######## design 1 ########
**Design 1: the metal 3 layer**

Scale: 2 px per um. Cells faint in the background.
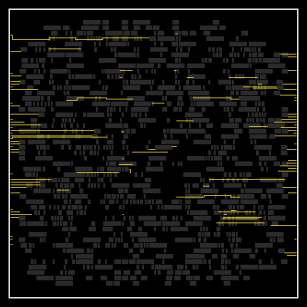

$ cat src/rtl/inst_encoder_pkg.sv
// Shared types and constants for the RV32I instruction encoder.
// Holds the request class enum, opcode/error constants and the immediate-format enum.
package inst_encoder_pkg;

    typedef enum logic [3:0] {
        OP_R      = 4'd0,
        OP_I_ALU  = 4'd1,
        OP_LOAD   = 4'd2,
        OP_STORE  = 4'd3,
        OP_BRANCH = 4'd4,
        OP_LUI    = 4'd5,
        OP_AUIPC  = 4'd6,
        OP_JAL    = 4'd7,
        OP_JALR   = 4'd8,
        OP_CSR    = 4'd9
    } op_e;

    // FMT_NONE is used by register-register instructions, which carry no immediate.
    typedef enum logic [2:0] {
        FMT_NONE = 3'd0,
        FMT_I    = 3'd1,
        FMT_S    = 3'd2,
        FMT_B    = 3'd3,
        FMT_U    = 3'd4,
        FMT_J    = 3'd5
    } imm_fmt_e;

    localparam logic [6:0] OPC_OP     = 7'b0110011;
    localparam logic [6:0] OPC_OP_IMM = 7'b0010011;
    localparam logic [6:0] OPC_LOAD   = 7'b0000011;
    localparam logic [6:0] OPC_STORE  = 7'b0100011;
    localparam logic [6:0] OPC_BRANCH = 7'b1100011;
    localparam logic [6:0] OPC_LUI    = 7'b0110111;
    localparam logic [6:0] OPC_AUIPC  = 7'b0010111;
    localparam logic [6:0] OPC_JAL    = 7'b1101111;
    localparam logic [6:0] OPC_JALR   = 7'b1100111;
    localparam logic [6:0] OPC_SYSTEM = 7'b1110011;

    localparam logic [1:0] ERR_NONE    = 2'b00;
    localparam logic [1:0] ERR_RANGE   = 2'b01;
    localparam logic [1:0] ERR_ALIGN   = 2'b10;
    localparam logic [1:0] ERR_ILLEGAL = 2'b11;

    // True when value is representable as a two's-complement number of the given width.
    function automatic logic fitsSigned(input logic [31:0] value, input int bits);
        logic [31:0] w_hi;
        w_hi = $signed(value) >>> (bits - 1);
        return (w_hi == '0) || (w_hi == '1);
    endfunction

endpackage

$ cat src/rtl/imm_packer.sv
// Places a 32-bit immediate into RV32I instruction bit positions for one format,
// flagging immediates that do not fit the format or violate its alignment.
module imm_packer
    import inst_encoder_pkg::*;
(
    input  logic [31:0] i_imm,
    input  imm_fmt_e    i_fmt,
    input  logic        i_unsigned,
    output logic [31:0] o_bits,
    output logic        o_rangeErr,
    output logic        o_alignErr
);

    always_comb begin
        o_bits     = '0;
        o_rangeErr = 1'b0;
        o_alignErr = 1'b0;
        case (i_fmt)
            FMT_I: begin
                o_bits     = {i_imm[11:0], 20'b0};
                o_rangeErr = i_unsigned ? (i_imm[31:12] != '0) : !fitsSigned(i_imm, 12);
            end
            FMT_S: begin
                o_bits     = {i_imm[11:5], 13'b0, i_imm[4:0], 7'b0};
                o_rangeErr = !fitsSigned(i_imm, 12);
            end
            FMT_B: begin
                o_bits     = {i_imm[12], i_imm[10:5], 13'b0, i_imm[4:1], i_imm[11], 7'b0};
                o_rangeErr = !fitsSigned(i_imm, 13);
                o_alignErr = i_imm[0];
            end
            FMT_U: begin
                o_bits     = {i_imm[31:12], 12'b0};
                o_alignErr = (i_imm[11:0] != '0);
            end
            FMT_J: begin
                o_bits     = {i_imm[20], i_imm[10:1], i_imm[11], i_imm[19:12], 12'b0};
                o_rangeErr = !fitsSigned(i_imm, 21);
                o_alignErr = i_imm[0];
            end
            default: ;
        endcase
    end

endmodule

$ cat src/rtl/inst_encoder.sv
// Two-stage RV32I encoder: S1 holds checked fields, S2 holds the packed word and its
// IMEM address. Rejected bundles are reported from S1 and never reach S2.
module inst_encoder
    import inst_encoder_pkg::*;
#(
    parameter int IMEM_AW   = 14,
    parameter int BASE_ADDR = 0
) (
    input  logic               clk,
    input  logic               rst,
    input  logic               flush,
    input  logic               in_valid,
    output logic               in_ready,
    input  logic [3:0]         in_op,
    input  logic [2:0]         in_funct3,
    input  logic               in_alt,
    input  logic [4:0]         in_rd,
    input  logic [4:0]         in_rs1,
    input  logic [4:0]         in_rs2,
    input  logic [31:0]        in_imm,
    output logic               out_valid,
    input  logic               out_ready,
    output logic [31:0]        out_inst,
    output logic [IMEM_AW-1:0] out_addr,
    output logic               err_valid,
    output logic [1:0]         err_code,
    output logic [IMEM_AW:0]   count,
    output logic               wrapped
);

    localparam logic [IMEM_AW-1:0] BaseAddr = IMEM_AW'(BASE_ADDR);

    op_e          w_op;
    imm_fmt_e     w_fmt;
    logic [6:0]   w_opcode;
    logic         w_illegal;
    logic         w_unsigned;
    logic         w_isShift;
    logic [31:0]  w_packBits;
    logic         w_packRange;
    logic         w_packAlign;
    logic [31:0]  w_immBits;
    logic         w_rangeErr;
    logic [1:0]   w_errCode;

    logic         r_s1Valid;
    logic         r_s1Bad;
    imm_fmt_e     r_s1Fmt;
    logic [6:0]   r_s1Opcode;
    logic [2:0]   r_s1Funct3;
    logic         r_s1Alt;
    logic [4:0]   r_s1Rd;
    logic [4:0]   r_s1Rs1;
    logic [4:0]   r_s1Rs2;
    logic [31:0]  r_s1ImmBits;
    logic [1:0]   r_errCode;

    logic               r_s2Valid;
    logic [31:0]        r_outInst;
    logic [IMEM_AW-1:0] r_outAddr;
    logic [IMEM_AW-1:0] r_addrCnt;
    logic [IMEM_AW:0]   r_count;
    logic               r_wrapped;

    logic         w_s2Ready;
    logic         w_s1Ready;
    logic         w_s2Load;
    logic         w_outFire;
    logic [31:0]  w_fields;

    imm_packer u_immPacker (
        .i_imm      (in_imm),
        .i_fmt      (w_fmt),
        .i_unsigned (w_unsigned),
        .o_bits     (w_packBits),
        .o_rangeErr (w_packRange),
        .o_alignErr (w_packAlign)
    );

    always_comb begin
        w_op       = op_e'(in_op);
        w_fmt      = FMT_NONE;
        w_opcode   = '0;
        w_illegal  = 1'b0;
        w_unsigned = 1'b0;
        w_isShift  = 1'b0;
        case (w_op)
            OP_R:      w_opcode = OPC_OP;
            OP_I_ALU: begin
                w_fmt     = FMT_I;
                w_opcode  = OPC_OP_IMM;
                w_isShift = (in_funct3 == 3'b001) || (in_funct3 == 3'b101);
            end
            OP_LOAD: begin
                w_fmt     = FMT_I;
                w_opcode  = OPC_LOAD;
                w_illegal = (in_funct3 == 3'b011) || (in_funct3 == 3'b110) || (in_funct3 == 3'b111);
            end
            OP_STORE: begin
                w_fmt     = FMT_S;
                w_opcode  = OPC_STORE;
                w_illegal = (in_funct3 >= 3'b011);
            end
            OP_BRANCH: begin
                w_fmt     = FMT_B;
                w_opcode  = OPC_BRANCH;
                w_illegal = (in_funct3 == 3'b010) || (in_funct3 == 3'b011);
            end
            OP_LUI: begin
                w_fmt    = FMT_U;
                w_opcode = OPC_LUI;
            end
            OP_AUIPC: begin
                w_fmt    = FMT_U;
                w_opcode = OPC_AUIPC;
            end
            OP_JAL: begin
                w_fmt    = FMT_J;
                w_opcode = OPC_JAL;
            end
            OP_JALR: begin
                w_fmt     = FMT_I;
                w_opcode  = OPC_JALR;
                w_illegal = (in_funct3 != 3'b000);
            end
            OP_CSR: begin
                w_fmt      = FMT_I;
                w_opcode   = OPC_SYSTEM;
                w_unsigned = 1'b1;
                w_illegal  = (in_funct3 == 3'b000) || (in_funct3 == 3'b100);
            end
            default:   w_illegal = 1'b1;
        endcase
    end

    // Shift immediates replace the packer output: shamt in [24:20], SRA/SRAI select in bit 30.
    always_comb begin
        w_immBits  = w_packBits;
        w_rangeErr = w_packRange;
        if (w_isShift) begin
            w_immBits  = {1'b0, in_alt & (in_funct3 == 3'b101), 5'b0, in_imm[4:0], 20'b0};
            w_rangeErr = (in_imm[31:5] != '0);
        end
        if (w_illegal)
            w_errCode = ERR_ILLEGAL;
        else if (w_rangeErr)
            w_errCode = ERR_RANGE;
        else if (w_packAlign)
            w_errCode = ERR_ALIGN;
        else
            w_errCode = ERR_NONE;
    end

    assign w_s2Ready = !r_s2Valid || out_ready;
    assign w_s1Ready = !r_s1Valid || r_s1Bad || w_s2Ready;
    assign w_s2Load  = r_s1Valid && !r_s1Bad && w_s2Ready;
    assign w_outFire = r_s2Valid && out_ready;

    always_ff @(posedge clk or posedge rst) begin
        if (rst) begin
            r_s1Valid   <= 1'b0;
            r_s1Bad     <= 1'b0;
            r_s1Fmt     <= FMT_NONE;
            r_s1Opcode  <= '0;
            r_s1Funct3  <= '0;
            r_s1Alt     <= 1'b0;
            r_s1Rd      <= '0;
            r_s1Rs1     <= '0;
            r_s1Rs2     <= '0;
            r_s1ImmBits <= '0;
            r_errCode   <= ERR_NONE;
        end else if (flush) begin
            r_s1Valid <= 1'b0;
            r_s1Bad   <= 1'b0;
        end else if (w_s1Ready) begin
            r_s1Valid   <= in_valid;
            r_s1Bad     <= in_valid && (w_errCode != ERR_NONE);
            r_s1Fmt     <= w_fmt;
            r_s1Opcode  <= w_opcode;
            r_s1Funct3  <= in_funct3;
            r_s1Alt     <= in_alt;
            r_s1Rd      <= in_rd;
            r_s1Rs1     <= in_rs1;
            r_s1Rs2     <= in_rs2;
            r_s1ImmBits <= w_immBits;
            if (in_valid && (w_errCode != ERR_NONE))
                r_errCode <= w_errCode;
        end
    end

    always_comb begin
        case (r_s1Fmt)
            FMT_NONE:     w_fields = {1'b0, r_s1Alt, 5'b0, r_s1Rs2, r_s1Rs1, r_s1Funct3, r_s1Rd, r_s1Opcode};
            FMT_I:        w_fields = {12'b0, r_s1Rs1, r_s1Funct3, r_s1Rd, r_s1Opcode};
            FMT_S, FMT_B: w_fields = {7'b0, r_s1Rs2, r_s1Rs1, r_s1Funct3, 5'b0, r_s1Opcode};
            default:      w_fields = {20'b0, r_s1Rd, r_s1Opcode};
        endcase
    end

    // The address counter tracks the next word to retire; a word loaded while its
    // predecessor retires takes the post-increment value.
    always_ff @(posedge clk or posedge rst) begin
        if (rst) begin
            r_s2Valid <= 1'b0;
            r_outInst <= '0;
            r_outAddr <= BaseAddr;
            r_addrCnt <= BaseAddr;
            r_count   <= '0;
            r_wrapped <= 1'b0;
        end else if (flush) begin
            r_s2Valid <= 1'b0;
            r_addrCnt <= BaseAddr;
            r_count   <= '0;
            r_wrapped <= 1'b0;
        end else begin
            if (w_s2Ready)
                r_s2Valid <= w_s2Load;
            if (w_s2Load) begin
                r_outInst <= w_fields | r_s1ImmBits;
                r_outAddr <= r_addrCnt + IMEM_AW'(w_outFire);
            end
            if (w_outFire) begin
                r_addrCnt <= r_addrCnt + IMEM_AW'(1);
                if (r_addrCnt == '1)
                    r_wrapped <= 1'b1;
                if (r_count != '1)
                    r_count <= r_count + (IMEM_AW + 1)'(1);
            end
        end
    end

    assign in_ready  = w_s1Ready;
    assign out_valid = r_s2Valid;
    assign out_inst  = r_outInst;
    assign out_addr  = r_outAddr;
    assign err_valid = r_s1Valid && r_s1Bad;
    assign err_code  = r_errCode;
    assign count     = r_count;
    assign wrapped   = r_wrapped;

endmodule

$ cat config.mk
export PLATFORM = sky130hd
export DESIGN_NAME = inst_encoder
export DESIGN_NICKNAME = d
export VERILOG_FILES = /design/src/rtl/inst_encoder_pkg.sv /design/src/rtl/imm_packer.sv /design/src/rtl/inst_encoder.sv
export SDC_FILE = /design/constraint.sdc
export NUM_CORES = 1
export LEC_CHECK = 0
export ABC_AREA = 1
export CELL_PAD_IN_SITES_DETAIL_PLACEMENT = 0
export CELL_PAD_IN_SITES_GLOBAL_PLACEMENT = 1
export CORE_MARGIN = 4
export CORE_UTILIZATION = 35
export DETAILED_ROUTE_END_ITERATION = 12
export GPL_TIMING_DRIVEN = 0
export PLACE_DENSITY_LB_ADDON = 0.1
export REMOVE_ABC_BUFFERS = 1
export SLEW_MARGIN = 20
export SYNTH_ARGS = -nofsm -noshare
export SYNTH_HDL_FRONTEND = slang
export SYNTH_SLANG_ARGS = --single-unit
$ cat constraint.sdc
create_clock -name clk -period 9.05 [get_ports clk]
set_input_delay 0.905 -clock clk [delete_from_list [all_inputs] [get_ports clk]]
set_output_delay 0.905 -clock clk [all_outputs]
set_load 0.02 [all_outputs]
######## design 2 ########
==> src/rtl/mole_round_ctrl_pkg.sv <==
// Shared constants, state encoding and mole placement helpers for the
// whack-a-mole round controller.
package mole_round_ctrl_pkg;

  localparam int unsigned NUM_HOLES  = 9;
  localparam int unsigned MAX_MISSES = 3;
  localparam int unsigned LFSR_W     = 8;
  localparam int unsigned POS_W      = 4;
  localparam int unsigned INT_W      = 3;
  localparam int unsigned SCORE_W    = 8;
  localparam int unsigned MISS_W     = 2;

  localparam logic [LFSR_W-1:0] LFSR_SEED = 8'hA5;
  // Right-shift Galois feedback mask for x^8+x^6+x^5+x^4+1
  localparam logic [LFSR_W-1:0] LFSR_TAPS = 8'hB8;

  typedef enum logic [2:0] {
    IDLE,
    ARM,
    WAIT,
    HIT,
    MISS,
    OVER
  } state_e;

  // Interval seconds from lfsr[6:4]; zero is promoted to one.
  function automatic logic [INT_W-1:0] pick_interval(input logic [6:0] rnd);
    return (rnd[6:4] == INT_W'(0)) ? INT_W'(1) : rnd[6:4];
  endfunction

  // Fold lfsr[3:0] into 0..8 and step past the previous hole on a repeat.
  function automatic logic [POS_W-1:0] pick_pos(input logic [6:0]       rnd,
                                                input logic [POS_W-1:0] prev);
    logic [POS_W-1:0] p;
    p = rnd[3:0];
    if (p >= POS_W'(NUM_HOLES)) p = p - POS_W'(NUM_HOLES);
    if (p == prev) p = (p == POS_W'(NUM_HOLES - 1)) ? POS_W'(0) : p + POS_W'(1);
    return p;
  endfunction

endpackage

==> src/rtl/mole_round_ctrl_if.sv <==
// Player/counter side signals of the round controller.
interface mole_round_ctrl_if;
  import mole_round_ctrl_pkg::*;

  logic               start;
  logic               hit_valid;
  logic [POS_W-1:0]   hit_pos;
  logic               timeout;
  logic               cnt_rst_n;
  logic [INT_W-1:0]   interval;
  logic               dir;
  logic [POS_W-1:0]   mole_pos;
  logic               mole_on;
  logic [SCORE_W-1:0] score;
  logic [MISS_W-1:0]  misses;
  logic               game_over;

  modport slave (
    input  start, hit_valid, hit_pos, timeout,
    output cnt_rst_n, interval, dir, mole_pos, mole_on, score, misses, game_over
  );

  modport master (
    output start, hit_valid, hit_pos, timeout,
    input  cnt_rst_n, interval, dir, mole_pos, mole_on, score, misses, game_over
  );

endinterface

==> src/rtl/mole_lfsr.sv <==
// Free-running 8-bit Galois LFSR, x^8+x^6+x^5+x^4+1, reseeded by reset.
module mole_lfsr
  import mole_round_ctrl_pkg::*;
(
  input  logic              clk,
  input  logic              rst,
  output logic [LFSR_W-1:0] state_o
);

  logic [LFSR_W-1:0] lfsr_q;
  logic [LFSR_W-1:0] lfsr_d;

  always_comb begin
    lfsr_d = {1'b0, lfsr_q[LFSR_W-1:1]} ^ (lfsr_q[0] ? LFSR_TAPS : LFSR_W'(0));
  end

  always_ff @(posedge clk) begin
    if (rst) lfsr_q <= LFSR_SEED;
    else     lfsr_q <= lfsr_d;
  end

  assign state_o = lfsr_q;

endmodule

==> src/rtl/mole_round_ctrl.sv <==
// Round controller: arms the interval counter, places the mole, scores hits
// and counts timeouts until the game ends.
module mole_round_ctrl
  import mole_round_ctrl_pkg::*;
(
  input  logic              clk,
  input  logic              rst,
  mole_round_ctrl_if.slave  bus
);

  logic [LFSR_W-1:0]  lfsr;
  logic               unused_lfsr_msb;

  state_e             state_q;
  logic               cnt_rst_n_q;
  logic [INT_W-1:0]   interval_q;
  logic [POS_W-1:0]   mole_pos_q;
  logic               mole_on_q;
  logic [SCORE_W-1:0] score_q;
  logic [MISS_W-1:0]  misses_q;
  logic               game_over_q;

  logic [INT_W-1:0]   interval_d;
  logic [POS_W-1:0]   mole_pos_d;
  logic [SCORE_W-1:0] score_d;
  logic [MISS_W-1:0]  misses_d;
  logic               hit_match_c;

  mole_lfsr u_lfsr (
    .clk     (clk),
    .rst     (rst),
    .state_o (lfsr)
  );

  assign unused_lfsr_msb = lfsr[LFSR_W-1];

  // Values captured on entry to ARM, and the saturating score increment.
  always_comb begin
    interval_d  = pick_interval(lfsr[6:0]);
    mole_pos_d  = pick_pos(lfsr[6:0], mole_pos_q);
    score_d     = (score_q == {SCORE_W{1'b1}}) ? score_q : score_q + SCORE_W'(1);
    misses_d    = misses_q + MISS_W'(1);
    hit_match_c = bus.hit_valid && (bus.hit_pos == mole_pos_q);
  end

  always_ff @(posedge clk) begin
    if (rst) begin
      state_q     <= IDLE;
      cnt_rst_n_q <= 1'b1;
      interval_q  <= '0;
      mole_pos_q  <= '0;
      mole_on_q   <= 1'b0;
      score_q     <= '0;
      misses_q    <= '0;
      game_over_q <= 1'b0;
    end else begin
      case (state_q)
        IDLE: begin
          if (bus.start) begin
            state_q     <= ARM;
            cnt_rst_n_q <= 1'b0;
            interval_q  <= interval_d;
            mole_pos_q  <= mole_pos_d;
          end
        end
        ARM: begin
          state_q     <= WAIT;
          cnt_rst_n_q <= 1'b1;
          mole_on_q   <= 1'b1;
        end
        // A matching hit takes priority over a coincident timeout.
        WAIT: begin
          if (hit_match_c) begin
            state_q   <= HIT;
            mole_on_q <= 1'b0;
            score_q   <= score_d;
          end else if (bus.timeout) begin
            state_q   <= MISS;
            mole_on_q <= 1'b0;
            misses_q  <= misses_d;
          end
        end
        HIT: begin
          state_q     <= ARM;
          cnt_rst_n_q <= 1'b0;
          interval_q  <= interval_d;
          mole_pos_q  <= mole_pos_d;
        end
        MISS: begin
          if (misses_q == MISS_W'(MAX_MISSES)) begin
            state_q     <= OVER;
            game_over_q <= 1'b1;
          end else begin
            state_q     <= ARM;
            cnt_rst_n_q <= 1'b0;
            interval_q  <= interval_d;
            mole_pos_q  <= mole_pos_d;
          end
        end
        OVER: begin
          if (bus.start) begin
            state_q     <= ARM;
            cnt_rst_n_q <= 1'b0;
            interval_q  <= interval_d;
            mole_pos_q  <= mole_pos_d;
            score_q     <= '0;
            misses_q    <= '0;
            game_over_q <= 1'b0;
          end
        end
        default: state_q <= IDLE;
      endcase
    end
  end

  assign bus.cnt_rst_n = cnt_rst_n_q;
  assign bus.interval  = interval_q;
  assign bus.dir       = 1'b0;
  assign bus.mole_pos  = mole_pos_q;
  assign bus.mole_on   = mole_on_q;
  assign bus.score     = score_q;
  assign bus.misses    = misses_q;
  assign bus.game_over = game_over_q;

endmodule
==> src/flat_wrapper.sv <==
// flat-port wrapper written by rule: the top's interface ports become plain ports
module mole_round_ctrl_flat import mole_round_ctrl_pkg::*;
  (clk, rst, bus_start, bus_hit_valid, bus_hit_pos, bus_timeout, bus_cnt_rst_n, bus_interval, bus_dir, bus_mole_pos, bus_mole_on, bus_score, bus_misses, bus_game_over);
  mole_round_ctrl_if bus_i ();
  input  logic clk;
  input  logic rst;
  input wire logic [$bits(bus_i.start)-1:0] bus_start;
  input wire logic [$bits(bus_i.hit_valid)-1:0] bus_hit_valid;
  input wire logic [$bits(bus_i.hit_pos)-1:0] bus_hit_pos;
  input wire logic [$bits(bus_i.timeout)-1:0] bus_timeout;
  output wire logic [$bits(bus_i.cnt_rst_n)-1:0] bus_cnt_rst_n;
  output wire logic [$bits(bus_i.interval)-1:0] bus_interval;
  output wire logic [$bits(bus_i.dir)-1:0] bus_dir;
  output wire logic [$bits(bus_i.mole_pos)-1:0] bus_mole_pos;
  output wire logic [$bits(bus_i.mole_on)-1:0] bus_mole_on;
  output wire logic [$bits(bus_i.score)-1:0] bus_score;
  output wire logic [$bits(bus_i.misses)-1:0] bus_misses;
  output wire logic [$bits(bus_i.game_over)-1:0] bus_game_over;
  assign bus_i.start = bus_start;
  assign bus_i.hit_valid = bus_hit_valid;
  assign bus_i.hit_pos = bus_hit_pos;
  assign bus_i.timeout = bus_timeout;
  assign bus_cnt_rst_n = bus_i.cnt_rst_n;
  assign bus_interval = bus_i.interval;
  assign bus_dir = bus_i.dir;
  assign bus_mole_pos = bus_i.mole_pos;
  assign bus_mole_on = bus_i.mole_on;
  assign bus_score = bus_i.score;
  assign bus_misses = bus_i.misses;
  assign bus_game_over = bus_i.game_over;
  mole_round_ctrl u_core (.clk(clk), .rst(rst), .bus(bus_i));
endmodule
==> config.mk <==
export PLATFORM = sky130hd
export DESIGN_NAME = mole_round_ctrl_flat
export DESIGN_NICKNAME = d
export VERILOG_FILES = /design/src/rtl/mole_round_ctrl_pkg.sv /design/src/rtl/mole_round_ctrl_if.sv /design/src/rtl/mole_lfsr.sv /design/src/rtl/mole_round_ctrl.sv /design/src/flat_wrapper.sv
export SDC_FILE = /design/constraint.sdc
export NUM_CORES = 1
export LEC_CHECK = 0
export ABC_AREA = 0
export CORE_ASPECT_RATIO = 1.25
export CORE_MARGIN = 2
export CORE_UTILIZATION = 35
export DETAILED_ROUTE_END_ITERATION = 8
export GPL_TIMING_DRIVEN = 1
export HOLD_SLACK_MARGIN = 0.03
export MAX_ROUTING_LAYER = met4
export PLACE_DENSITY = 0.59
export SYNTH_ARGS = -nofsm -noshare
export SYNTH_HDL_FRONTEND = slang
export SYNTH_SLANG_ARGS = --single-unit
==> constraint.sdc <==
create_clock -name clk -period 2.95 [get_ports clk]
set_input_delay 0.295 -clock clk [delete_from_list [all_inputs] [get_ports clk]]
set_output_delay 0.295 -clock clk [all_outputs]
set_load 0.03 [all_outputs]
######## design 3 ########
File: src/rtl/rs_hs_pipeline_tail.sv
// Credit-returning tail buffer for a pipelined valid/ready body. Upstream may keep
// sending for GRACE_PERIOD cycles after in_ready drops, so the buffer keeps that much slack.
module rs_hs_pipeline_tail #(
  parameter int DATA_WIDTH      = 32,
  parameter int DEPTH           = 24,
  parameter int GRACE_PERIOD    = 9,
  parameter int REAL_DEPTH      = GRACE_PERIOD + DEPTH + 4,
  parameter int REAL_ADDR_WIDTH = $clog2(REAL_DEPTH)
) (
  input  logic                  clk,
  input  logic                  reset,
  input  logic                  in_valid,
  input  logic [DATA_WIDTH-1:0] in_data,
  output logic                  in_ready,
  output logic                  out_valid,
  output logic [DATA_WIDTH-1:0] out_data,
  input  logic                  out_ready,
  output logic                  overflow_err
);

  localparam int CW = $clog2(REAL_DEPTH + 1);
  localparam logic [CW-1:0] FULL = CW'(REAL_DEPTH);
  localparam logic [CW-1:0] THRESH = CW'(REAL_DEPTH - GRACE_PERIOD);
  localparam logic [REAL_ADDR_WIDTH-1:0] LAST = REAL_ADDR_WIDTH'(REAL_DEPTH - 1);

  if (REAL_DEPTH < DEPTH + GRACE_PERIOD) begin : g_bad_depth
    $error("REAL_DEPTH too small to absorb the grace-period beats");
  end

  logic [DATA_WIDTH-1:0]      mem [REAL_DEPTH];
  logic [REAL_ADDR_WIDTH-1:0] wr_ptr;
  logic [REAL_ADDR_WIDTH-1:0] rd_ptr;
  logic [CW-1:0]              count;
  logic [CW-1:0]              count_next;
  logic                       push;
  logic                       pop;

  function automatic logic [REAL_ADDR_WIDTH-1:0] next_ptr(input logic [REAL_ADDR_WIDTH-1:0] p);
    return (p == LAST) ? '0 : p + 1'b1;
  endfunction

  // Handshake: a beat moves on a rising edge when valid and ready are both high.
  // On the input side ready is only a credit hint; push depends on free space alone.
  always_comb begin
    pop        = out_valid && out_ready;
    push       = in_valid && ((count < FULL) || pop);
    count_next = count;
    if (push && !pop)
      count_next = count + 1'b1;
    else if (pop && !push)
      count_next = count - 1'b1;
  end

  assign out_valid = (count != '0);
  assign out_data  = mem[rd_ptr];

  always_ff @(posedge clk or posedge reset) begin
    if (reset) begin
      wr_ptr       <= '0;
      rd_ptr       <= '0;
      count        <= '0;
      in_ready     <= 1'b0;
      overflow_err <= 1'b0;
    end else begin
      if (push)
        wr_ptr <= next_ptr(wr_ptr);
      if (pop)
        rd_ptr <= next_ptr(rd_ptr);
      count    <= count_next;
      in_ready <= (count_next < THRESH);
      if (in_valid && !push)
        overflow_err <= 1'b1;
    end
  end

  // Storage is never cleared; only the pointers and count define what is live.
  always_ff @(posedge clk) begin
    if (push && !reset)
      mem[wr_ptr] <= in_data;
  end

endmodule

File: config.mk
export PLATFORM = sky130hd
export DESIGN_NAME = rs_hs_pipeline_tail
export DESIGN_NICKNAME = d
export VERILOG_FILES = /design/src/rtl/rs_hs_pipeline_tail.sv
export SDC_FILE = /design/constraint.sdc
export NUM_CORES = 1
export LEC_CHECK = 0
export ABC_AREA = 0
export CORE_MARGIN = 10
export CORE_UTILIZATION = 55
export DETAILED_ROUTE_END_ITERATION = 10
export HOLD_SLACK_MARGIN = 0.05
export PLACE_DENSITY_LB_ADDON = 0.1
export SYNTH_ARGS = -nofsm -noshare
export SYNTH_HDL_FRONTEND = slang
export SYNTH_SLANG_ARGS = --single-unit
File: constraint.sdc
create_clock -name clk -period 5.05 [get_ports clk]
set_clock_uncertainty 0.1 [all_clocks]
set_input_delay 1.01 -clock clk [delete_from_list [all_inputs] [get_ports clk]]
set_output_delay 1.01 -clock clk [all_outputs]
set_load 0.05 [all_outputs]
######## design 4 ########
**config.mk**
```make
export PLATFORM = sky130hd
export DESIGN_NAME = jt053260_mixer
export DESIGN_NICKNAME = d
export VERILOG_FILES = /design/src/rtl/jt053260_mixer.sv
export SDC_FILE = /design/constraint.sdc
export NUM_CORES = 1
export LEC_CHECK = 0
export ABC_AREA = 1
export CAP_MARGIN = 20
export CORE_MARGIN = 2
export CORE_UTILIZATION = 35
export DETAILED_ROUTE_END_ITERATION = 10
export MAX_ROUTING_LAYER = met4
export PLACE_DENSITY = 0.57
export SLEW_MARGIN = 0
export SYNTH_ARGS = -nofsm -noshare
export SYNTH_HDL_FRONTEND = slang
export SYNTH_SLANG_ARGS = --single-unit
```
**constraint.sdc**
```tcl
create_clock -name clk -period 24.5 [get_ports clk]
set_clock_uncertainty 0.2 [all_clocks]
set_input_delay 2.45 -clock clk [delete_from_list [all_inputs] [get_ports clk]]
set_output_delay 2.45 -clock clk [all_outputs]
set_load 0.01 [all_outputs]
```
**src/rtl/jt053260_mixer.sv**
```systemverilog
// Four-channel PCM mixer with one shared multiplier. A mix takes 5 cen ticks from an accepted
// sample_stb to the sample pulse; sample_stb is dropped while busy, and cen=0 stalls the mix.
module jt053260_mixer (
    input  logic        clk,
    input  logic        rst,
    input  logic        cen,
    input  logic        sample_stb,
    input  logic [31:0] ch_snd,
    input  logic [27:0] ch_vol,
    input  logic [11:0] ch_pan,
    input  logic [3:0]  ch_en,
    output logic [15:0] snd_l,
    output logic [15:0] snd_r,
    output logic        sample,
    output logic        busy
);

    typedef enum logic [2:0] {
        ST_IDLE = 3'd0,
        ST_CH0  = 3'd1,
        ST_CH1  = 3'd2,
        ST_CH2  = 3'd3,
        ST_CH3  = 3'd4,
        ST_OUT  = 3'd5
    } state_t;

    state_t             state_q, state_d;

    logic [31:0]        snd_q;
    logic [27:0]        vol_q;
    logic [11:0]        pan_q;
    logic [3:0]         en_q;

    logic signed [19:0] acc_l_q, acc_r_q;
    logic [15:0]        snd_l_q, snd_r_q;
    logic               sample_q;

    logic               start;
    logic [1:0]         sel;
    logic [7:0]         cur_snd;
    logic [6:0]         cur_vol;
    logic [2:0]         cur_pan;
    logic               cur_en;
    logic [2:0]         gain_l, gain_r;
    logic signed [14:0] prod;
    logic signed [17:0] mul_l, mul_r;
    logic signed [17:0] con_l, con_r;
    logic signed [19:0] shf_l, shf_r;
    logic [15:0]        sat_l, sat_r;

    // Acceptance ignores cen so a strobe is never missed between enable ticks.
    assign start = (state_q == ST_IDLE) && sample_stb;

    always_comb begin
        state_d = state_q;
        case (state_q)
            ST_IDLE: if (sample_stb) state_d = ST_CH0;
            ST_CH0:  if (cen)        state_d = ST_CH1;
            ST_CH1:  if (cen)        state_d = ST_CH2;
            ST_CH2:  if (cen)        state_d = ST_CH3;
            ST_CH3:  if (cen)        state_d = ST_OUT;
            ST_OUT:  if (cen)        state_d = ST_IDLE;
            default:                 state_d = ST_IDLE;
        endcase
    end

    always_comb begin
        sel = 2'd0;
        case (state_q)
            ST_CH1:  sel = 2'd1;
            ST_CH2:  sel = 2'd2;
            ST_CH3:  sel = 2'd3;
            default: sel = 2'd0;
        endcase
    end

    always_comb begin
        cur_snd = snd_q[7:0];
        cur_vol = vol_q[6:0];
        cur_pan = pan_q[2:0];
        cur_en  = en_q[0];
        case (sel)
            2'd1: begin
                cur_snd = snd_q[15:8];
                cur_vol = vol_q[13:7];
                cur_pan = pan_q[5:3];
                cur_en  = en_q[1];
            end
            2'd2: begin
                cur_snd = snd_q[23:16];
                cur_vol = vol_q[20:14];
                cur_pan = pan_q[8:6];
                cur_en  = en_q[2];
            end
            2'd3: begin
                cur_snd = snd_q[31:24];
                cur_vol = vol_q[27:21];
                cur_pan = pan_q[11:9];
                cur_en  = en_q[3];
            end
            default: ;
        endcase
    end

    // Pan code k splits a fixed total gain of 8 as (8-k, k); code 0 mutes.
    always_comb begin
        gain_l = 3'd0;
        gain_r = 3'd0;
        if (cur_pan != 3'd0) begin
            gain_l = 3'(4'd8 - {1'b0, cur_pan});
            gain_r = cur_pan;
        end
    end

    assign prod  = $signed({{7{cur_snd[7]}}, cur_snd}) * $signed({8'd0, cur_vol});
    assign mul_l = $signed({{3{prod[14]}}, prod}) * $signed({15'd0, gain_l});
    assign mul_r = $signed({{3{prod[14]}}, prod}) * $signed({15'd0, gain_r});
    assign con_l = cur_en ? mul_l : 18'sd0;
    assign con_r = cur_en ? mul_r : 18'sd0;

    assign shf_l = acc_l_q >>> 3;
    assign shf_r = acc_r_q >>> 3;

    always_comb begin
        sat_l = shf_l[15:0];
        if (shf_l > 20'sd32767)       sat_l = 16'h7FFF;
        else if (shf_l < -20'sd32768) sat_l = 16'h8000;
        sat_r = shf_r[15:0];
        if (shf_r > 20'sd32767)       sat_r = 16'h7FFF;
        else if (shf_r < -20'sd32768) sat_r = 16'h8000;
    end

    always_ff @(posedge clk) begin
        if (rst) begin
            state_q  <= ST_IDLE;
            snd_q    <= '0;
            vol_q    <= '0;
            pan_q    <= '0;
            en_q     <= '0;
            acc_l_q  <= '0;
            acc_r_q  <= '0;
            snd_l_q  <= '0;
            snd_r_q  <= '0;
            sample_q <= 1'b0;
        end else begin
            state_q  <= state_d;
            sample_q <= 1'b0;
            if (start) begin
                snd_q   <= ch_snd;
                vol_q   <= ch_vol;
                pan_q   <= ch_pan;
                en_q    <= ch_en;
                acc_l_q <= '0;
                acc_r_q <= '0;
            end else if (cen) begin
                case (state_q)
                    ST_CH0, ST_CH1, ST_CH2, ST_CH3: begin
                        acc_l_q <= acc_l_q + {{2{con_l[17]}}, con_l};
                        acc_r_q <= acc_r_q + {{2{con_r[17]}}, con_r};
                    end
                    ST_OUT: begin
                        snd_l_q  <= sat_l;
                        snd_r_q  <= sat_r;
                        sample_q <= 1'b1;
                    end
                    default: ;
                endcase
            end
        end
    end

    assign snd_l  = snd_l_q;
    assign snd_r  = snd_r_q;
    assign sample = sample_q;
    assign busy   = (state_q != ST_IDLE);

endmodule

```
**Design 3: port wiring**

Scale: 1.5 px per um.
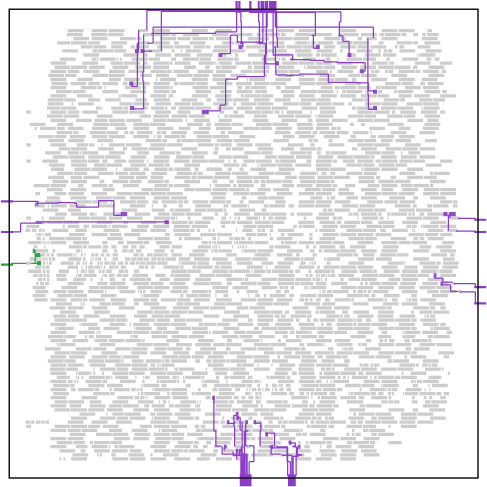
[green] out_ready | bits: 1 | direction: input | edge: west | end cells: 3 | buffers: 1 | wire: 29.4 um
[purple] out_data | bits: 32 | direction: output | edge: 13 south, 13 north, 4 east, 2 west | end cells: 32 | buffers: 32 | wire: 2100 um
io pins: 71
port buffer count: 70

==> flow_summary.toml, design 3 <==
# synthesis and place-and-route metrics
[routing]
met2_wirelength_um = 54400
mean_routed_wirelength_per_cell_um = 31.5

[place]
placed_cell_area_sq_mm = 0.0497
dpl.cell_count = 3453
place_worst_setup_slack_ns = 0.708

[pwr]
power.sequential.fraction_pct = 37.6
powerComb_mw = 10.5
dominant_power_group = "sequential cells"

[synth]
complex_gates_by_area_pct = 3.72
netlist_area_sq_mm = 0.0467
ys.flops = 1204
synth_cells = 2270
topCellsByArea = "edfxtp_1, mux4_2, mux2i_1"
ys_cells = 2270

[grt]
grt_start_max_net_pins = 87
grt_first_pass_wirelength_um = 168000
grtUsageMet3_pct = 5.56
grt_overflow_total = 0
grt_util_met2_pct = 36.1

[critical_path]
crit_start = "rd_ptr[1]"
timing.critical_path.cells = "buf_12 > buf_4 > mux2i_1 > a21oi_1 > a31oi_1 > o32a_1 > a21oi_1 > buf_12"
path_class = "register to primary output"
start_kind = "register"
crit_path_max_incr_delay_ns = 0.60

[final_layout]
area.combinational_sq_mm = 0.0102
inv_count = 8
clock_buffer_count = 150
register_area_sq_mm = 0.0361

[floorplanning]
die_w_um = 312
floorplan.core_area_sq_mm = 0.0840
die.size.y_um = 312
nWellTaps = 1134

[final_timing]
final_min_period_over_clock_period_pct = 95.8

[clock_network]
cts_htree_levels = 3
cts-root-to-sink-buffers = 3

[run_status]
status = "completed"
[design 3: worst paths after layout]
kind	cells past startpoint	slack, ns	end
hold reg to reg	1	0.37	overflow_err
min in group asynchronous	3	0.68	count[1]
hold / removal	1	0.37	overflow_err
setup / recovery	8	0.21	out_data[7]
setup reg to reg	9	1.51	mem[0][9]
max in group asynchronous	3	3.87	rd_ptr[1]
[design 3: sequential cells by signal, indices dropped and copies added (netlist names)]
name,cells
wr_ptr,6
rd_ptr,6
overflow_err,1
count,6
mem,1184
in_ready,1
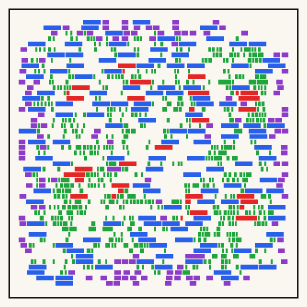
**Above:** design 1 (cells coloured by class).
Scale: 2 px per um.
[red] clock drivers and dummy loads | cells: 32
[green] all other logic | cells: 624
[purple] other buffers and delay cells | cells: 128
[blue] flops | cells: 133
num rows: 49
end-of-flow core utilization: 47.5%
Std-Cell Core Area: 0.0180 sq mm
sequential fraction of total cell area: 38.9%

## Picture notes: 'the metal 3 layer' of design 1
nets with wire on the layer: 88
longest straight run: 47.4 um
wire length on this layer: 905 um
share of all routed wire: 5.2%
met3 track utilization from global routing: 4.46%
WL final: 17400 um
via count: 5616

==> flow_summary.toml, design 1 <==
# synthesis and place-and-route metrics
[grt]
grt_first_pass_wirelength_um = 28900
grt_util_met2_pct = 29.9
grt_start_max_net_pins = 81

[synth]
yosysChipArea_sq_mm = 0.00643
yosys.area.top_type = "dfrtp_1"
postSynth.asyncResetShare_pct = 100
synth-edff-count = 0
post_synth_most_frequent_cells = "nand2_1, dfrtp_1, o21ai_0"

[clock_network]
cts-root-to-sink-buffers = 2
cts_htree_levels = 4
ctsHoldBuffers = 0
cts_buffers = 17

[final_timing]
fmax_mhz = 292
number_of_hold_violations_in_the_final_report = 0
holdWs_ns = 0.475

[final_layout]
final_cell_area_sq_mm = 0.00855
stdcell_count = 1146
layout.nets = 968
register_area_sq_mm = 0.00333
area.combinational_sq_mm = 0.00268
clock_buffer_count = 20
layout_top_cell = "nand2_1"
area_share_nonclk_buffers_pct = 15.3
cell_group_occupying_the_most_layout_area = "flip-flops and latches"
final_layout_top_logic_cells = "nand2_1, dfrtp_1, clkdlybuf4s50_1, o21ai_0, inv_1"

[pwr]
power_switching_mw = 0.462
post-layout-total-power_mw = 1.74
power.sequential.fraction_pct = 39.3

[routing]
mean_routed_wirelength_per_cell_um = 15.2
drt_first_iter_violations = 256
antenna_viol_nets_final = 0

[run_status]
status = "completed"

[worst_hold_path]
hold_class = "register to register"
min-delay-start = "r_s1Rs2[3]"

[floorplanning]
die_w_um = 144
die.size.y_um = 144

[run]
warnings = 25

[place]
gp_routability_congestion = 0.850
place_worst_setup_slack_ns = 5.36

[critical_path]
timing.critical_path.to = "in_ready"
crit_start = "out_ready"
cp_max_fo = 2
==> design 1: cell families (layout without fill, tap and decap cells) <==
| logic type | Yosys count | in the layout | share of synthesized area (%) |
|---|---|---|---|
| xor+xnor | 11 | 11 | 1.50 |
| fa+ha+maj | 4 | 4 | 0.779 |
| simple gates | 371 | 371 | 25.2 |
| buf+inv | 105 | 238 | 6.58 |
| flops | 133 | 133 | 51.8 |
| compound gates | 160 | 160 | 14.2 |
==> design 1: worst max-delay path: stages <==
cell and delay [ns]:
clkdlybuf4s50_1 0.46, nor2_1 0.19, inv_1 0.08, nor2_1 0.22, inv_1 0.12, clkdlybuf4s50_1 0.55
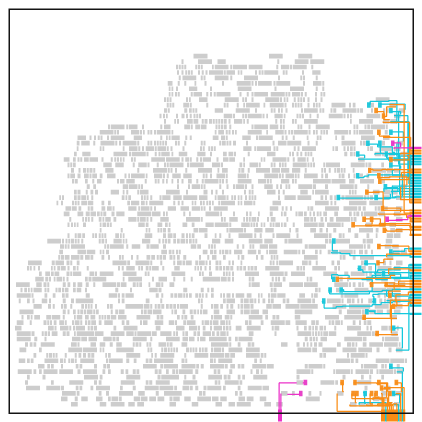
**Above:** design 4 (port wiring).
Scale: 2 px per um.
[orange] ch_snd | bits: 32 | direction: input | edge: 22 east, 10 south | end cells: 32 | buffers: 32 | wire: 961 um
[cyan] ch_vol | bits: 28 | direction: input | edge: 25 east, 3 south | end cells: 28 | buffers: 28 | wire: 1030 um
[magenta] ch_en | bits: 4 | direction: input | edge: 2 east, 2 south | end cells: 4 | buffers: 4 | wire: 71.5 um
io pins: 114
port buffer count: 113

==> flow_summary.toml, design 4 <==
# synthesis and place-and-route metrics
[critical_path]
start_kind = "register"
rr_startpoint = "state_q[2]"

[pwr]
p_per_area_mw_per_mm2 = 78.2
post-layout-total-power_mw = 1.24

[final_layout]
largest_registers = "snd_q x32, vol_q x28"
layout_top_cell = "inv_1"
inv_count = 434
cell_group_occupying_the_most_layout_area = "combinational gates"
flip_flop_count_of_the_largest_register_after_layout = 32
area.combinational_sq_mm = 0.00872

[synth]
topCellsByArea = "dfxtp_1, ha_1, inv_1"

[final_timing]
fmax_mhz = 97.2
holdWs_ns = 0.256
maxSlewViolCount = 0

[clock_network]
ctsHoldBuffers = 0
clk_pin_slew_ns = 0.08

[run_status]
status = "completed"

[routing]
detailroute.via_count = 12600
antenna_viol_nets_final = 0

[floorplanning]
placementRows = 72
design 4: metrics by stage:
step | std cells | cell area (sq um)
floorplan | 1985 | 13600
global placement | 2564 | 15200
CTS | 2597 | 15900
global route | 2598 | 15900
finish | 2598 | 15900
detailed placement | 2565 | 15300
design 4: worst max path at each step:
stage	to	slack [ns]	cells after the start
floorplan	acc_r_q[19]	15.81	55
global placement	acc_l_q[19]	14.30	53
detailed placement	acc_l_q[19]	14.32	53
CTS	acc_l_q[19]	14.25	53
global route	acc_r_q[19]	13.42	49
finish	acc_l_q[19]	14.21	53
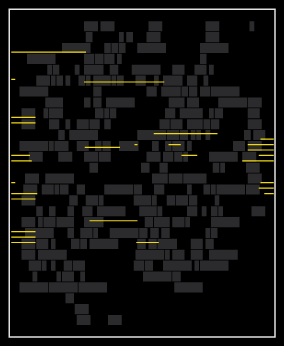
**Above:** design 2 (the metal 3 layer).
Scale: 4 px per um. Cells faint in the background.
wire length on this layer: 172 um
longest straight run: 19.8 um
main direction: horizontal
nets with wire on the layer: 24
share of all routed wire: 4.9%
via count: 1419
met3 track utilization from global routing: 3.70%
WL final: 3490 um

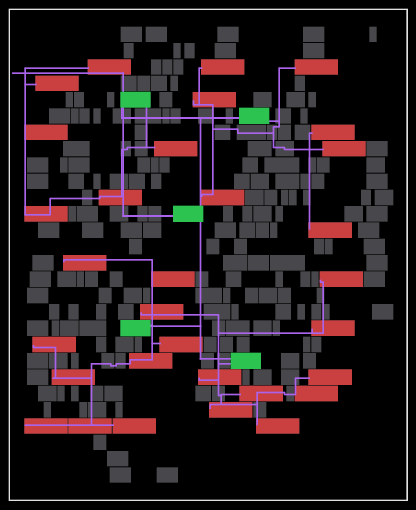
**Above:** design 2 (clock network drawn from the DEF).
Scale: 6 px per um.
[green] cells driving clock nets | count: 5
[red] flip-flops | count: 31
[purple] clock wires | length: 475 um
routed clock nets: 6
source-to-sink clock delay at the later pin of the worst-skew pair: 0.28 ns
clock skew: 0.00629 ns

==> flow_summary.toml, design 2 <==
# synthesis and place-and-route metrics
[synth]
ff_type = "dfxtp_1"
xor_share_pct = 9.80
yosysChipArea_sq_mm = 0.00169
ys_sh_adder_pct = 2.97
postSynth.asyncResetShare_pct = 0
post_synth_most_frequent_cells = "dfxtp_1, nor2_1, nand2_1"

[final_timing]
rsz0062_at_grt = "no"
final-setup-viol-count = 0
holdWs_ns = 0.441

[run_status]
status = "completed"

[routing]
highest-signal-layer = "met4"

[grt]
grt_pass1_vias = 1292

[critical_path]
reg2reg_setup_slack_ns = 0.40
cp.buffers_inverters = 1
crit_path_max_incr_delay_ns = 0.57
critical_path.reg2reg.endpoint = "u_core.bus.mole_pos[1]"

[final_layout]
layout_top_cell = "dfxtp_1"

[pwr]
power_share_of_the_clock_group_pct = 32.9
design 2: area by class of cell:
| class | count | area share, % |
|---|---|---|
| clock buffer | 6 | 3.95 |
| clock inverter | 1 | 0.239 |
| inverter | 6 | 1.08 |
| multi-input combinational | 152 | 47.3 |
| sequential | 31 | 29.7 |
| tap | 60 | 3.59 |
| timing repair buffer | 30 | 14.1 |
design 2: power groups by stage:
stage,Clock (mW),Combinational (mW),Sequential [mW]
finish,0.342,0.217,0.483
global route,0.368,0.239,0.488
CTS,0.354,0.219,0.483
detailed placement,0,0.218,0.493
global placement,0,0.217,0.493
floorplan,0,0.147,0.498

######## design 5 ########
**Design 5: the clock network**

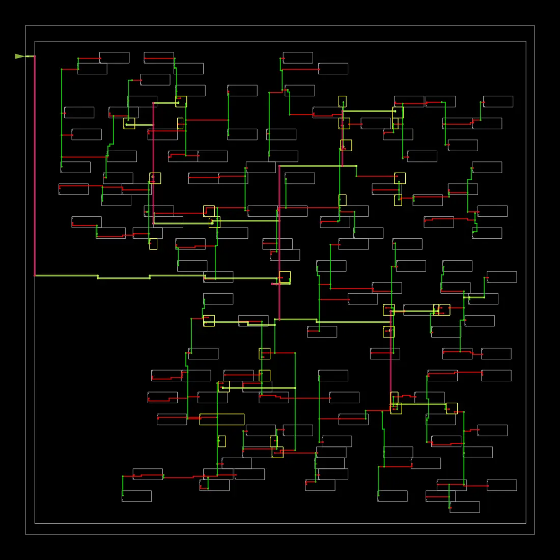

## src/rtl/vram_slot_responder_pkg.sv

```systemverilog
// Shared types and lane helpers for the VDP VRAM slot responder.
// Holds the FSM state type, write-size encodings and byte-enable helper.
package vdp_vram_pkg;

  typedef enum logic [1:0] {
    VS_IDLE    = 2'd0,
    VS_ISSUE   = 2'd1,
    VS_WAIT_RD = 2'd2
  } vs_state_t;

  localparam logic [1:0] WR_SIZE_8  = 2'b00;
  localparam logic [1:0] WR_SIZE_16 = 2'b01;
  localparam logic [1:0] WR_SIZE_32 = 2'b10;

  // The reserved size 2'b11 falls into the byte case.
  function automatic logic [3:0] be_for(input logic [1:0] size, input logic [1:0] addr_lo);
    case (size)
      WR_SIZE_16: be_for = addr_lo[1] ? 4'b1100 : 4'b0011;
      WR_SIZE_32: be_for = 4'b1111;
      default:    be_for = 4'b0001 << addr_lo;
    endcase
  endfunction

endpackage

```

## src/rtl/vram_lane_pack.sv

```systemverilog
// Combinational lane mapping between slot-sized data and the 32-bit VRAM word,
// in both directions: write packing (be/wdata) and read byte/half selection.
module vram_lane_pack
  import vdp_vram_pkg::*;
(
  input  logic        is_write,
  input  logic [1:0]  size,
  input  logic [1:0]  wr_lo,
  input  logic [7:0]  d8,
  input  logic [15:0] d16,
  input  logic [31:0] d32,
  input  logic [1:0]  rd_lo,
  input  logic [31:0] rdata,
  output logic [3:0]  be,
  output logic [31:0] wdata,
  output logic [7:0]  rd8,
  output logic [15:0] rd16
);

  always_comb begin
    be    = 4'b1111;
    wdata = 32'h0;
    if (is_write) begin
      be = be_for(size, wr_lo);
      case (size)
        WR_SIZE_16: wdata = {2{d16}};
        WR_SIZE_32: wdata = d32;
        default:    wdata = {4{d8}};
      endcase
    end
  end

  assign rd16 = rd_lo[1] ? rdata[31:16] : rdata[15:0];
  assign rd8  = rdata[{rd_lo, 3'b000} +: 8];

endmodule

```

## src/rtl/vram_slot_responder.sv

```systemverilog
// Memory-side end of the VDP VRAM slot interface: captures one arbiter slot per
// sample point and turns it into a single 32-bit word access on the backend port.
module vram_slot_responder
  import vdp_vram_pkg::*;
#(
  parameter int MEM_AW  = 17,
  parameter int TIMEOUT = 15
) (
  input  logic              CLK21M,
  input  logic              RESET,
  input  logic [1:0]        DOTSTATE,
  input  logic [18:0]       IRAMADR,
  input  logic              PRAMWE_N,
  input  logic [1:0]        PRAM_WR_SIZE,
  input  logic [7:0]        PRAMDBO_8,
  input  logic [15:0]       PRAMDBO_16,
  input  logic [31:0]       PRAMDBO_32,
  output logic [7:0]        PRAMDAT_8,
  output logic [15:0]       PRAMDAT_16,
  output logic [31:0]       PRAMDAT_32,
  output logic              mem_req,
  output logic              mem_we,
  output logic [MEM_AW-1:0] mem_addr,
  output logic [31:0]       mem_wdata,
  output logic [3:0]        mem_be,
  input  logic              mem_ack,
  input  logic [31:0]       mem_rdata,
  input  logic              mem_rvalid,
  output logic              overrun
);

  localparam int TW = $clog2(TIMEOUT + 1);
  localparam logic [TW-1:0] TMO_MAX  = TW'(TIMEOUT);
  localparam logic [TW-1:0] TMO_LAST = TW'(TIMEOUT - 1);

  vs_state_t state_q, state_d;

  logic [1:0]        dot_prev_q, dot_prev_d;
  logic [TW-1:0]     tmo_q, tmo_d;
  logic              overrun_q, overrun_d;
  logic              mem_req_q, mem_req_d;
  logic              mem_we_q, mem_we_d;
  logic [MEM_AW-1:0] mem_addr_q, mem_addr_d;
  logic [31:0]       mem_wdata_q, mem_wdata_d;
  logic [3:0]        mem_be_q, mem_be_d;
  logic [1:0]        lat_lo_q, lat_lo_d;
  logic [31:0]       pramdat_32_q, pramdat_32_d;
  logic [15:0]       pramdat_16_q, pramdat_16_d;
  logic [7:0]        pramdat_8_q, pramdat_8_d;

  logic        sample_pt;
  logic        tmo_hit;
  logic        wr_done;
  logic        rd_done;
  logic        abandon;
  logic        slot_free;
  logic        accept;
  logic        drop;
  logic [3:0]  pack_be;
  logic [31:0] pack_wdata;
  logic [7:0]  sel_8;
  logic [15:0] sel_16;

  vram_lane_pack u_lane_pack (
    .is_write (~PRAMWE_N),
    .size     (PRAM_WR_SIZE),
    .wr_lo    (IRAMADR[1:0]),
    .d8       (PRAMDBO_8),
    .d16      (PRAMDBO_16),
    .d32      (PRAMDBO_32),
    .rd_lo    (lat_lo_q),
    .rdata    (mem_rdata),
    .be       (pack_be),
    .wdata    (pack_wdata),
    .rd8      (sel_8),
    .rd16     (sel_16)
  );

  // A sample point is the first cycle DOTSTATE enters 00 or 11, so a held phase captures once.
  assign sample_pt = ((DOTSTATE == 2'b00) || (DOTSTATE == 2'b11)) && (DOTSTATE != dot_prev_q);
  assign tmo_hit   = (tmo_q >= TMO_LAST);
  assign wr_done   = (state_q == VS_ISSUE) && mem_ack && mem_we_q;
  assign rd_done   = (state_q == VS_WAIT_RD) && mem_rvalid;
  assign abandon   = tmo_hit && (((state_q == VS_ISSUE) && !mem_ack) ||
                                 ((state_q == VS_WAIT_RD) && !mem_rvalid));
  // The cycle that finishes an access can already take the next slot.
  assign slot_free = (state_q == VS_IDLE) || wr_done || rd_done || abandon;
  assign accept    = sample_pt && slot_free;
  assign drop      = sample_pt && !slot_free;

  always_ff @(posedge CLK21M) begin
    if (RESET) begin
      state_q <= VS_IDLE;
    end else begin
      state_q <= state_d;
    end
  end

  always_comb begin
    state_d = state_q;
    case (state_q)
      VS_ISSUE: begin
        if (mem_ack) begin
          state_d = mem_we_q ? VS_IDLE : VS_WAIT_RD;
        end else if (tmo_hit) begin
          state_d = VS_IDLE;
        end
      end
      VS_WAIT_RD: begin
        if (mem_rvalid || tmo_hit) begin
          state_d = VS_IDLE;
        end
      end
      default: state_d = state_q;
    endcase
    if (accept) begin
      state_d = VS_ISSUE;
    end
  end

  always_comb begin
    dot_prev_d   = DOTSTATE;
    tmo_d        = tmo_q;
    overrun_d    = overrun_q;
    mem_req_d    = mem_req_q;
    mem_we_d     = mem_we_q;
    mem_addr_d   = mem_addr_q;
    mem_wdata_d  = mem_wdata_q;
    mem_be_d     = mem_be_q;
    lat_lo_d     = lat_lo_q;
    pramdat_32_d = pramdat_32_q;
    pramdat_16_d = pramdat_16_q;
    pramdat_8_d  = pramdat_8_q;

    if (state_q == VS_IDLE) begin
      tmo_d = '0;
    end else if (tmo_q != TMO_MAX) begin
      tmo_d = tmo_q + TW'(1);
    end

    if ((state_q == VS_ISSUE) && (mem_ack || tmo_hit)) begin
      mem_req_d = 1'b0;
    end

    if (rd_done) begin
      pramdat_32_d = mem_rdata;
      pramdat_16_d = sel_16;
      pramdat_8_d  = sel_8;
    end

    if (abandon || drop) begin
      overrun_d = 1'b1;
    end

    if (accept) begin
      tmo_d       = '0;
      mem_req_d   = 1'b1;
      mem_we_d    = ~PRAMWE_N;
      mem_addr_d  = MEM_AW'(IRAMADR[18:2]);
      mem_wdata_d = pack_wdata;
      mem_be_d    = pack_be;
      lat_lo_d    = IRAMADR[1:0];
    end
  end

  always_ff @(posedge CLK21M) begin
    if (RESET) begin
      dot_prev_q   <= 2'b10;
      tmo_q        <= '0;
      overrun_q    <= 1'b0;
      mem_req_q    <= 1'b0;
      mem_we_q     <= 1'b0;
      mem_addr_q   <= '0;
      mem_wdata_q  <= 32'h0;
      mem_be_q     <= 4'h0;
      lat_lo_q     <= 2'b00;
      pramdat_32_q <= 32'h0;
      pramdat_16_q <= 16'h0;
      pramdat_8_q  <= 8'h0;
    end else begin
      dot_prev_q   <= dot_prev_d;
      tmo_q        <= tmo_d;
      overrun_q    <= overrun_d;
      mem_req_q    <= mem_req_d;
      mem_we_q     <= mem_we_d;
      mem_addr_q   <= mem_addr_d;
      mem_wdata_q  <= mem_wdata_d;
      mem_be_q     <= mem_be_d;
      lat_lo_q     <= lat_lo_d;
      pramdat_32_q <= pramdat_32_d;
      pramdat_16_q <= pramdat_16_d;
      pramdat_8_q  <= pramdat_8_d;
    end
  end

  assign mem_req    = mem_req_q;
  assign mem_we     = mem_we_q;
  assign mem_addr   = mem_addr_q;
  assign mem_wdata  = mem_wdata_q;
  assign mem_be     = mem_be_q;
  assign overrun    = overrun_q;
  assign PRAMDAT_32 = pramdat_32_q;
  assign PRAMDAT_16 = pramdat_16_q;
  assign PRAMDAT_8  = pramdat_8_q;

endmodule

```

## config.mk

```make
export PLATFORM = sky130hd
export DESIGN_NAME = vram_slot_responder
export DESIGN_NICKNAME = d
export VERILOG_FILES = /design/src/rtl/vram_slot_responder_pkg.sv /design/src/rtl/vram_lane_pack.sv /design/src/rtl/vram_slot_responder.sv
export SDC_FILE = /design/constraint.sdc
export NUM_CORES = 1
export LEC_CHECK = 0
export ABC_AREA = 1
export CAP_MARGIN = 20
export CORE_MARGIN = 2
export CORE_UTILIZATION = 38
export CTS_BUF_LIST = sky130_fd_sc_hd__clkbuf_4
export DETAILED_ROUTE_END_ITERATION = 16
export GPL_TIMING_DRIVEN = 0
export PLACE_DENSITY_LB_ADDON = 0.25
export SYNTH_ARGS = -nofsm -noshare
export SYNTH_HDL_FRONTEND = slang
export SYNTH_SLANG_ARGS = --single-unit
```

## constraint.sdc

```tcl
create_clock -name CLK21M -period 2.1 [get_ports CLK21M]
set_clock_uncertainty 0.05 [all_clocks]
set_input_delay 0.42 -clock CLK21M [delete_from_list [all_inputs] [get_ports CLK21M]]
set_output_delay 0.42 -clock CLK21M [all_outputs]
set_load 0.01 [all_outputs]
```

######## design 6 ########
<file path="config.mk">
export PLATFORM = sky130hd
export DESIGN_NAME = fetch_unit
export DESIGN_NICKNAME = d
export VERILOG_FILES = /design/src/rtl/fetch_unit_pkg.sv /design/src/rtl/fetch_fifo.sv /design/src/rtl/fetch_unit.sv
export SDC_FILE = /design/constraint.sdc
export NUM_CORES = 1
export LEC_CHECK = 0
export CAP_MARGIN = 40
export CORE_MARGIN = 2
export CORE_UTILIZATION = 30
export CTS_CLUSTER_DIAMETER = 40
export DETAILED_ROUTE_END_ITERATION = 8
export GPL_TIMING_DRIVEN = 0
export HOLD_SLACK_MARGIN = 0.12
export PLACE_DENSITY_LB_ADDON = 0.3
export REMOVE_ABC_BUFFERS = 1
export SETUP_SLACK_MARGIN = 0.4
export SLEW_MARGIN = 20
export SYNTH_ARGS = -nofsm -noshare
export SYNTH_HDL_FRONTEND = slang
export SYNTH_SLANG_ARGS = --single-unit
</file>
<file path="constraint.sdc">
create_clock -name clk -period 3.63 [get_ports clk]
set_input_delay 0.726 -clock clk [delete_from_list [all_inputs] [get_ports clk]]
set_output_delay 0.726 -clock clk [all_outputs]
set_load 0.005 [all_outputs]
</file>
<file path="src/rtl/fetch_unit_pkg.sv">
`default_nettype none
//==============================================================================
// Module   : fetch_unit_pkg
// Brief    : Shared defines, entry types and PC helpers for the fetch front end
// Revision : 1.0
//==============================================================================

`ifndef FETCH_UNIT_DEFINES
`define FETCH_UNIT_DEFINES
`define FETCH_RESET_PC 32'h0000_0000
`define ENABLE         1'b1
`define DISABLE        1'b0
`endif

package fetch_unit_pkg;

    localparam logic [31:0] c_pc_step = 32'd4;

    // Kill sits in the MSB so the FIFO's mark-all can set it generically.
    typedef struct packed {
        logic        kill;
        logic [31:0] pc;
    } trk_entry_t;

    typedef struct packed {
        logic [31:0] inst;
        logic [31:0] pc;
    } buf_entry_t;

    function automatic logic [31:0] align_pc(input logic [31:0] pc);
        return {pc[31:2], 2'b00};
    endfunction

endpackage

`default_nettype wire

</file>
<file path="src/rtl/fetch_fifo.sv">
`default_nettype none
//==============================================================================
// Module   : fetch_fifo
// Brief    : Power-of-two FIFO with flush and a set-MSB-on-every-entry mark
// Revision : 1.0
//==============================================================================

module fetch_fifo #(
    parameter int WIDTH = 32,
    parameter int DEPTH = 4
) (
    input  logic                   clk,
    input  logic                   rst_n,
    input  logic                   push,
    input  logic [WIDTH-1:0]       push_data,
    input  logic                   pop,
    input  logic                   flush,
    input  logic                   mark_all,
    output logic [WIDTH-1:0]       head,
    output logic                   empty,
    output logic [$clog2(DEPTH):0] count
);

    localparam int               c_aw   = $clog2(DEPTH);
    localparam logic [WIDTH-1:0] c_mark = {1'b1, {(WIDTH-1){1'b0}}};

    logic [WIDTH-1:0] r_mem [DEPTH];
    logic [c_aw-1:0]  r_wr_ptr;
    logic [c_aw-1:0]  r_rd_ptr;
    logic [c_aw:0]    r_count;
    logic             w_push;
    logic             w_pop;
    logic [WIDTH-1:0] w_mark;

    assign w_push = push & ~flush;
    assign w_pop  = pop & ~flush & (r_count != '0);
    assign w_mark = mark_all ? c_mark : '0;

    // A mark applies to the entry being written this cycle as well.
    always_ff @(posedge clk or negedge rst_n) begin
        if (!rst_n) begin
            for (int i = 0; i < DEPTH; i++) r_mem[i] <= '0;
        end else begin
            for (int i = 0; i < DEPTH; i++) begin
                if (w_push && (int'(r_wr_ptr) == i)) r_mem[i] <= push_data | w_mark;
                else                                 r_mem[i] <= r_mem[i] | w_mark;
            end
        end
    end

    always_ff @(posedge clk or negedge rst_n) begin
        if (!rst_n) begin
            r_wr_ptr <= '0;
            r_rd_ptr <= '0;
            r_count  <= '0;
        end else if (flush) begin
            r_wr_ptr <= '0;
            r_rd_ptr <= '0;
            r_count  <= '0;
        end else begin
            if (w_push) r_wr_ptr <= r_wr_ptr + c_aw'(1);
            if (w_pop)  r_rd_ptr <= r_rd_ptr + c_aw'(1);
            r_count <= r_count + (c_aw+1)'(w_push) - (c_aw+1)'(w_pop);
        end
    end

    assign head  = r_mem[r_rd_ptr];
    assign empty = (r_count == '0);
    assign count = r_count;

endmodule

`default_nettype wire

</file>
<file path="src/rtl/fetch_unit.sv">
`default_nettype none
//==============================================================================
// Module   : fetch_unit
// Brief    : Credit-limited in-order instruction fetch with redirect squash
// Revision : 1.0
//==============================================================================

module fetch_unit
    import fetch_unit_pkg::*;
#(
    parameter logic [31:0] RESET_PC = `FETCH_RESET_PC,
    parameter int          DEPTH    = 4
) (
    input  logic        clk,
    input  logic        rst_n,
    output logic        imem_req,
    output logic [31:0] imem_addr,
    input  logic        imem_gnt,
    input  logic        imem_rvalid,
    input  logic [31:0] imem_rdata,
    input  logic        redirect,
    input  logic [31:0] redirect_pc,
    output logic        inst_valid,
    input  logic        inst_ready,
    output logic [31:0] inst,
    output logic [31:0] inst_pc,
    output logic        misalign
);

    localparam int         c_cw      = $clog2(DEPTH) + 1;
    localparam logic [0:0] c_st_idle = 1'b0;
    localparam logic [0:0] c_st_run  = 1'b1;

    logic [0:0]  r_state;
    logic [31:0] r_fetch_pc;

    logic            w_redirect;
    logic            w_grant;
    logic            w_credit;
    logic            w_resp_keep;
    logic            w_dec_pop;
    logic [c_cw-1:0] w_trk_count;
    logic [c_cw-1:0] w_buf_count;
    logic [c_cw:0]   w_occupancy;
    logic            w_trk_empty;
    logic            w_buf_empty;
    trk_entry_t      w_trk_push;
    trk_entry_t      w_trk_head;
    buf_entry_t      w_buf_push;
    buf_entry_t      w_buf_head;

    assign w_redirect = (redirect == `ENABLE);

    // Credit uses registered counts only; same-cycle returns free space next cycle.
    assign w_occupancy = {1'b0, w_trk_count} + {1'b0, w_buf_count};
    assign w_credit    = (w_occupancy < (c_cw+1)'(DEPTH));

    assign imem_req  = (r_state == c_st_run) & w_credit;
    assign imem_addr = r_fetch_pc;
    assign w_grant   = imem_req & imem_gnt;

    always_ff @(posedge clk or negedge rst_n) begin
        if (!rst_n) begin
            r_state    <= c_st_idle;
            r_fetch_pc <= RESET_PC;
        end else begin
            r_state <= c_st_run;
            if (w_redirect)   r_fetch_pc <= align_pc(redirect_pc);
            else if (w_grant) r_fetch_pc <= r_fetch_pc + c_pc_step;
        end
    end

    // A grant racing a redirect carries the old-path PC, so it is born killed.
    assign w_trk_push = '{kill: 1'b0, pc: r_fetch_pc};

    fetch_fifo #(
        .WIDTH ($bits(trk_entry_t)),
        .DEPTH (DEPTH)
    ) u_tracker (
        .clk       (clk),
        .rst_n     (rst_n),
        .push      (w_grant),
        .push_data (w_trk_push),
        .pop       (imem_rvalid),
        .flush     (1'b0),
        .mark_all  (w_redirect),
        .head      (w_trk_head),
        .empty     (w_trk_empty),
        .count     (w_trk_count)
    );

    assign w_resp_keep = imem_rvalid & ~w_trk_empty & ~w_trk_head.kill;
    assign w_buf_push  = '{inst: imem_rdata, pc: w_trk_head.pc};

    assign inst_valid = ~w_buf_empty & ~w_redirect;
    assign w_dec_pop  = inst_valid & inst_ready;

    fetch_fifo #(
        .WIDTH ($bits(buf_entry_t)),
        .DEPTH (DEPTH)
    ) u_inst_buf (
        .clk       (clk),
        .rst_n     (rst_n),
        .push      (w_resp_keep),
        .push_data (w_buf_push),
        .pop       (w_dec_pop),
        .flush     (w_redirect),
        .mark_all  (1'b0),
        .head      (w_buf_head),
        .empty     (w_buf_empty),
        .count     (w_buf_count)
    );

    assign inst     = w_buf_head.inst;
    assign inst_pc  = w_buf_head.pc;
    assign misalign = w_redirect & (redirect_pc[1:0] != 2'b00);

endmodule

`default_nettype wire
</file>
######## design 7 ########
--- src/rtl/qar_irq_ctrl.sv ---
// qar_irq_ctrl -- external interrupt controller for qar_core.
//
// Synchronises NUM_SRC asynchronous sources, tracks pending state (edge sources
// are latched, level sources follow the synchronised input), masks with ENABLE,
// selects one winner and drives a registered irq_external. Software claims and
// completes interrupts through a small MMIO register file on a valid/ready bus.
// Rising edges of irq_ack are counted in a free-running debug counter.
//
// Register map (byte offset, bits [4:2] select, [1:0] ignored):
//   0x00 PENDING  R, W1C (edge sources only)
//   0x04 ENABLE   R/W
//   0x08 EDGE     R/W (1 = rising-edge source, 0 = level source)
//   0x0C CLAIM    R   (winner id = index+1, 0 if none or already in service)
//   0x10 COMPLETE W   (wdata[4:0] must equal the claimed id)
//   0x14 ACKCNT   R, any write clears
//
// Optional feature macro: QAR_IRQ_ROUND_ROBIN_EN
//   defined   -> winner is the first active source at or after rr_ptr
//   undefined -> fixed priority, lowest index wins
//
// Ports:
//   clk          system clock
//   rst          asynchronous active-high reset
//   irq_src      raw asynchronous interrupt sources, active-high
//   bus_valid    MMIO request, held until bus_ready
//   bus_we       1 = write, 0 = read
//   bus_addr     byte offset into the register map
//   bus_wdata    write data
//   bus_ready    one-cycle response strobe
//   bus_rdata    read data, valid while bus_ready is high
//   irq_external interrupt request to the core
//   irq_ack      interrupt acknowledge from the core
module qar_irq_ctrl #(
    parameter int NUM_SRC     = 8,
    parameter int SYNC_STAGES = 2
) (
    input  logic               clk,
    input  logic               rst,
    input  logic [NUM_SRC-1:0] irq_src,
    input  logic               bus_valid,
    input  logic               bus_we,
    input  logic [4:0]         bus_addr,
    input  logic [31:0]        bus_wdata,
    output logic               bus_ready,
    output logic [31:0]        bus_rdata,
    output logic               irq_external,
    input  logic               irq_ack
);

    typedef logic [NUM_SRC-1:0] vec_t;
    typedef enum logic {IDLE, RESP} state_t;

    localparam logic [2:0] REG_PENDING  = 3'd0;
    localparam logic [2:0] REG_ENABLE   = 3'd1;
    localparam logic [2:0] REG_EDGE     = 3'd2;
    localparam logic [2:0] REG_CLAIM    = 3'd3;
    localparam logic [2:0] REG_COMPLETE = 3'd4;
    localparam logic [2:0] REG_ACKCNT   = 3'd5;

    vec_t        sync_q [SYNC_STAGES];
    vec_t        s, s_prev;
    vec_t        enable_r, edge_mode, edge_pend;
    vec_t        pending, active, clr, edge_next;
    logic        in_service;
    logic [4:0]  svc_id;
    logic [31:0] ack_cnt;
    logic        ack_prev;
    logic        irq_q;
    logic [31:0] rdata_q, rd_val;
    state_t      state, state_next;
    logic        win_found;
    logic [4:0]  win_idx, claim_id;
    logic        capture, wr, rd;
    logic [2:0]  sel;

    // Address LSBs and write bits above NUM_SRC have no function.
    logic unused;
    assign unused = ^{bus_addr[1:0], bus_wdata[31:NUM_SRC]};

    // ---------------- synchroniser and edge-detect history ----------------
    always_ff @(posedge clk or posedge rst) begin
        if (rst) begin
            // NOTE: every synchroniser stage is reset so no stale level can be
            // mistaken for a rising edge right after reset.
            for (int k = 0; k < SYNC_STAGES; k++) sync_q[k] <= '0;
            s_prev <= '0;
        end else begin
            // NOTE: non-blocking assignments let each stage take the previous
            // stage's old value, forming a true shift chain.
            sync_q[0] <= irq_src;
            for (int k = 1; k < SYNC_STAGES; k++) sync_q[k] <= sync_q[k-1];
            s_prev <= s;
        end
    end

    assign s       = sync_q[SYNC_STAGES-1];
    assign pending = (edge_pend & edge_mode) | (s & ~edge_mode);
    assign active  = pending & enable_r;

    // ---------------- bus decode ----------------
    assign sel     = bus_addr[4:2];
    assign capture = (state == IDLE) && bus_valid;
    assign wr      = capture && bus_we;
    assign rd      = capture && !bus_we;

`ifdef QAR_IRQ_ROUND_ROBIN_EN
    logic [4:0] rr_ptr;

    always_comb begin
        int idx;
        // NOTE: defaults first so every path assigns every output; no latches.
        win_found = 1'b0;
        win_idx   = '0;
        idx       = 0;
        for (int k = 0; k < NUM_SRC; k++) begin
            idx = int'(rr_ptr) + k;
            if (idx >= NUM_SRC) idx = idx - NUM_SRC;
            if (!win_found && active[idx]) begin
                win_found = 1'b1;
                win_idx   = 5'(idx);
            end
        end
    end

    always_ff @(posedge clk or posedge rst) begin
        if (rst)
            rr_ptr <= '0;
        else if (rd && sel == REG_CLAIM && win_found && !in_service)
            rr_ptr <= (win_idx == 5'(NUM_SRC - 1)) ? 5'd0 : win_idx + 5'd1;
    end
`else
    // Scan downwards so the lowest active index is the one left standing.
    always_comb begin
        win_found = 1'b0;
        win_idx   = '0;
        for (int i = NUM_SRC - 1; i >= 0; i--) begin
            if (active[i]) begin
                win_found = 1'b1;
                win_idx   = 5'(i);
            end
        end
    end
`endif

    // Claim succeeds only when nothing is already in service.
    assign claim_id = (win_found && !in_service) ? win_idx + 5'd1 : 5'd0;

    // Latched edge bits are cleared by W1C or by a successful claim; a new
    // edge in the same cycle wins. Switching a source to level mode drops
    // its latch so a stale edge cannot reappear later.
    always_comb begin
        clr = '0;
        if (wr && sel == REG_PENDING) clr = clr | bus_wdata[NUM_SRC-1:0];
        if (rd && sel == REG_CLAIM && claim_id != 5'd0) clr = clr | (vec_t'(1) << win_idx);
        edge_next = (wr && sel == REG_EDGE) ? bus_wdata[NUM_SRC-1:0] : edge_mode;
    end

    // ---------------- register file and side effects ----------------
    always_ff @(posedge clk or posedge rst) begin
        if (rst) begin
            enable_r   <= '0;
            edge_mode  <= '0;
            edge_pend  <= '0;
            in_service <= 1'b0;
            svc_id     <= '0;
            ack_cnt    <= '0;
            ack_prev   <= 1'b0;
            irq_q      <= 1'b0;
            rdata_q    <= '0;
        end else begin
            edge_pend <= ((edge_pend & ~clr) | (s & ~s_prev & edge_mode)) & edge_next;
            edge_mode <= edge_next;
            if (wr && sel == REG_ENABLE) enable_r <= bus_wdata[NUM_SRC-1:0];

            if (rd && sel == REG_CLAIM && claim_id != 5'd0) begin
                in_service <= 1'b1;
                svc_id     <= claim_id;
            end else if (wr && sel == REG_COMPLETE && bus_wdata[4:0] == svc_id) begin
                in_service <= 1'b0;
            end

            ack_prev <= irq_ack;
            if (wr && sel == REG_ACKCNT)
                ack_cnt <= '0;
            else if (irq_ack && !ack_prev)
                ack_cnt <= ack_cnt + 32'd1;

            irq_q <= (|active) && !in_service;

            if (capture) rdata_q <= bus_we ? 32'd0 : rd_val;
        end
    end

    always_comb begin
        rd_val = '0;
        case (sel)
            REG_PENDING: rd_val = 32'(pending);
            REG_ENABLE:  rd_val = 32'(enable_r);
            REG_EDGE:    rd_val = 32'(edge_mode);
            REG_CLAIM:   rd_val = {27'd0, claim_id};
            REG_ACKCNT:  rd_val = ack_cnt;
            default:     rd_val = '0;
        endcase
    end

    // ---------------- bus FSM: state register / next state / outputs ----------------
    always_ff @(posedge clk or posedge rst) begin
        if (rst) state <= IDLE;
        else     state <= state_next;
    end

    always_comb begin
        state_next = state;
        case (state)
            IDLE:    if (bus_valid) state_next = RESP;
            RESP:    state_next = IDLE;
            default: state_next = IDLE;
        endcase
    end

    always_comb begin
        bus_ready = (state == RESP);
    end

    assign bus_rdata    = rdata_q;
    assign irq_external = irq_q;

endmodule

--- config.mk ---
export PLATFORM = sky130hd
export DESIGN_NAME = qar_irq_ctrl
export DESIGN_NICKNAME = d
export VERILOG_FILES = /design/src/rtl/qar_irq_ctrl.sv
export SDC_FILE = /design/constraint.sdc
export NUM_CORES = 1
export LEC_CHECK = 0
export ABC_AREA = 0
export CAP_MARGIN = 20
export CORE_ASPECT_RATIO = 2
export CORE_MARGIN = 3
export CORE_UTILIZATION = 40
export CTS_BUF_LIST = sky130_fd_sc_hd__clkbuf_8
export CTS_CLUSTER_DIAMETER = 100
export DETAILED_ROUTE_END_ITERATION = 12
export DONT_BUFFER_PORTS = 1
export PLACE_DENSITY = 0.57
export SLEW_MARGIN = 5
export SYNTH_ARGS = -nofsm -noshare
export SYNTH_HDL_FRONTEND = slang
export SYNTH_SLANG_ARGS = --single-unit
--- constraint.sdc ---
create_clock -name clk -period 3.75 [get_ports clk]
set_input_delay 0.5625 -clock clk [delete_from_list [all_inputs] [get_ports clk]]
set_output_delay 0.5625 -clock clk [all_outputs]
set_load 0.005 [all_outputs]

==> gallery <==
The metal 3 layer.
panel A
Scale: 1.5 px per um. Cells faint in the background.
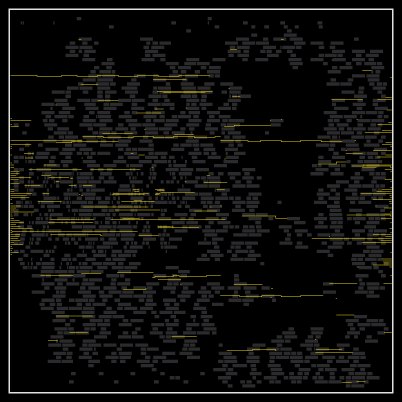
panel B
Scale: 3 px per um. Cells faint in the background.
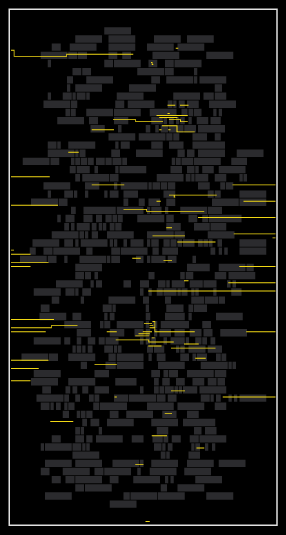
panel C
Scale: 3 px per um. Cells faint in the background.
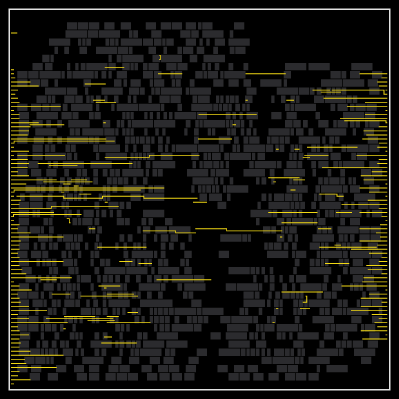
Of these, largest die: panel A
Design 5 is panel C.
Design 7 is panel B.
Design 6 is panel A.

Key to panel B:
main direction: horizontal
longest straight run: 42.1 um

**Design 5: port wiring**

Scale: 4 px per um.
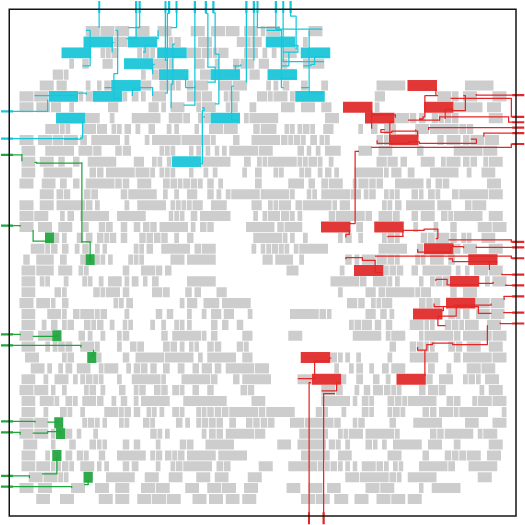
[green] PRAMDBO_8 | bits: 8 | direction: input | edge: west | end cells: 8 | buffers: 8 | wire: 130 um
[red] PRAMDAT_16 | bits: 16 | direction: output | edge: 14 east, 2 south | end cells: 16 | buffers: 16 | wire: 535 um
[cyan] mem_addr | bits: 17 | direction: output | edge: 15 north, 2 west | end cells: 17 | buffers: 17 | wire: 454 um
io pins: 228
port buffer count: 226

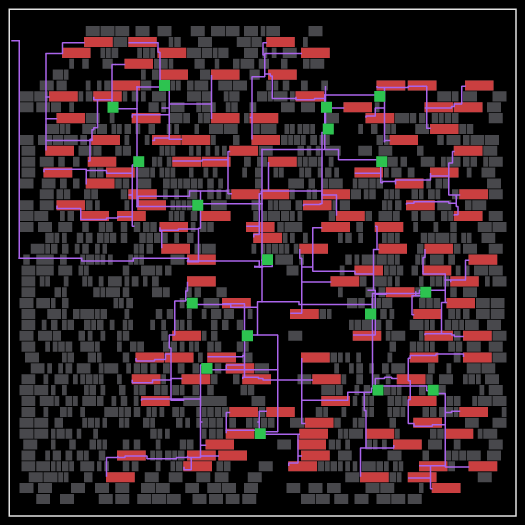
**Above:** design 5 (clock network drawn from the DEF).
Scale: 4 px per um.
[purple] clock wires | length: 1640 um
[red] flip-flops | count: 122
[green] cells driving clock nets | count: 17
flops lie: widely spread
routed clock nets: 18
power share of the clock group: 27.1%
source-to-sink clock delay at the later pin of the worst-skew pair: 0.54 ns
clock network power: 1.45 mW

## Picture notes: 'the clock network' of design 5
number of clock-tree buffers in the layout: 19
number of buffers added by the clock tree synthesis step: 17
count of clock tree sinks: 122

==> flow_summary.toml, design 5 <==
# synthesis and place-and-route metrics
[run_status]
status = "completed"

[synth]
ys.flops = 122
topCellsByArea = "dfxtp_1, nand2_1, nand3_1"
top_cell = "nand2_1"
netlist_area_sq_mm = 0.00569
post_synth_most_frequent_cells = "nand2_1, dfxtp_1, nor2_1"
ys_cells = 824
ff_type = "dfxtp_1"
yosys.cell_types.count = 25

[final_timing]
fmax_mhz = 507
maxSlewViolCount = 0
final-setup-viol-count = 0
fin_crit_ns = 1.97

[worst_hold_path]
hold_class = "input pin to register"

[grt]
global_routing_usage_on_met1_pct = 30.1
grt_overflow_total = 0
grt_util_all_layers_pct = 24.4
grt_start_max_net_pins = 17
grtUsageMet3_pct = 7.42
grt_pass1_vias = 6024

[place]
gp_routability_congestion = 0.932

[final_layout]
area_growth_pct = 48.0
final_core_util_pct = 57.7
layout_top_cell = "clkdlybuf4s50_1"
inv_count = 42
proportion_of_layout_cells_with_a_drive_suffix_above_1_pct = 7.12
seq_area_share_pct = 29.0
n_fill_cell = 1436

[critical_path]
start_kind = "input pin"
timing.critical_path.to = "mem_wdata[3]"
cp_max_fo = 10
reg2reg_setup_slack_ns = 0.39
worst_path_most_repeated_cell = "inv_1"
crit_start = "PRAM_WR_SIZE[0]"
critical_path.reg2reg.endpoint = "lat_lo_q[1]"

[routing]
drc_errors_left = 0
mean_routed_wirelength_per_cell_um = 15.5
highest-signal-layer = "met4"
first_pass_iters = 5
antenna_viol_nets_final = 0

[floorplanning]
die_w_um = 126
die.size.y_um = 126

[clock_network]
tritoncts = "done"
cts-root-buf = "clkbuf_4"
## design 5: power by group
group	leakage [nW]	switching [mW]	internal [mW]
Sequential	0.993	0.0805	2.45
Clock	0.134	0.875	0.578
Combinational	2.31	0.726	0.653
## design 5: stage by stage
stage	power (mW)	TNS [ns]	instance area, sq um	instances
2_1_floorplan	3.26	0	5690	824
3_3_place_gp	3.94	-19.08	8180	1234
6_report	5.36	0	8410	1267
4_1_cts	5.40	0	8400	1265
5_1_grt	5.64	0	8410	1267
3_5_place_dp	3.95	-20.31	8180	1234
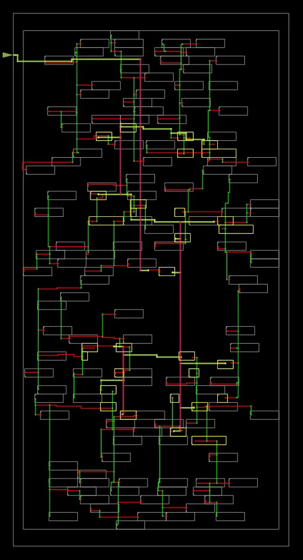
**Above:** design 7 (the clock network).
count of clock tree sinks: 120
clock skew: 0.0109 ns
number of buffers added by the clock tree synthesis step: 17
number of flip-flops and latches: 120
source-to-sink clock delay at the later pin of the worst-skew pair: 0.43 ns

==> flow_summary.toml, design 7 <==
# synthesis and place-and-route metrics
[synth]
top_cell = "dfrtp_1"
yosys.cell_types.count = 52
postSynth.asyncResetShare_pct = 100

[pwr]
comb_power_share_pct = 17.2
internal_power_mw = 2.42

[grt]
grt_first_pass_wirelength_um = 21900
grtUsageMet3_pct = 4.55
grt_start_max_net_pins = 67

[run]
warnings = 56

[critical_path]
cp_max_fo = 7
critical_path.endpoint_type = "register"
cp_slowest_cell = "dfrtp_1"
path_class = "register to register"
reg2reg_setup_slack_ns = 0.54
crit_path_max_incr_delay_ns = 0.43

[routing]
drc_errors_left = 0

[final_layout]
layout_top_cell = "dfrtp_1"
non_clock_buffer_count = 7
seq_area_share_pct = 49.2
final_cell_area_sq_mm = 0.00610

[place]
place_worst_setup_slack_ns = 0.561
gp_routability_congestion = 0.866

[floorplanning]
placementRows = 59

[run_status]
status = "completed"

[final_timing]
fin_crit_ns = 3.21
[design 7: kinds of logic after synthesis]
kind of cell,share of synthesized area [%]
simple gates,15.3
xor+xnor,4.48
flops,54.8
compound gates,15.0
buf+inv,2.17
fa+ha+maj,1.60
mux,6.65
[design 7: critical path, delay by kind of cell, from the launching register on]
family                   cells  cell delay, ns
flip-flops                   1            0.43
AND-OR/OR-AND                5            1.18
adder cells (fa/ha/maj)      2            0.57
AND/OR/NAND/NOR              2            0.22
multiplexers                 2            0.67
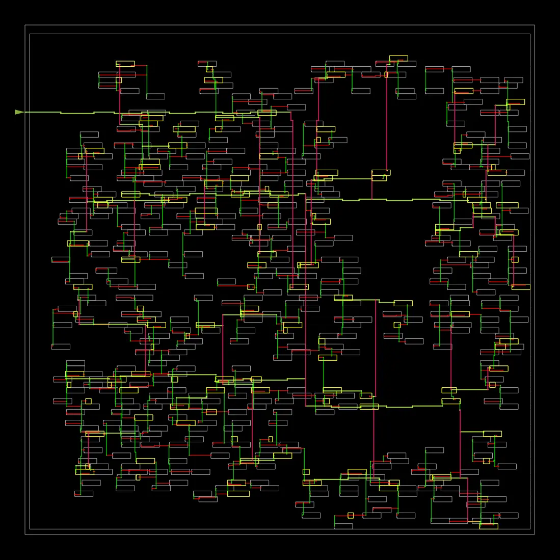
**Above:** design 6 (the clock network).
clock network power: 6.97 mW
source-to-sink clock delay at the later pin of the worst-skew pair: 0.60 ns
number of flip-flops and latches: 417
count of clock tree sinks: 417
clock skew: 0.0195 ns

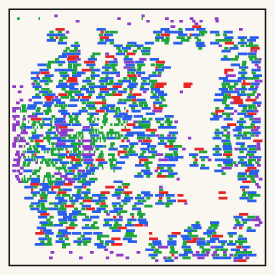
**Above:** design 6 (cells coloured by class).
Scale: 1 px per um.
[purple] other buffers and delay cells | cells: 201
[blue] flops | cells: 417
[green] all other logic | cells: 735
[red] clock drivers and dummy loads | cells: 136
Std-Cell Core Area: 0.0619 sq mm
sequential fraction of total cell area: 42.8%
num rows: 91

==> flow_summary.toml, design 6 <==
# synthesis and place-and-route metrics
[run]
max_cap_viol_count = 0

[run_status]
status = "completed"

[critical_path]
rr_startpoint = "u_tracker.r_rd_ptr[0]"
worst-r2r-cell-count = 6
timing.critical_path.cells = "buf_4 > buf_16 > mux4_2 > clkdlybuf4s50_1"

[final_timing]
holdWs_ns = 0.480
fmax_mhz = 319

[routing]
avgViaCountPerCell = 4.93

[final_layout]
non_clock_buffer_count = 201
clock_tree_area_fraction_pct = 10.4

[place]
place_worst_setup_slack_ns = 0.0765

[floorplanning]
die.size.y_um = 255
nWellTaps = 837

[clock_network]
ctsHoldBuffers = 1
cts-root-buf = "clkbuf_16"
cts_buffers = 74

[worst_hold_path]
timing.hold.worst_path_depth = 1

[synth]
ys.flops = 417
ys_warn_count = 0

[grt]
grt_start_max_net_pins = 103
==> design 6: flip-flops by register name, indices dropped and copies added, names as in the netlist <==
| signal | flops |
|---|---|
| u_tracker.r_mem | 124 |
| u_tracker.r_rd_ptr | 2 |
| u_inst_buf.count | 3 |
| r_state | 1 |
| u_tracker.r_wr_ptr | 2 |
| imem_addr | 30 |
| u_tracker.count | 3 |
| u_inst_buf.r_rd_ptr | 2 |
| u_inst_buf.r_mem | 248 |
| u_inst_buf.r_wr_ptr | 2 |

######## design 8 ########
**Design 8: the clock network**

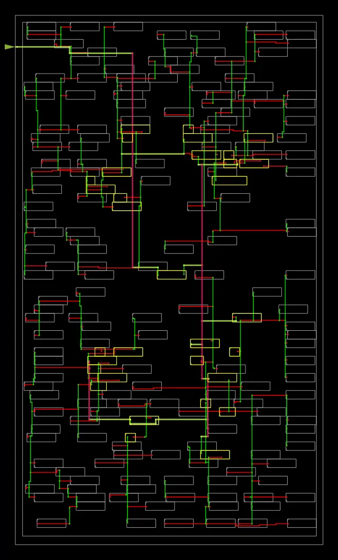

File: src/rtl/pipeline_pkg.sv
// Shared pipeline definitions: control-bundle layout and register constants.
// Imported by the decode/execute boundary logic and the hazard units.
package pipeline_pkg;

  localparam int CTRL_W          = 9;
  localparam int CTRL_REG_WRITE  = 0;
  localparam int CTRL_MEM_READ   = 1;
  localparam int CTRL_MEM_WRITE  = 2;
  localparam int CTRL_MEM_TO_REG = 3;
  localparam int CTRL_ALU_SRC    = 4;
  localparam int CTRL_ALU_OP_LSB = 5;
  localparam int CTRL_ALU_OP_MSB = 8;

  localparam logic [4:0] REG_X0 = 5'd0;

endpackage

File: src/rtl/load_use_detect.sv
// Combinational load-use hazard equation between a consumer slot and a
// downstream load slot; shared by the ID/EX and MEM-stage hazard logic.
module load_use_detect
  import pipeline_pkg::*;
(
  input  logic       i_id_valid,
  input  logic [4:0] i_id_rs1,
  input  logic [4:0] i_id_rs2,
  input  logic       i_id_uses_rs1,
  input  logic       i_id_uses_rs2,
  input  logic       i_ld_valid,
  input  logic       i_ld_mem_read,
  input  logic [4:0] i_ld_rd,
  output logic       o_hazard
);

  logic w_rs1_hit;
  logic w_rs2_hit;

  assign w_rs1_hit = i_id_uses_rs1 && (i_id_rs1 == i_ld_rd);
  assign w_rs2_hit = i_id_uses_rs2 && (i_id_rs2 == i_ld_rd);

  // A load into x0 never produces a value anyone can depend on.
  assign o_hazard = i_id_valid && i_ld_valid && i_ld_mem_read &&
                    (i_ld_rd != REG_X0) && (w_rs1_hit || w_rs2_hit);

endmodule

File: src/rtl/id_ex_stage.sv
// ID/EX pipeline register with load-use bubble insertion, x0 read masking,
// branch flush and a saturating stall counter for debug.
module id_ex_stage #(
  parameter int XLEN   = 32,
  parameter int CTRL_W = pipeline_pkg::CTRL_W,
  parameter int CNT_W  = 16
) (
  input  logic              clock,
  input  logic              reset,
  input  logic              id_valid,
  input  logic [XLEN-1:0]   id_pc,
  input  logic [4:0]        id_rs1,
  input  logic [4:0]        id_rs2,
  input  logic [4:0]        id_rd,
  input  logic              id_uses_rs1,
  input  logic              id_uses_rs2,
  input  logic [XLEN-1:0]   id_data_1,
  input  logic [XLEN-1:0]   id_data_2,
  input  logic [XLEN-1:0]   id_imm,
  input  logic [CTRL_W-1:0] id_ctrl,
  input  logic              flush,
  output logic              ex_valid,
  output logic [XLEN-1:0]   ex_pc,
  output logic [XLEN-1:0]   ex_data_1,
  output logic [XLEN-1:0]   ex_data_2,
  output logic [XLEN-1:0]   ex_imm,
  output logic [4:0]        ex_rs1,
  output logic [4:0]        ex_rs2,
  output logic [4:0]        ex_rd,
  output logic [CTRL_W-1:0] ex_ctrl,
  output logic              hazard_stall,
  output logic [CNT_W-1:0]  stall_count
);

  import pipeline_pkg::*;

  logic              r_valid;
  logic [XLEN-1:0]   r_pc;
  logic [XLEN-1:0]   r_data_1;
  logic [XLEN-1:0]   r_data_2;
  logic [XLEN-1:0]   r_imm;
  logic [4:0]        r_rs1;
  logic [4:0]        r_rs2;
  logic [4:0]        r_rd;
  logic [CTRL_W-1:0] r_ctrl;
  logic [CNT_W-1:0]  r_stall_count;
  logic              w_hazard;
  logic              w_bubble;

  load_use_detect u_load_use_detect (
    .i_id_valid    (id_valid),
    .i_id_rs1      (id_rs1),
    .i_id_rs2      (id_rs2),
    .i_id_uses_rs1 (id_uses_rs1),
    .i_id_uses_rs2 (id_uses_rs2),
    .i_ld_valid    (r_valid),
    .i_ld_mem_read (r_ctrl[CTRL_MEM_READ]),
    .i_ld_rd       (r_rd),
    .o_hazard      (w_hazard)
  );

  // Flush and hazard both load a fully zeroed slot; flush just wins the count.
  assign w_bubble = flush || w_hazard;

  always_ff @(posedge clock or posedge reset) begin
    if (reset) begin
      r_valid  <= 1'b0;
      r_pc     <= '0;
      r_data_1 <= '0;
      r_data_2 <= '0;
      r_imm    <= '0;
      r_rs1    <= '0;
      r_rs2    <= '0;
      r_rd     <= '0;
      r_ctrl   <= '0;
    end else if (w_bubble) begin
      r_valid  <= 1'b0;
      r_pc     <= '0;
      r_data_1 <= '0;
      r_data_2 <= '0;
      r_imm    <= '0;
      r_rs1    <= '0;
      r_rs2    <= '0;
      r_rd     <= '0;
      r_ctrl   <= '0;
    end else begin
      r_valid  <= id_valid;
      r_pc     <= id_pc;
      // Register file may return junk for x0; architecturally it reads zero.
      r_data_1 <= (id_rs1 == REG_X0) ? '0 : id_data_1;
      r_data_2 <= (id_rs2 == REG_X0) ? '0 : id_data_2;
      r_imm    <= id_imm;
      r_rs1    <= id_rs1;
      r_rs2    <= id_rs2;
      r_rd     <= id_rd;
      r_ctrl   <= id_valid ? id_ctrl : '0;
    end
  end

  always_ff @(posedge clock or posedge reset) begin
    if (reset) begin
      r_stall_count <= '0;
    end else if (w_hazard && !flush && (r_stall_count != {CNT_W{1'b1}})) begin
      r_stall_count <= r_stall_count + 1'b1;
    end
  end

  assign ex_valid     = r_valid;
  assign ex_pc        = r_pc;
  assign ex_data_1    = r_data_1;
  assign ex_data_2    = r_data_2;
  assign ex_imm       = r_imm;
  assign ex_rs1       = r_rs1;
  assign ex_rs2       = r_rs2;
  assign ex_rd        = r_rd;
  assign ex_ctrl      = r_ctrl;
  assign hazard_stall = w_hazard;
  assign stall_count  = r_stall_count;

endmodule

File: config.mk
export PLATFORM = sky130hd
export DESIGN_NAME = id_ex_stage
export DESIGN_NICKNAME = d
export VERILOG_FILES = /design/src/rtl/pipeline_pkg.sv /design/src/rtl/load_use_detect.sv /design/src/rtl/id_ex_stage.sv
export SDC_FILE = /design/constraint.sdc
export NUM_CORES = 1
export LEC_CHECK = 0
export CELL_PAD_IN_SITES_DETAIL_PLACEMENT = 1
export CELL_PAD_IN_SITES_GLOBAL_PLACEMENT = 2
export CORE_ASPECT_RATIO = 1.75
export CORE_MARGIN = 2
export CORE_UTILIZATION = 38
export DETAILED_ROUTE_END_ITERATION = 8
export DONT_BUFFER_PORTS = 1
export PLACE_DENSITY_LB_ADDON = 0.1
export SLEW_MARGIN = 15
export SYNTH_ARGS = -nofsm -noshare
export SYNTH_HDL_FRONTEND = slang
export SYNTH_HIERARCHICAL = 1
export SYNTH_SLANG_ARGS = --single-unit
File: constraint.sdc
create_clock -name clock -period 6.35 [get_ports clock]
set_input_delay 1.27 -clock clock [delete_from_list [all_inputs] [get_ports clock]]
set_output_delay 1.27 -clock clock [all_outputs]
set_load 0.1 [all_outputs]
######## design 9 ########
===== config.mk =====
export PLATFORM = sky130hd
export DESIGN_NAME = mode_scheduler_flat
export DESIGN_NICKNAME = d
export VERILOG_FILES = /design/src/rtl/mode_scheduler_if.sv /design/src/rtl/mode_scheduler.sv /design/src/flat_wrapper.sv
export SDC_FILE = /design/constraint.sdc
export NUM_CORES = 1
export LEC_CHECK = 0
export CAP_MARGIN = 10
export CELL_PAD_IN_SITES_DETAIL_PLACEMENT = 0
export CELL_PAD_IN_SITES_GLOBAL_PLACEMENT = 1
export CORE_MARGIN = 5
export CORE_UTILIZATION = 40
export CTS_BUF_LIST = sky130_fd_sc_hd__clkbuf_2 sky130_fd_sc_hd__clkbuf_4 sky130_fd_sc_hd__clkbuf_8
export DETAILED_ROUTE_END_ITERATION = 12
export GPL_TIMING_DRIVEN = 0
export PLACE_DENSITY_LB_ADDON = 0.1
export SLEW_MARGIN = 20
export SYNTH_ARGS = -nofsm -noshare
export SYNTH_HDL_FRONTEND = slang
export SYNTH_SLANG_ARGS = --single-unit

===== constraint.sdc =====
create_clock -name clk -period 2.65 [get_ports clk]
set_input_delay 0.6625 -clock clk [delete_from_list [all_inputs] [get_ports clk]]
set_output_delay 0.6625 -clock clk [all_outputs]
set_load 0.005 [all_outputs]

===== src/rtl/mode_scheduler_if.sv =====
// Bundle of the scheduler's button, event and display-select signals.
// master drives the debounced inputs; slave is the scheduler itself.
interface mode_scheduler_if;
  logic       tick_1hz;
  logic [2:0] mode_pulse;
  logic       edit_lvl;
  logic [3:0] nav_pulse;
  logic       timer_done;
  logic       alarm_hit;
  logic [1:0] mode;
  logic [3:0] mode_oh;
  logic [3:0] edit_en;
  logic [3:0] nav_out;
  logic       alert_active;
  logic [1:0] alert_src;

  modport master (
    output tick_1hz, mode_pulse, edit_lvl, nav_pulse, timer_done, alarm_hit,
    input  mode, mode_oh, edit_en, nav_out, alert_active, alert_src
  );
  modport slave (
    input  tick_1hz, mode_pulse, edit_lvl, nav_pulse, timer_done, alarm_hit,
    output mode, mode_oh, edit_en, nav_out, alert_active, alert_src
  );
endinterface


===== src/rtl/mode_scheduler.sv =====
// Mode sequencer for the digital clock: grants display/edit/nav to one of
// CLOCK/TIMER/STOPWATCH/ALARM and pre-empts with a timed ALERT on events.
module mode_scheduler #(
  parameter int ALERT_SEC = 10
) (
  input  logic            clk,
  input  logic            rst,
  mode_scheduler_if.slave bus
);
  localparam int CW = $clog2(ALERT_SEC + 1);

  typedef enum logic [2:0] {S_CLK, S_TMR, S_SW, S_ALM, S_ALERT} state_t;

  state_t          state_q, state_n;
  logic [1:0]      ret_q, ret_n;
  logic [1:0]      src_q, src_n;
  logic [CW-1:0]   cnt_q, cnt_n, cnt_dec;
  logic            pend_t_q, pend_t_n, pend_a_q, pend_a_n;
  logic            edit_q;
  logic [3:0]      edit_en_q, edit_en_n;
  logic [3:0]      nav_q, nav_n;
  logic [1:0]      mode_q, mode_n;
  logic [3:0]      mode_oh_q;
  logic            alert_q;
  logic            edit_rise, ack, rep, any_evt;
  logic [1:0]      sel, cur;

  always_ff @(posedge clk or posedge rst) begin
    if (rst) begin
      state_q   <= S_CLK;
      ret_q     <= 2'b00;
      src_q     <= 2'b00;
      cnt_q     <= '0;
      pend_t_q  <= 1'b0;
      pend_a_q  <= 1'b0;
      edit_q    <= 1'b0;
      edit_en_q <= 4'b0000;
      nav_q     <= 4'b0000;
      mode_q    <= 2'b00;
      mode_oh_q <= 4'b0001;
      alert_q   <= 1'b0;
    end else begin
      state_q   <= state_n;
      ret_q     <= ret_n;
      src_q     <= src_n;
      cnt_q     <= cnt_n;
      pend_t_q  <= pend_t_n;
      pend_a_q  <= pend_a_n;
      edit_q    <= bus.edit_lvl;
      edit_en_q <= edit_en_n;
      nav_q     <= nav_n;
      mode_q    <= mode_n;
      mode_oh_q <= 4'b0001 << mode_n;
      alert_q   <= (state_n == S_ALERT);
    end
  end

  always_comb begin
    state_n   = state_q;
    ret_n     = ret_q;
    src_n     = src_q;
    cnt_n     = cnt_q;
    pend_t_n  = pend_t_q | bus.timer_done;
    pend_a_n  = pend_a_q | bus.alarm_hit;
    edit_en_n = 4'b0000;
    nav_n     = 4'b0000;
    sel       = 2'b00;
    cur       = state_q[1:0];
    edit_rise = bus.edit_lvl & ~edit_q;
    ack       = (|bus.mode_pulse) | (|bus.nav_pulse);
    any_evt   = pend_a_q | bus.alarm_hit | pend_t_q | bus.timer_done;
    rep       = 1'b0;
    cnt_dec   = (bus.tick_1hz && cnt_q != '0) ? cnt_q - 1'b1 : cnt_q;

    if (state_q == S_ALERT) begin
      // A repeat from the alerting source restarts the timeout instead of pending.
      if (src_q == 2'b10 && bus.alarm_hit) begin rep = 1'b1; pend_a_n = pend_a_q; end
      if (src_q == 2'b01 && bus.timer_done) begin rep = 1'b1; pend_t_n = pend_t_q; end
      if (ack || (!rep && cnt_dec == '0)) begin
        state_n = state_t'({1'b0, ret_q});
        src_n   = 2'b00;
        cnt_n   = '0;
      end else if (rep) begin
        cnt_n = CW'(ALERT_SEC);
      end else begin
        cnt_n = cnt_dec;
      end
    end else begin
      nav_n = (edit_en_q != 4'b0000 || state_q == S_SW) ? bus.nav_pulse : 4'b0000;
      if (any_evt && !bus.edit_lvl && edit_en_q == 4'b0000) begin
        state_n = S_ALERT;
        ret_n   = cur;
        cnt_n   = CW'(ALERT_SEC);
        // Clear only the served request; a fresh event on top of it stays pending.
        if (pend_a_q | bus.alarm_hit) begin
          src_n    = 2'b10;
          pend_a_n = pend_a_q & bus.alarm_hit;
        end else begin
          src_n    = 2'b01;
          pend_t_n = pend_t_q & bus.timer_done;
        end
      end else if (!bus.edit_lvl) begin
        for (int i = 2; i >= 0; i--)
          if (bus.mode_pulse[i]) sel = 2'(i + 1);
        if (|bus.mode_pulse)
          state_n = (cur == sel) ? S_CLK : state_t'({1'b0, sel});
      end else if (state_q != S_SW) begin
        edit_en_n = edit_rise ? (4'b0001 << cur) : edit_en_q;
      end
    end

    if (state_n == S_ALERT) mode_n = (src_n == 2'b10) ? 2'b11 : 2'b01;
    else                    mode_n = state_n[1:0];
  end

  assign bus.mode         = mode_q;
  assign bus.mode_oh      = mode_oh_q;
  assign bus.edit_en      = edit_en_q;
  assign bus.nav_out      = nav_q;
  assign bus.alert_active = alert_q;
  assign bus.alert_src    = src_q;
endmodule


===== src/flat_wrapper.sv =====
// flat-port wrapper written by rule: the top's interface ports become plain ports
module mode_scheduler_flat 
#(
  parameter int ALERT_SEC = 10
)
  (clk, rst, bus_tick_1hz, bus_mode_pulse, bus_edit_lvl, bus_nav_pulse, bus_timer_done, bus_alarm_hit, bus_mode, bus_mode_oh, bus_edit_en, bus_nav_out, bus_alert_active, bus_alert_src);
  mode_scheduler_if bus_i ();
  input  logic clk;
  input  logic rst;
  input wire logic [$bits(bus_i.tick_1hz)-1:0] bus_tick_1hz;
  input wire logic [$bits(bus_i.mode_pulse)-1:0] bus_mode_pulse;
  input wire logic [$bits(bus_i.edit_lvl)-1:0] bus_edit_lvl;
  input wire logic [$bits(bus_i.nav_pulse)-1:0] bus_nav_pulse;
  input wire logic [$bits(bus_i.timer_done)-1:0] bus_timer_done;
  input wire logic [$bits(bus_i.alarm_hit)-1:0] bus_alarm_hit;
  output wire logic [$bits(bus_i.mode)-1:0] bus_mode;
  output wire logic [$bits(bus_i.mode_oh)-1:0] bus_mode_oh;
  output wire logic [$bits(bus_i.edit_en)-1:0] bus_edit_en;
  output wire logic [$bits(bus_i.nav_out)-1:0] bus_nav_out;
  output wire logic [$bits(bus_i.alert_active)-1:0] bus_alert_active;
  output wire logic [$bits(bus_i.alert_src)-1:0] bus_alert_src;
  assign bus_i.tick_1hz = bus_tick_1hz;
  assign bus_i.mode_pulse = bus_mode_pulse;
  assign bus_i.edit_lvl = bus_edit_lvl;
  assign bus_i.nav_pulse = bus_nav_pulse;
  assign bus_i.timer_done = bus_timer_done;
  assign bus_i.alarm_hit = bus_alarm_hit;
  assign bus_mode = bus_i.mode;
  assign bus_mode_oh = bus_i.mode_oh;
  assign bus_edit_en = bus_i.edit_en;
  assign bus_nav_out = bus_i.nav_out;
  assign bus_alert_active = bus_i.alert_active;
  assign bus_alert_src = bus_i.alert_src;
  mode_scheduler #(.ALERT_SEC(ALERT_SEC)) u_core (.clk(clk), .rst(rst), .bus(bus_i));
endmodule

**Design 8: the metal 3 layer**

Scale: 3 px per um. Cells faint in the background.
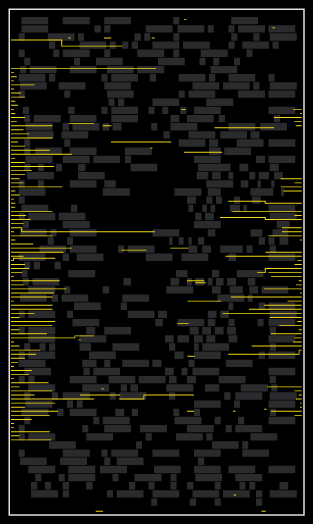
main direction: horizontal
share of all routed wire: 8.9%
nets with wire on the layer: 154
wire length on this layer: 1350 um
WL final: 15200 um
via count: 3173

## Picture notes: 'the clock network' of design 8
number of flip-flops and latches: 169
clock network power: 1.05 mW
count of clock tree sinks: 169
source-to-sink clock delay at the later pin of the worst-skew pair: 0.42 ns

==> flow_summary.toml, design 8 <==
# synthesis and place-and-route metrics
[run_status]
status = "completed"

[synth]
synth-edff-count = 0
post_synth_mux_area_share_pct = 0.449
ys_sh_adder_pct = 0.214

[critical_path]
timing.critical_path.cells = "or4_1 > o2111ai_1 > a21oi_2 > buf_4 > nor2_4 > buf_4 > o21a_1 > and2_1"
arrival_worst_endpoint_ns = 4.53
worst-r2r-cell-count = 8
reg2reg_setup_slack_ns = 2.18
critical_path.reg2reg.endpoint = "ex_data_1[17]"

[final_timing]
final-setup-viol-count = 0
layout_setup_ws_ns = 2.18
maxSlewViolCount = 0
final_min_period_over_clock_period_pct = 65.7

[routing]
antenna_viol_nets_final = 0
met2_wirelength_um = 8510

[clock_network]
clk_pin_slew_ns = 0.07

[final_layout]
n_fill_cell = 1531

[grt]
grt_util_all_layers_pct = 18.8

[place]
placed_cell_area_sq_mm = 0.00606
-- design 8: layout make-up --
type | instances | area, sq um | area share [%]
sequential | 169 | 4230 | 63.3
multi-input combinational | 228 | 1570 | 23.5
clock buffer | 19 | 453 | 6.78
tap | 186 | 233 | 3.49
clock inverter | 13 | 144 | 2.15
timing repair buffer | 3 | 22.5 | 0.337
antenna | 7 | 17.5 | 0.262
inverter | 2 | 12.5 | 0.187
-- design 8: power breakdown --
group / switching, mW / total [mW] / internal, mW
Combinational: 0.0458 / 0.0756 / 0.0299
Clock: 0.465 / 1.05 / 0.581
Sequential: 0.410 / 1.53 / 1.12
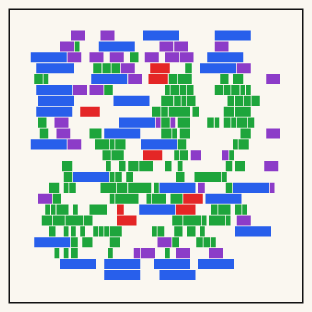
**Above:** design 9 (cells coloured by class).
Scale: 4 px per um.
[green] all other logic | cells: 135
[blue] flops | cells: 29
[red] clock drivers and dummy loads | cells: 8
[purple] other buffers and delay cells | cells: 36
Std-Cell Core Area: 0.00391 sq mm
sequential fraction of total cell area: 35.3%
post-route cell area: 0.00206 sq mm

==> flow_summary.toml, design 9 <==
# synthesis and place-and-route metrics
[routing]
drc_errors_left = 0
drt-total-wl_um = 3830
antenna_viol_nets_final = 0
mean_routed_wirelength_per_cell_um = 14.9
drt_first_iter_violations = 83

[place]
port-buffer-count = 29
place_worst_setup_slack_ns = -0.263
dpl.cell_count = 250
hpwl_after_detailed_placement_um = 2800

[run]
warnings = 26

[final_timing]
setup_total_negative_slack_ns = 0
maxSlewViolCount = 0
layout_setup_ws_ns = 0.125

[synth]
syn_avg_cell_area_sq_um = 9.29
yosysChipArea_sq_mm = 0.00159
yosys.stat.seqShare_pct = 45.7
synth_cells = 171
yosys.cell_types.count = 49
top_cell = "dfrtp_1"
synth.logic.top_family = "simple AND/OR/NAND/NOR gates"

[floorplanning]
initial_utilization_pct = 40.6
floorplan.die_area_sq_mm = 0.00533

[final_layout]
final_layout_top_logic_cells = "clkdlybuf4s50_1, dfrtp_1, nand2_1, nor2_1, nor2b_1"
final_core_util_pct = 52.6
proportion_of_layout_cells_with_a_drive_suffix_above_1_pct = 13.0
area_growth_pct = 29.5
stdcell_count = 258

[clock_network]
tritoncts = "done"
cts_repair_resize_count = 0
cts-root-to-sink-buffers = 2

[grt]
grt_start_max_net_pins = 30
grt_overflow_total = 0
grt_first_pass_wirelength_um = 6580

[critical_path]
cp_max_fo = 6
rr_startpoint = "u_core.cnt_q[0]"

[run_status]
status = "completed"

[worst_hold_path]
timing.hold.worst_path_depth = 1
hold-path-endpoint = "u_core.ret_q[1]"

[pwr]
p_seq_mw = 0.689
==> design 9: layer usage <==
layer | vias up | global-route usage (%) | wire length, um
li1 | 687 | - | -
met1 | 670 | 19.3 | 1640
met2 | 22 | 25.5 | 1940
met3 | 9 | 5.37 | 178
met4 | 0 | 7.17 | 80
met5 | - | 0 | 0
==> design 9: layout make-up <==
class                   count  area [sq um]
clock inverters             1          5.00
repair buffers             29           290
multi-input cells         128           817
well taps                  50          62.6
plain buffers               7          33.8
fillers                   380          1860
flip-flops and latches     29           727
clock buffers               7          96.3
inverters                   7          26.3


==> layout pictures side by side <==
The metal 3 layer.
shot_01.png
Scale: 1 px per um. Cells faint in the background.
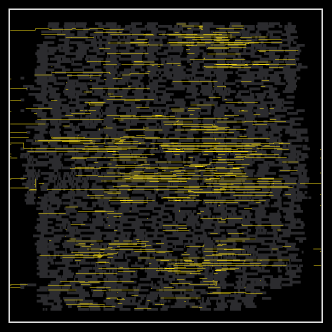
shot_02.png
Scale: 4 px per um. Cells faint in the background.
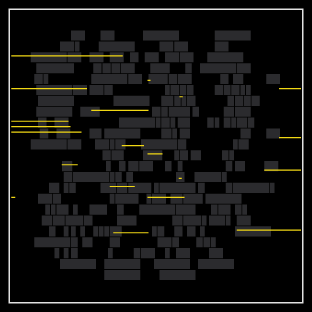
shot_03.png
Scale: 2 px per um. Cells faint in the background.
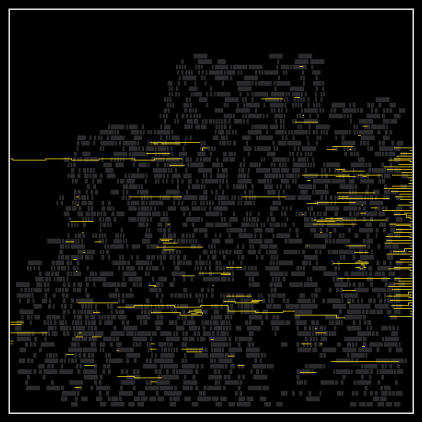
The one with the largest die is shot_01.png.
The one with the smallest die is shot_02.png.
- shot_01.png = design 3
- shot_02.png = design 9
- shot_03.png = design 4


==> gallery <==
Cells coloured by class.
image #1
Scale: 3 px per um.
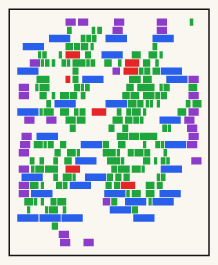
image #2
Scale: 1 px per um.
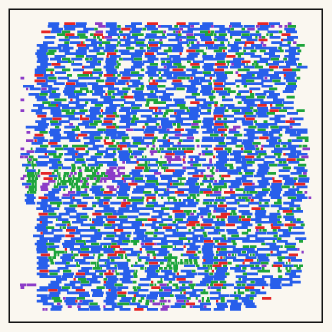
image #3
Scale: 2 px per um.
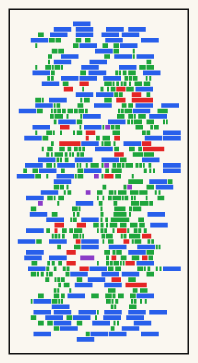
image #4
Scale: 2 px per um.
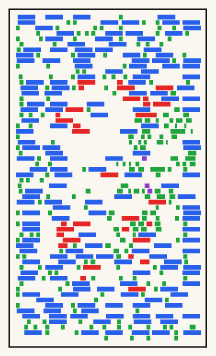
image #5
Scale: 2 px per um.
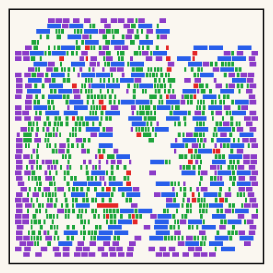
image #6
Scale: 1.5 px per um.
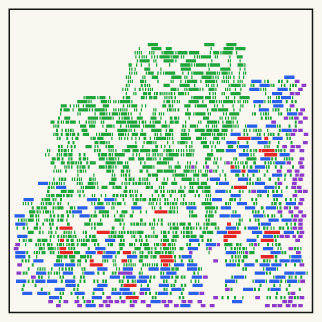
Image #4 comes from design 8.
Image #1 comes from design 2.
Image #5 comes from design 5.
Image #2 comes from design 3.
Image #3 comes from design 7.
Image #6 comes from design 4.
- largest die: image #2

No activity file was given, so power comes from the tool's default toggle rates.
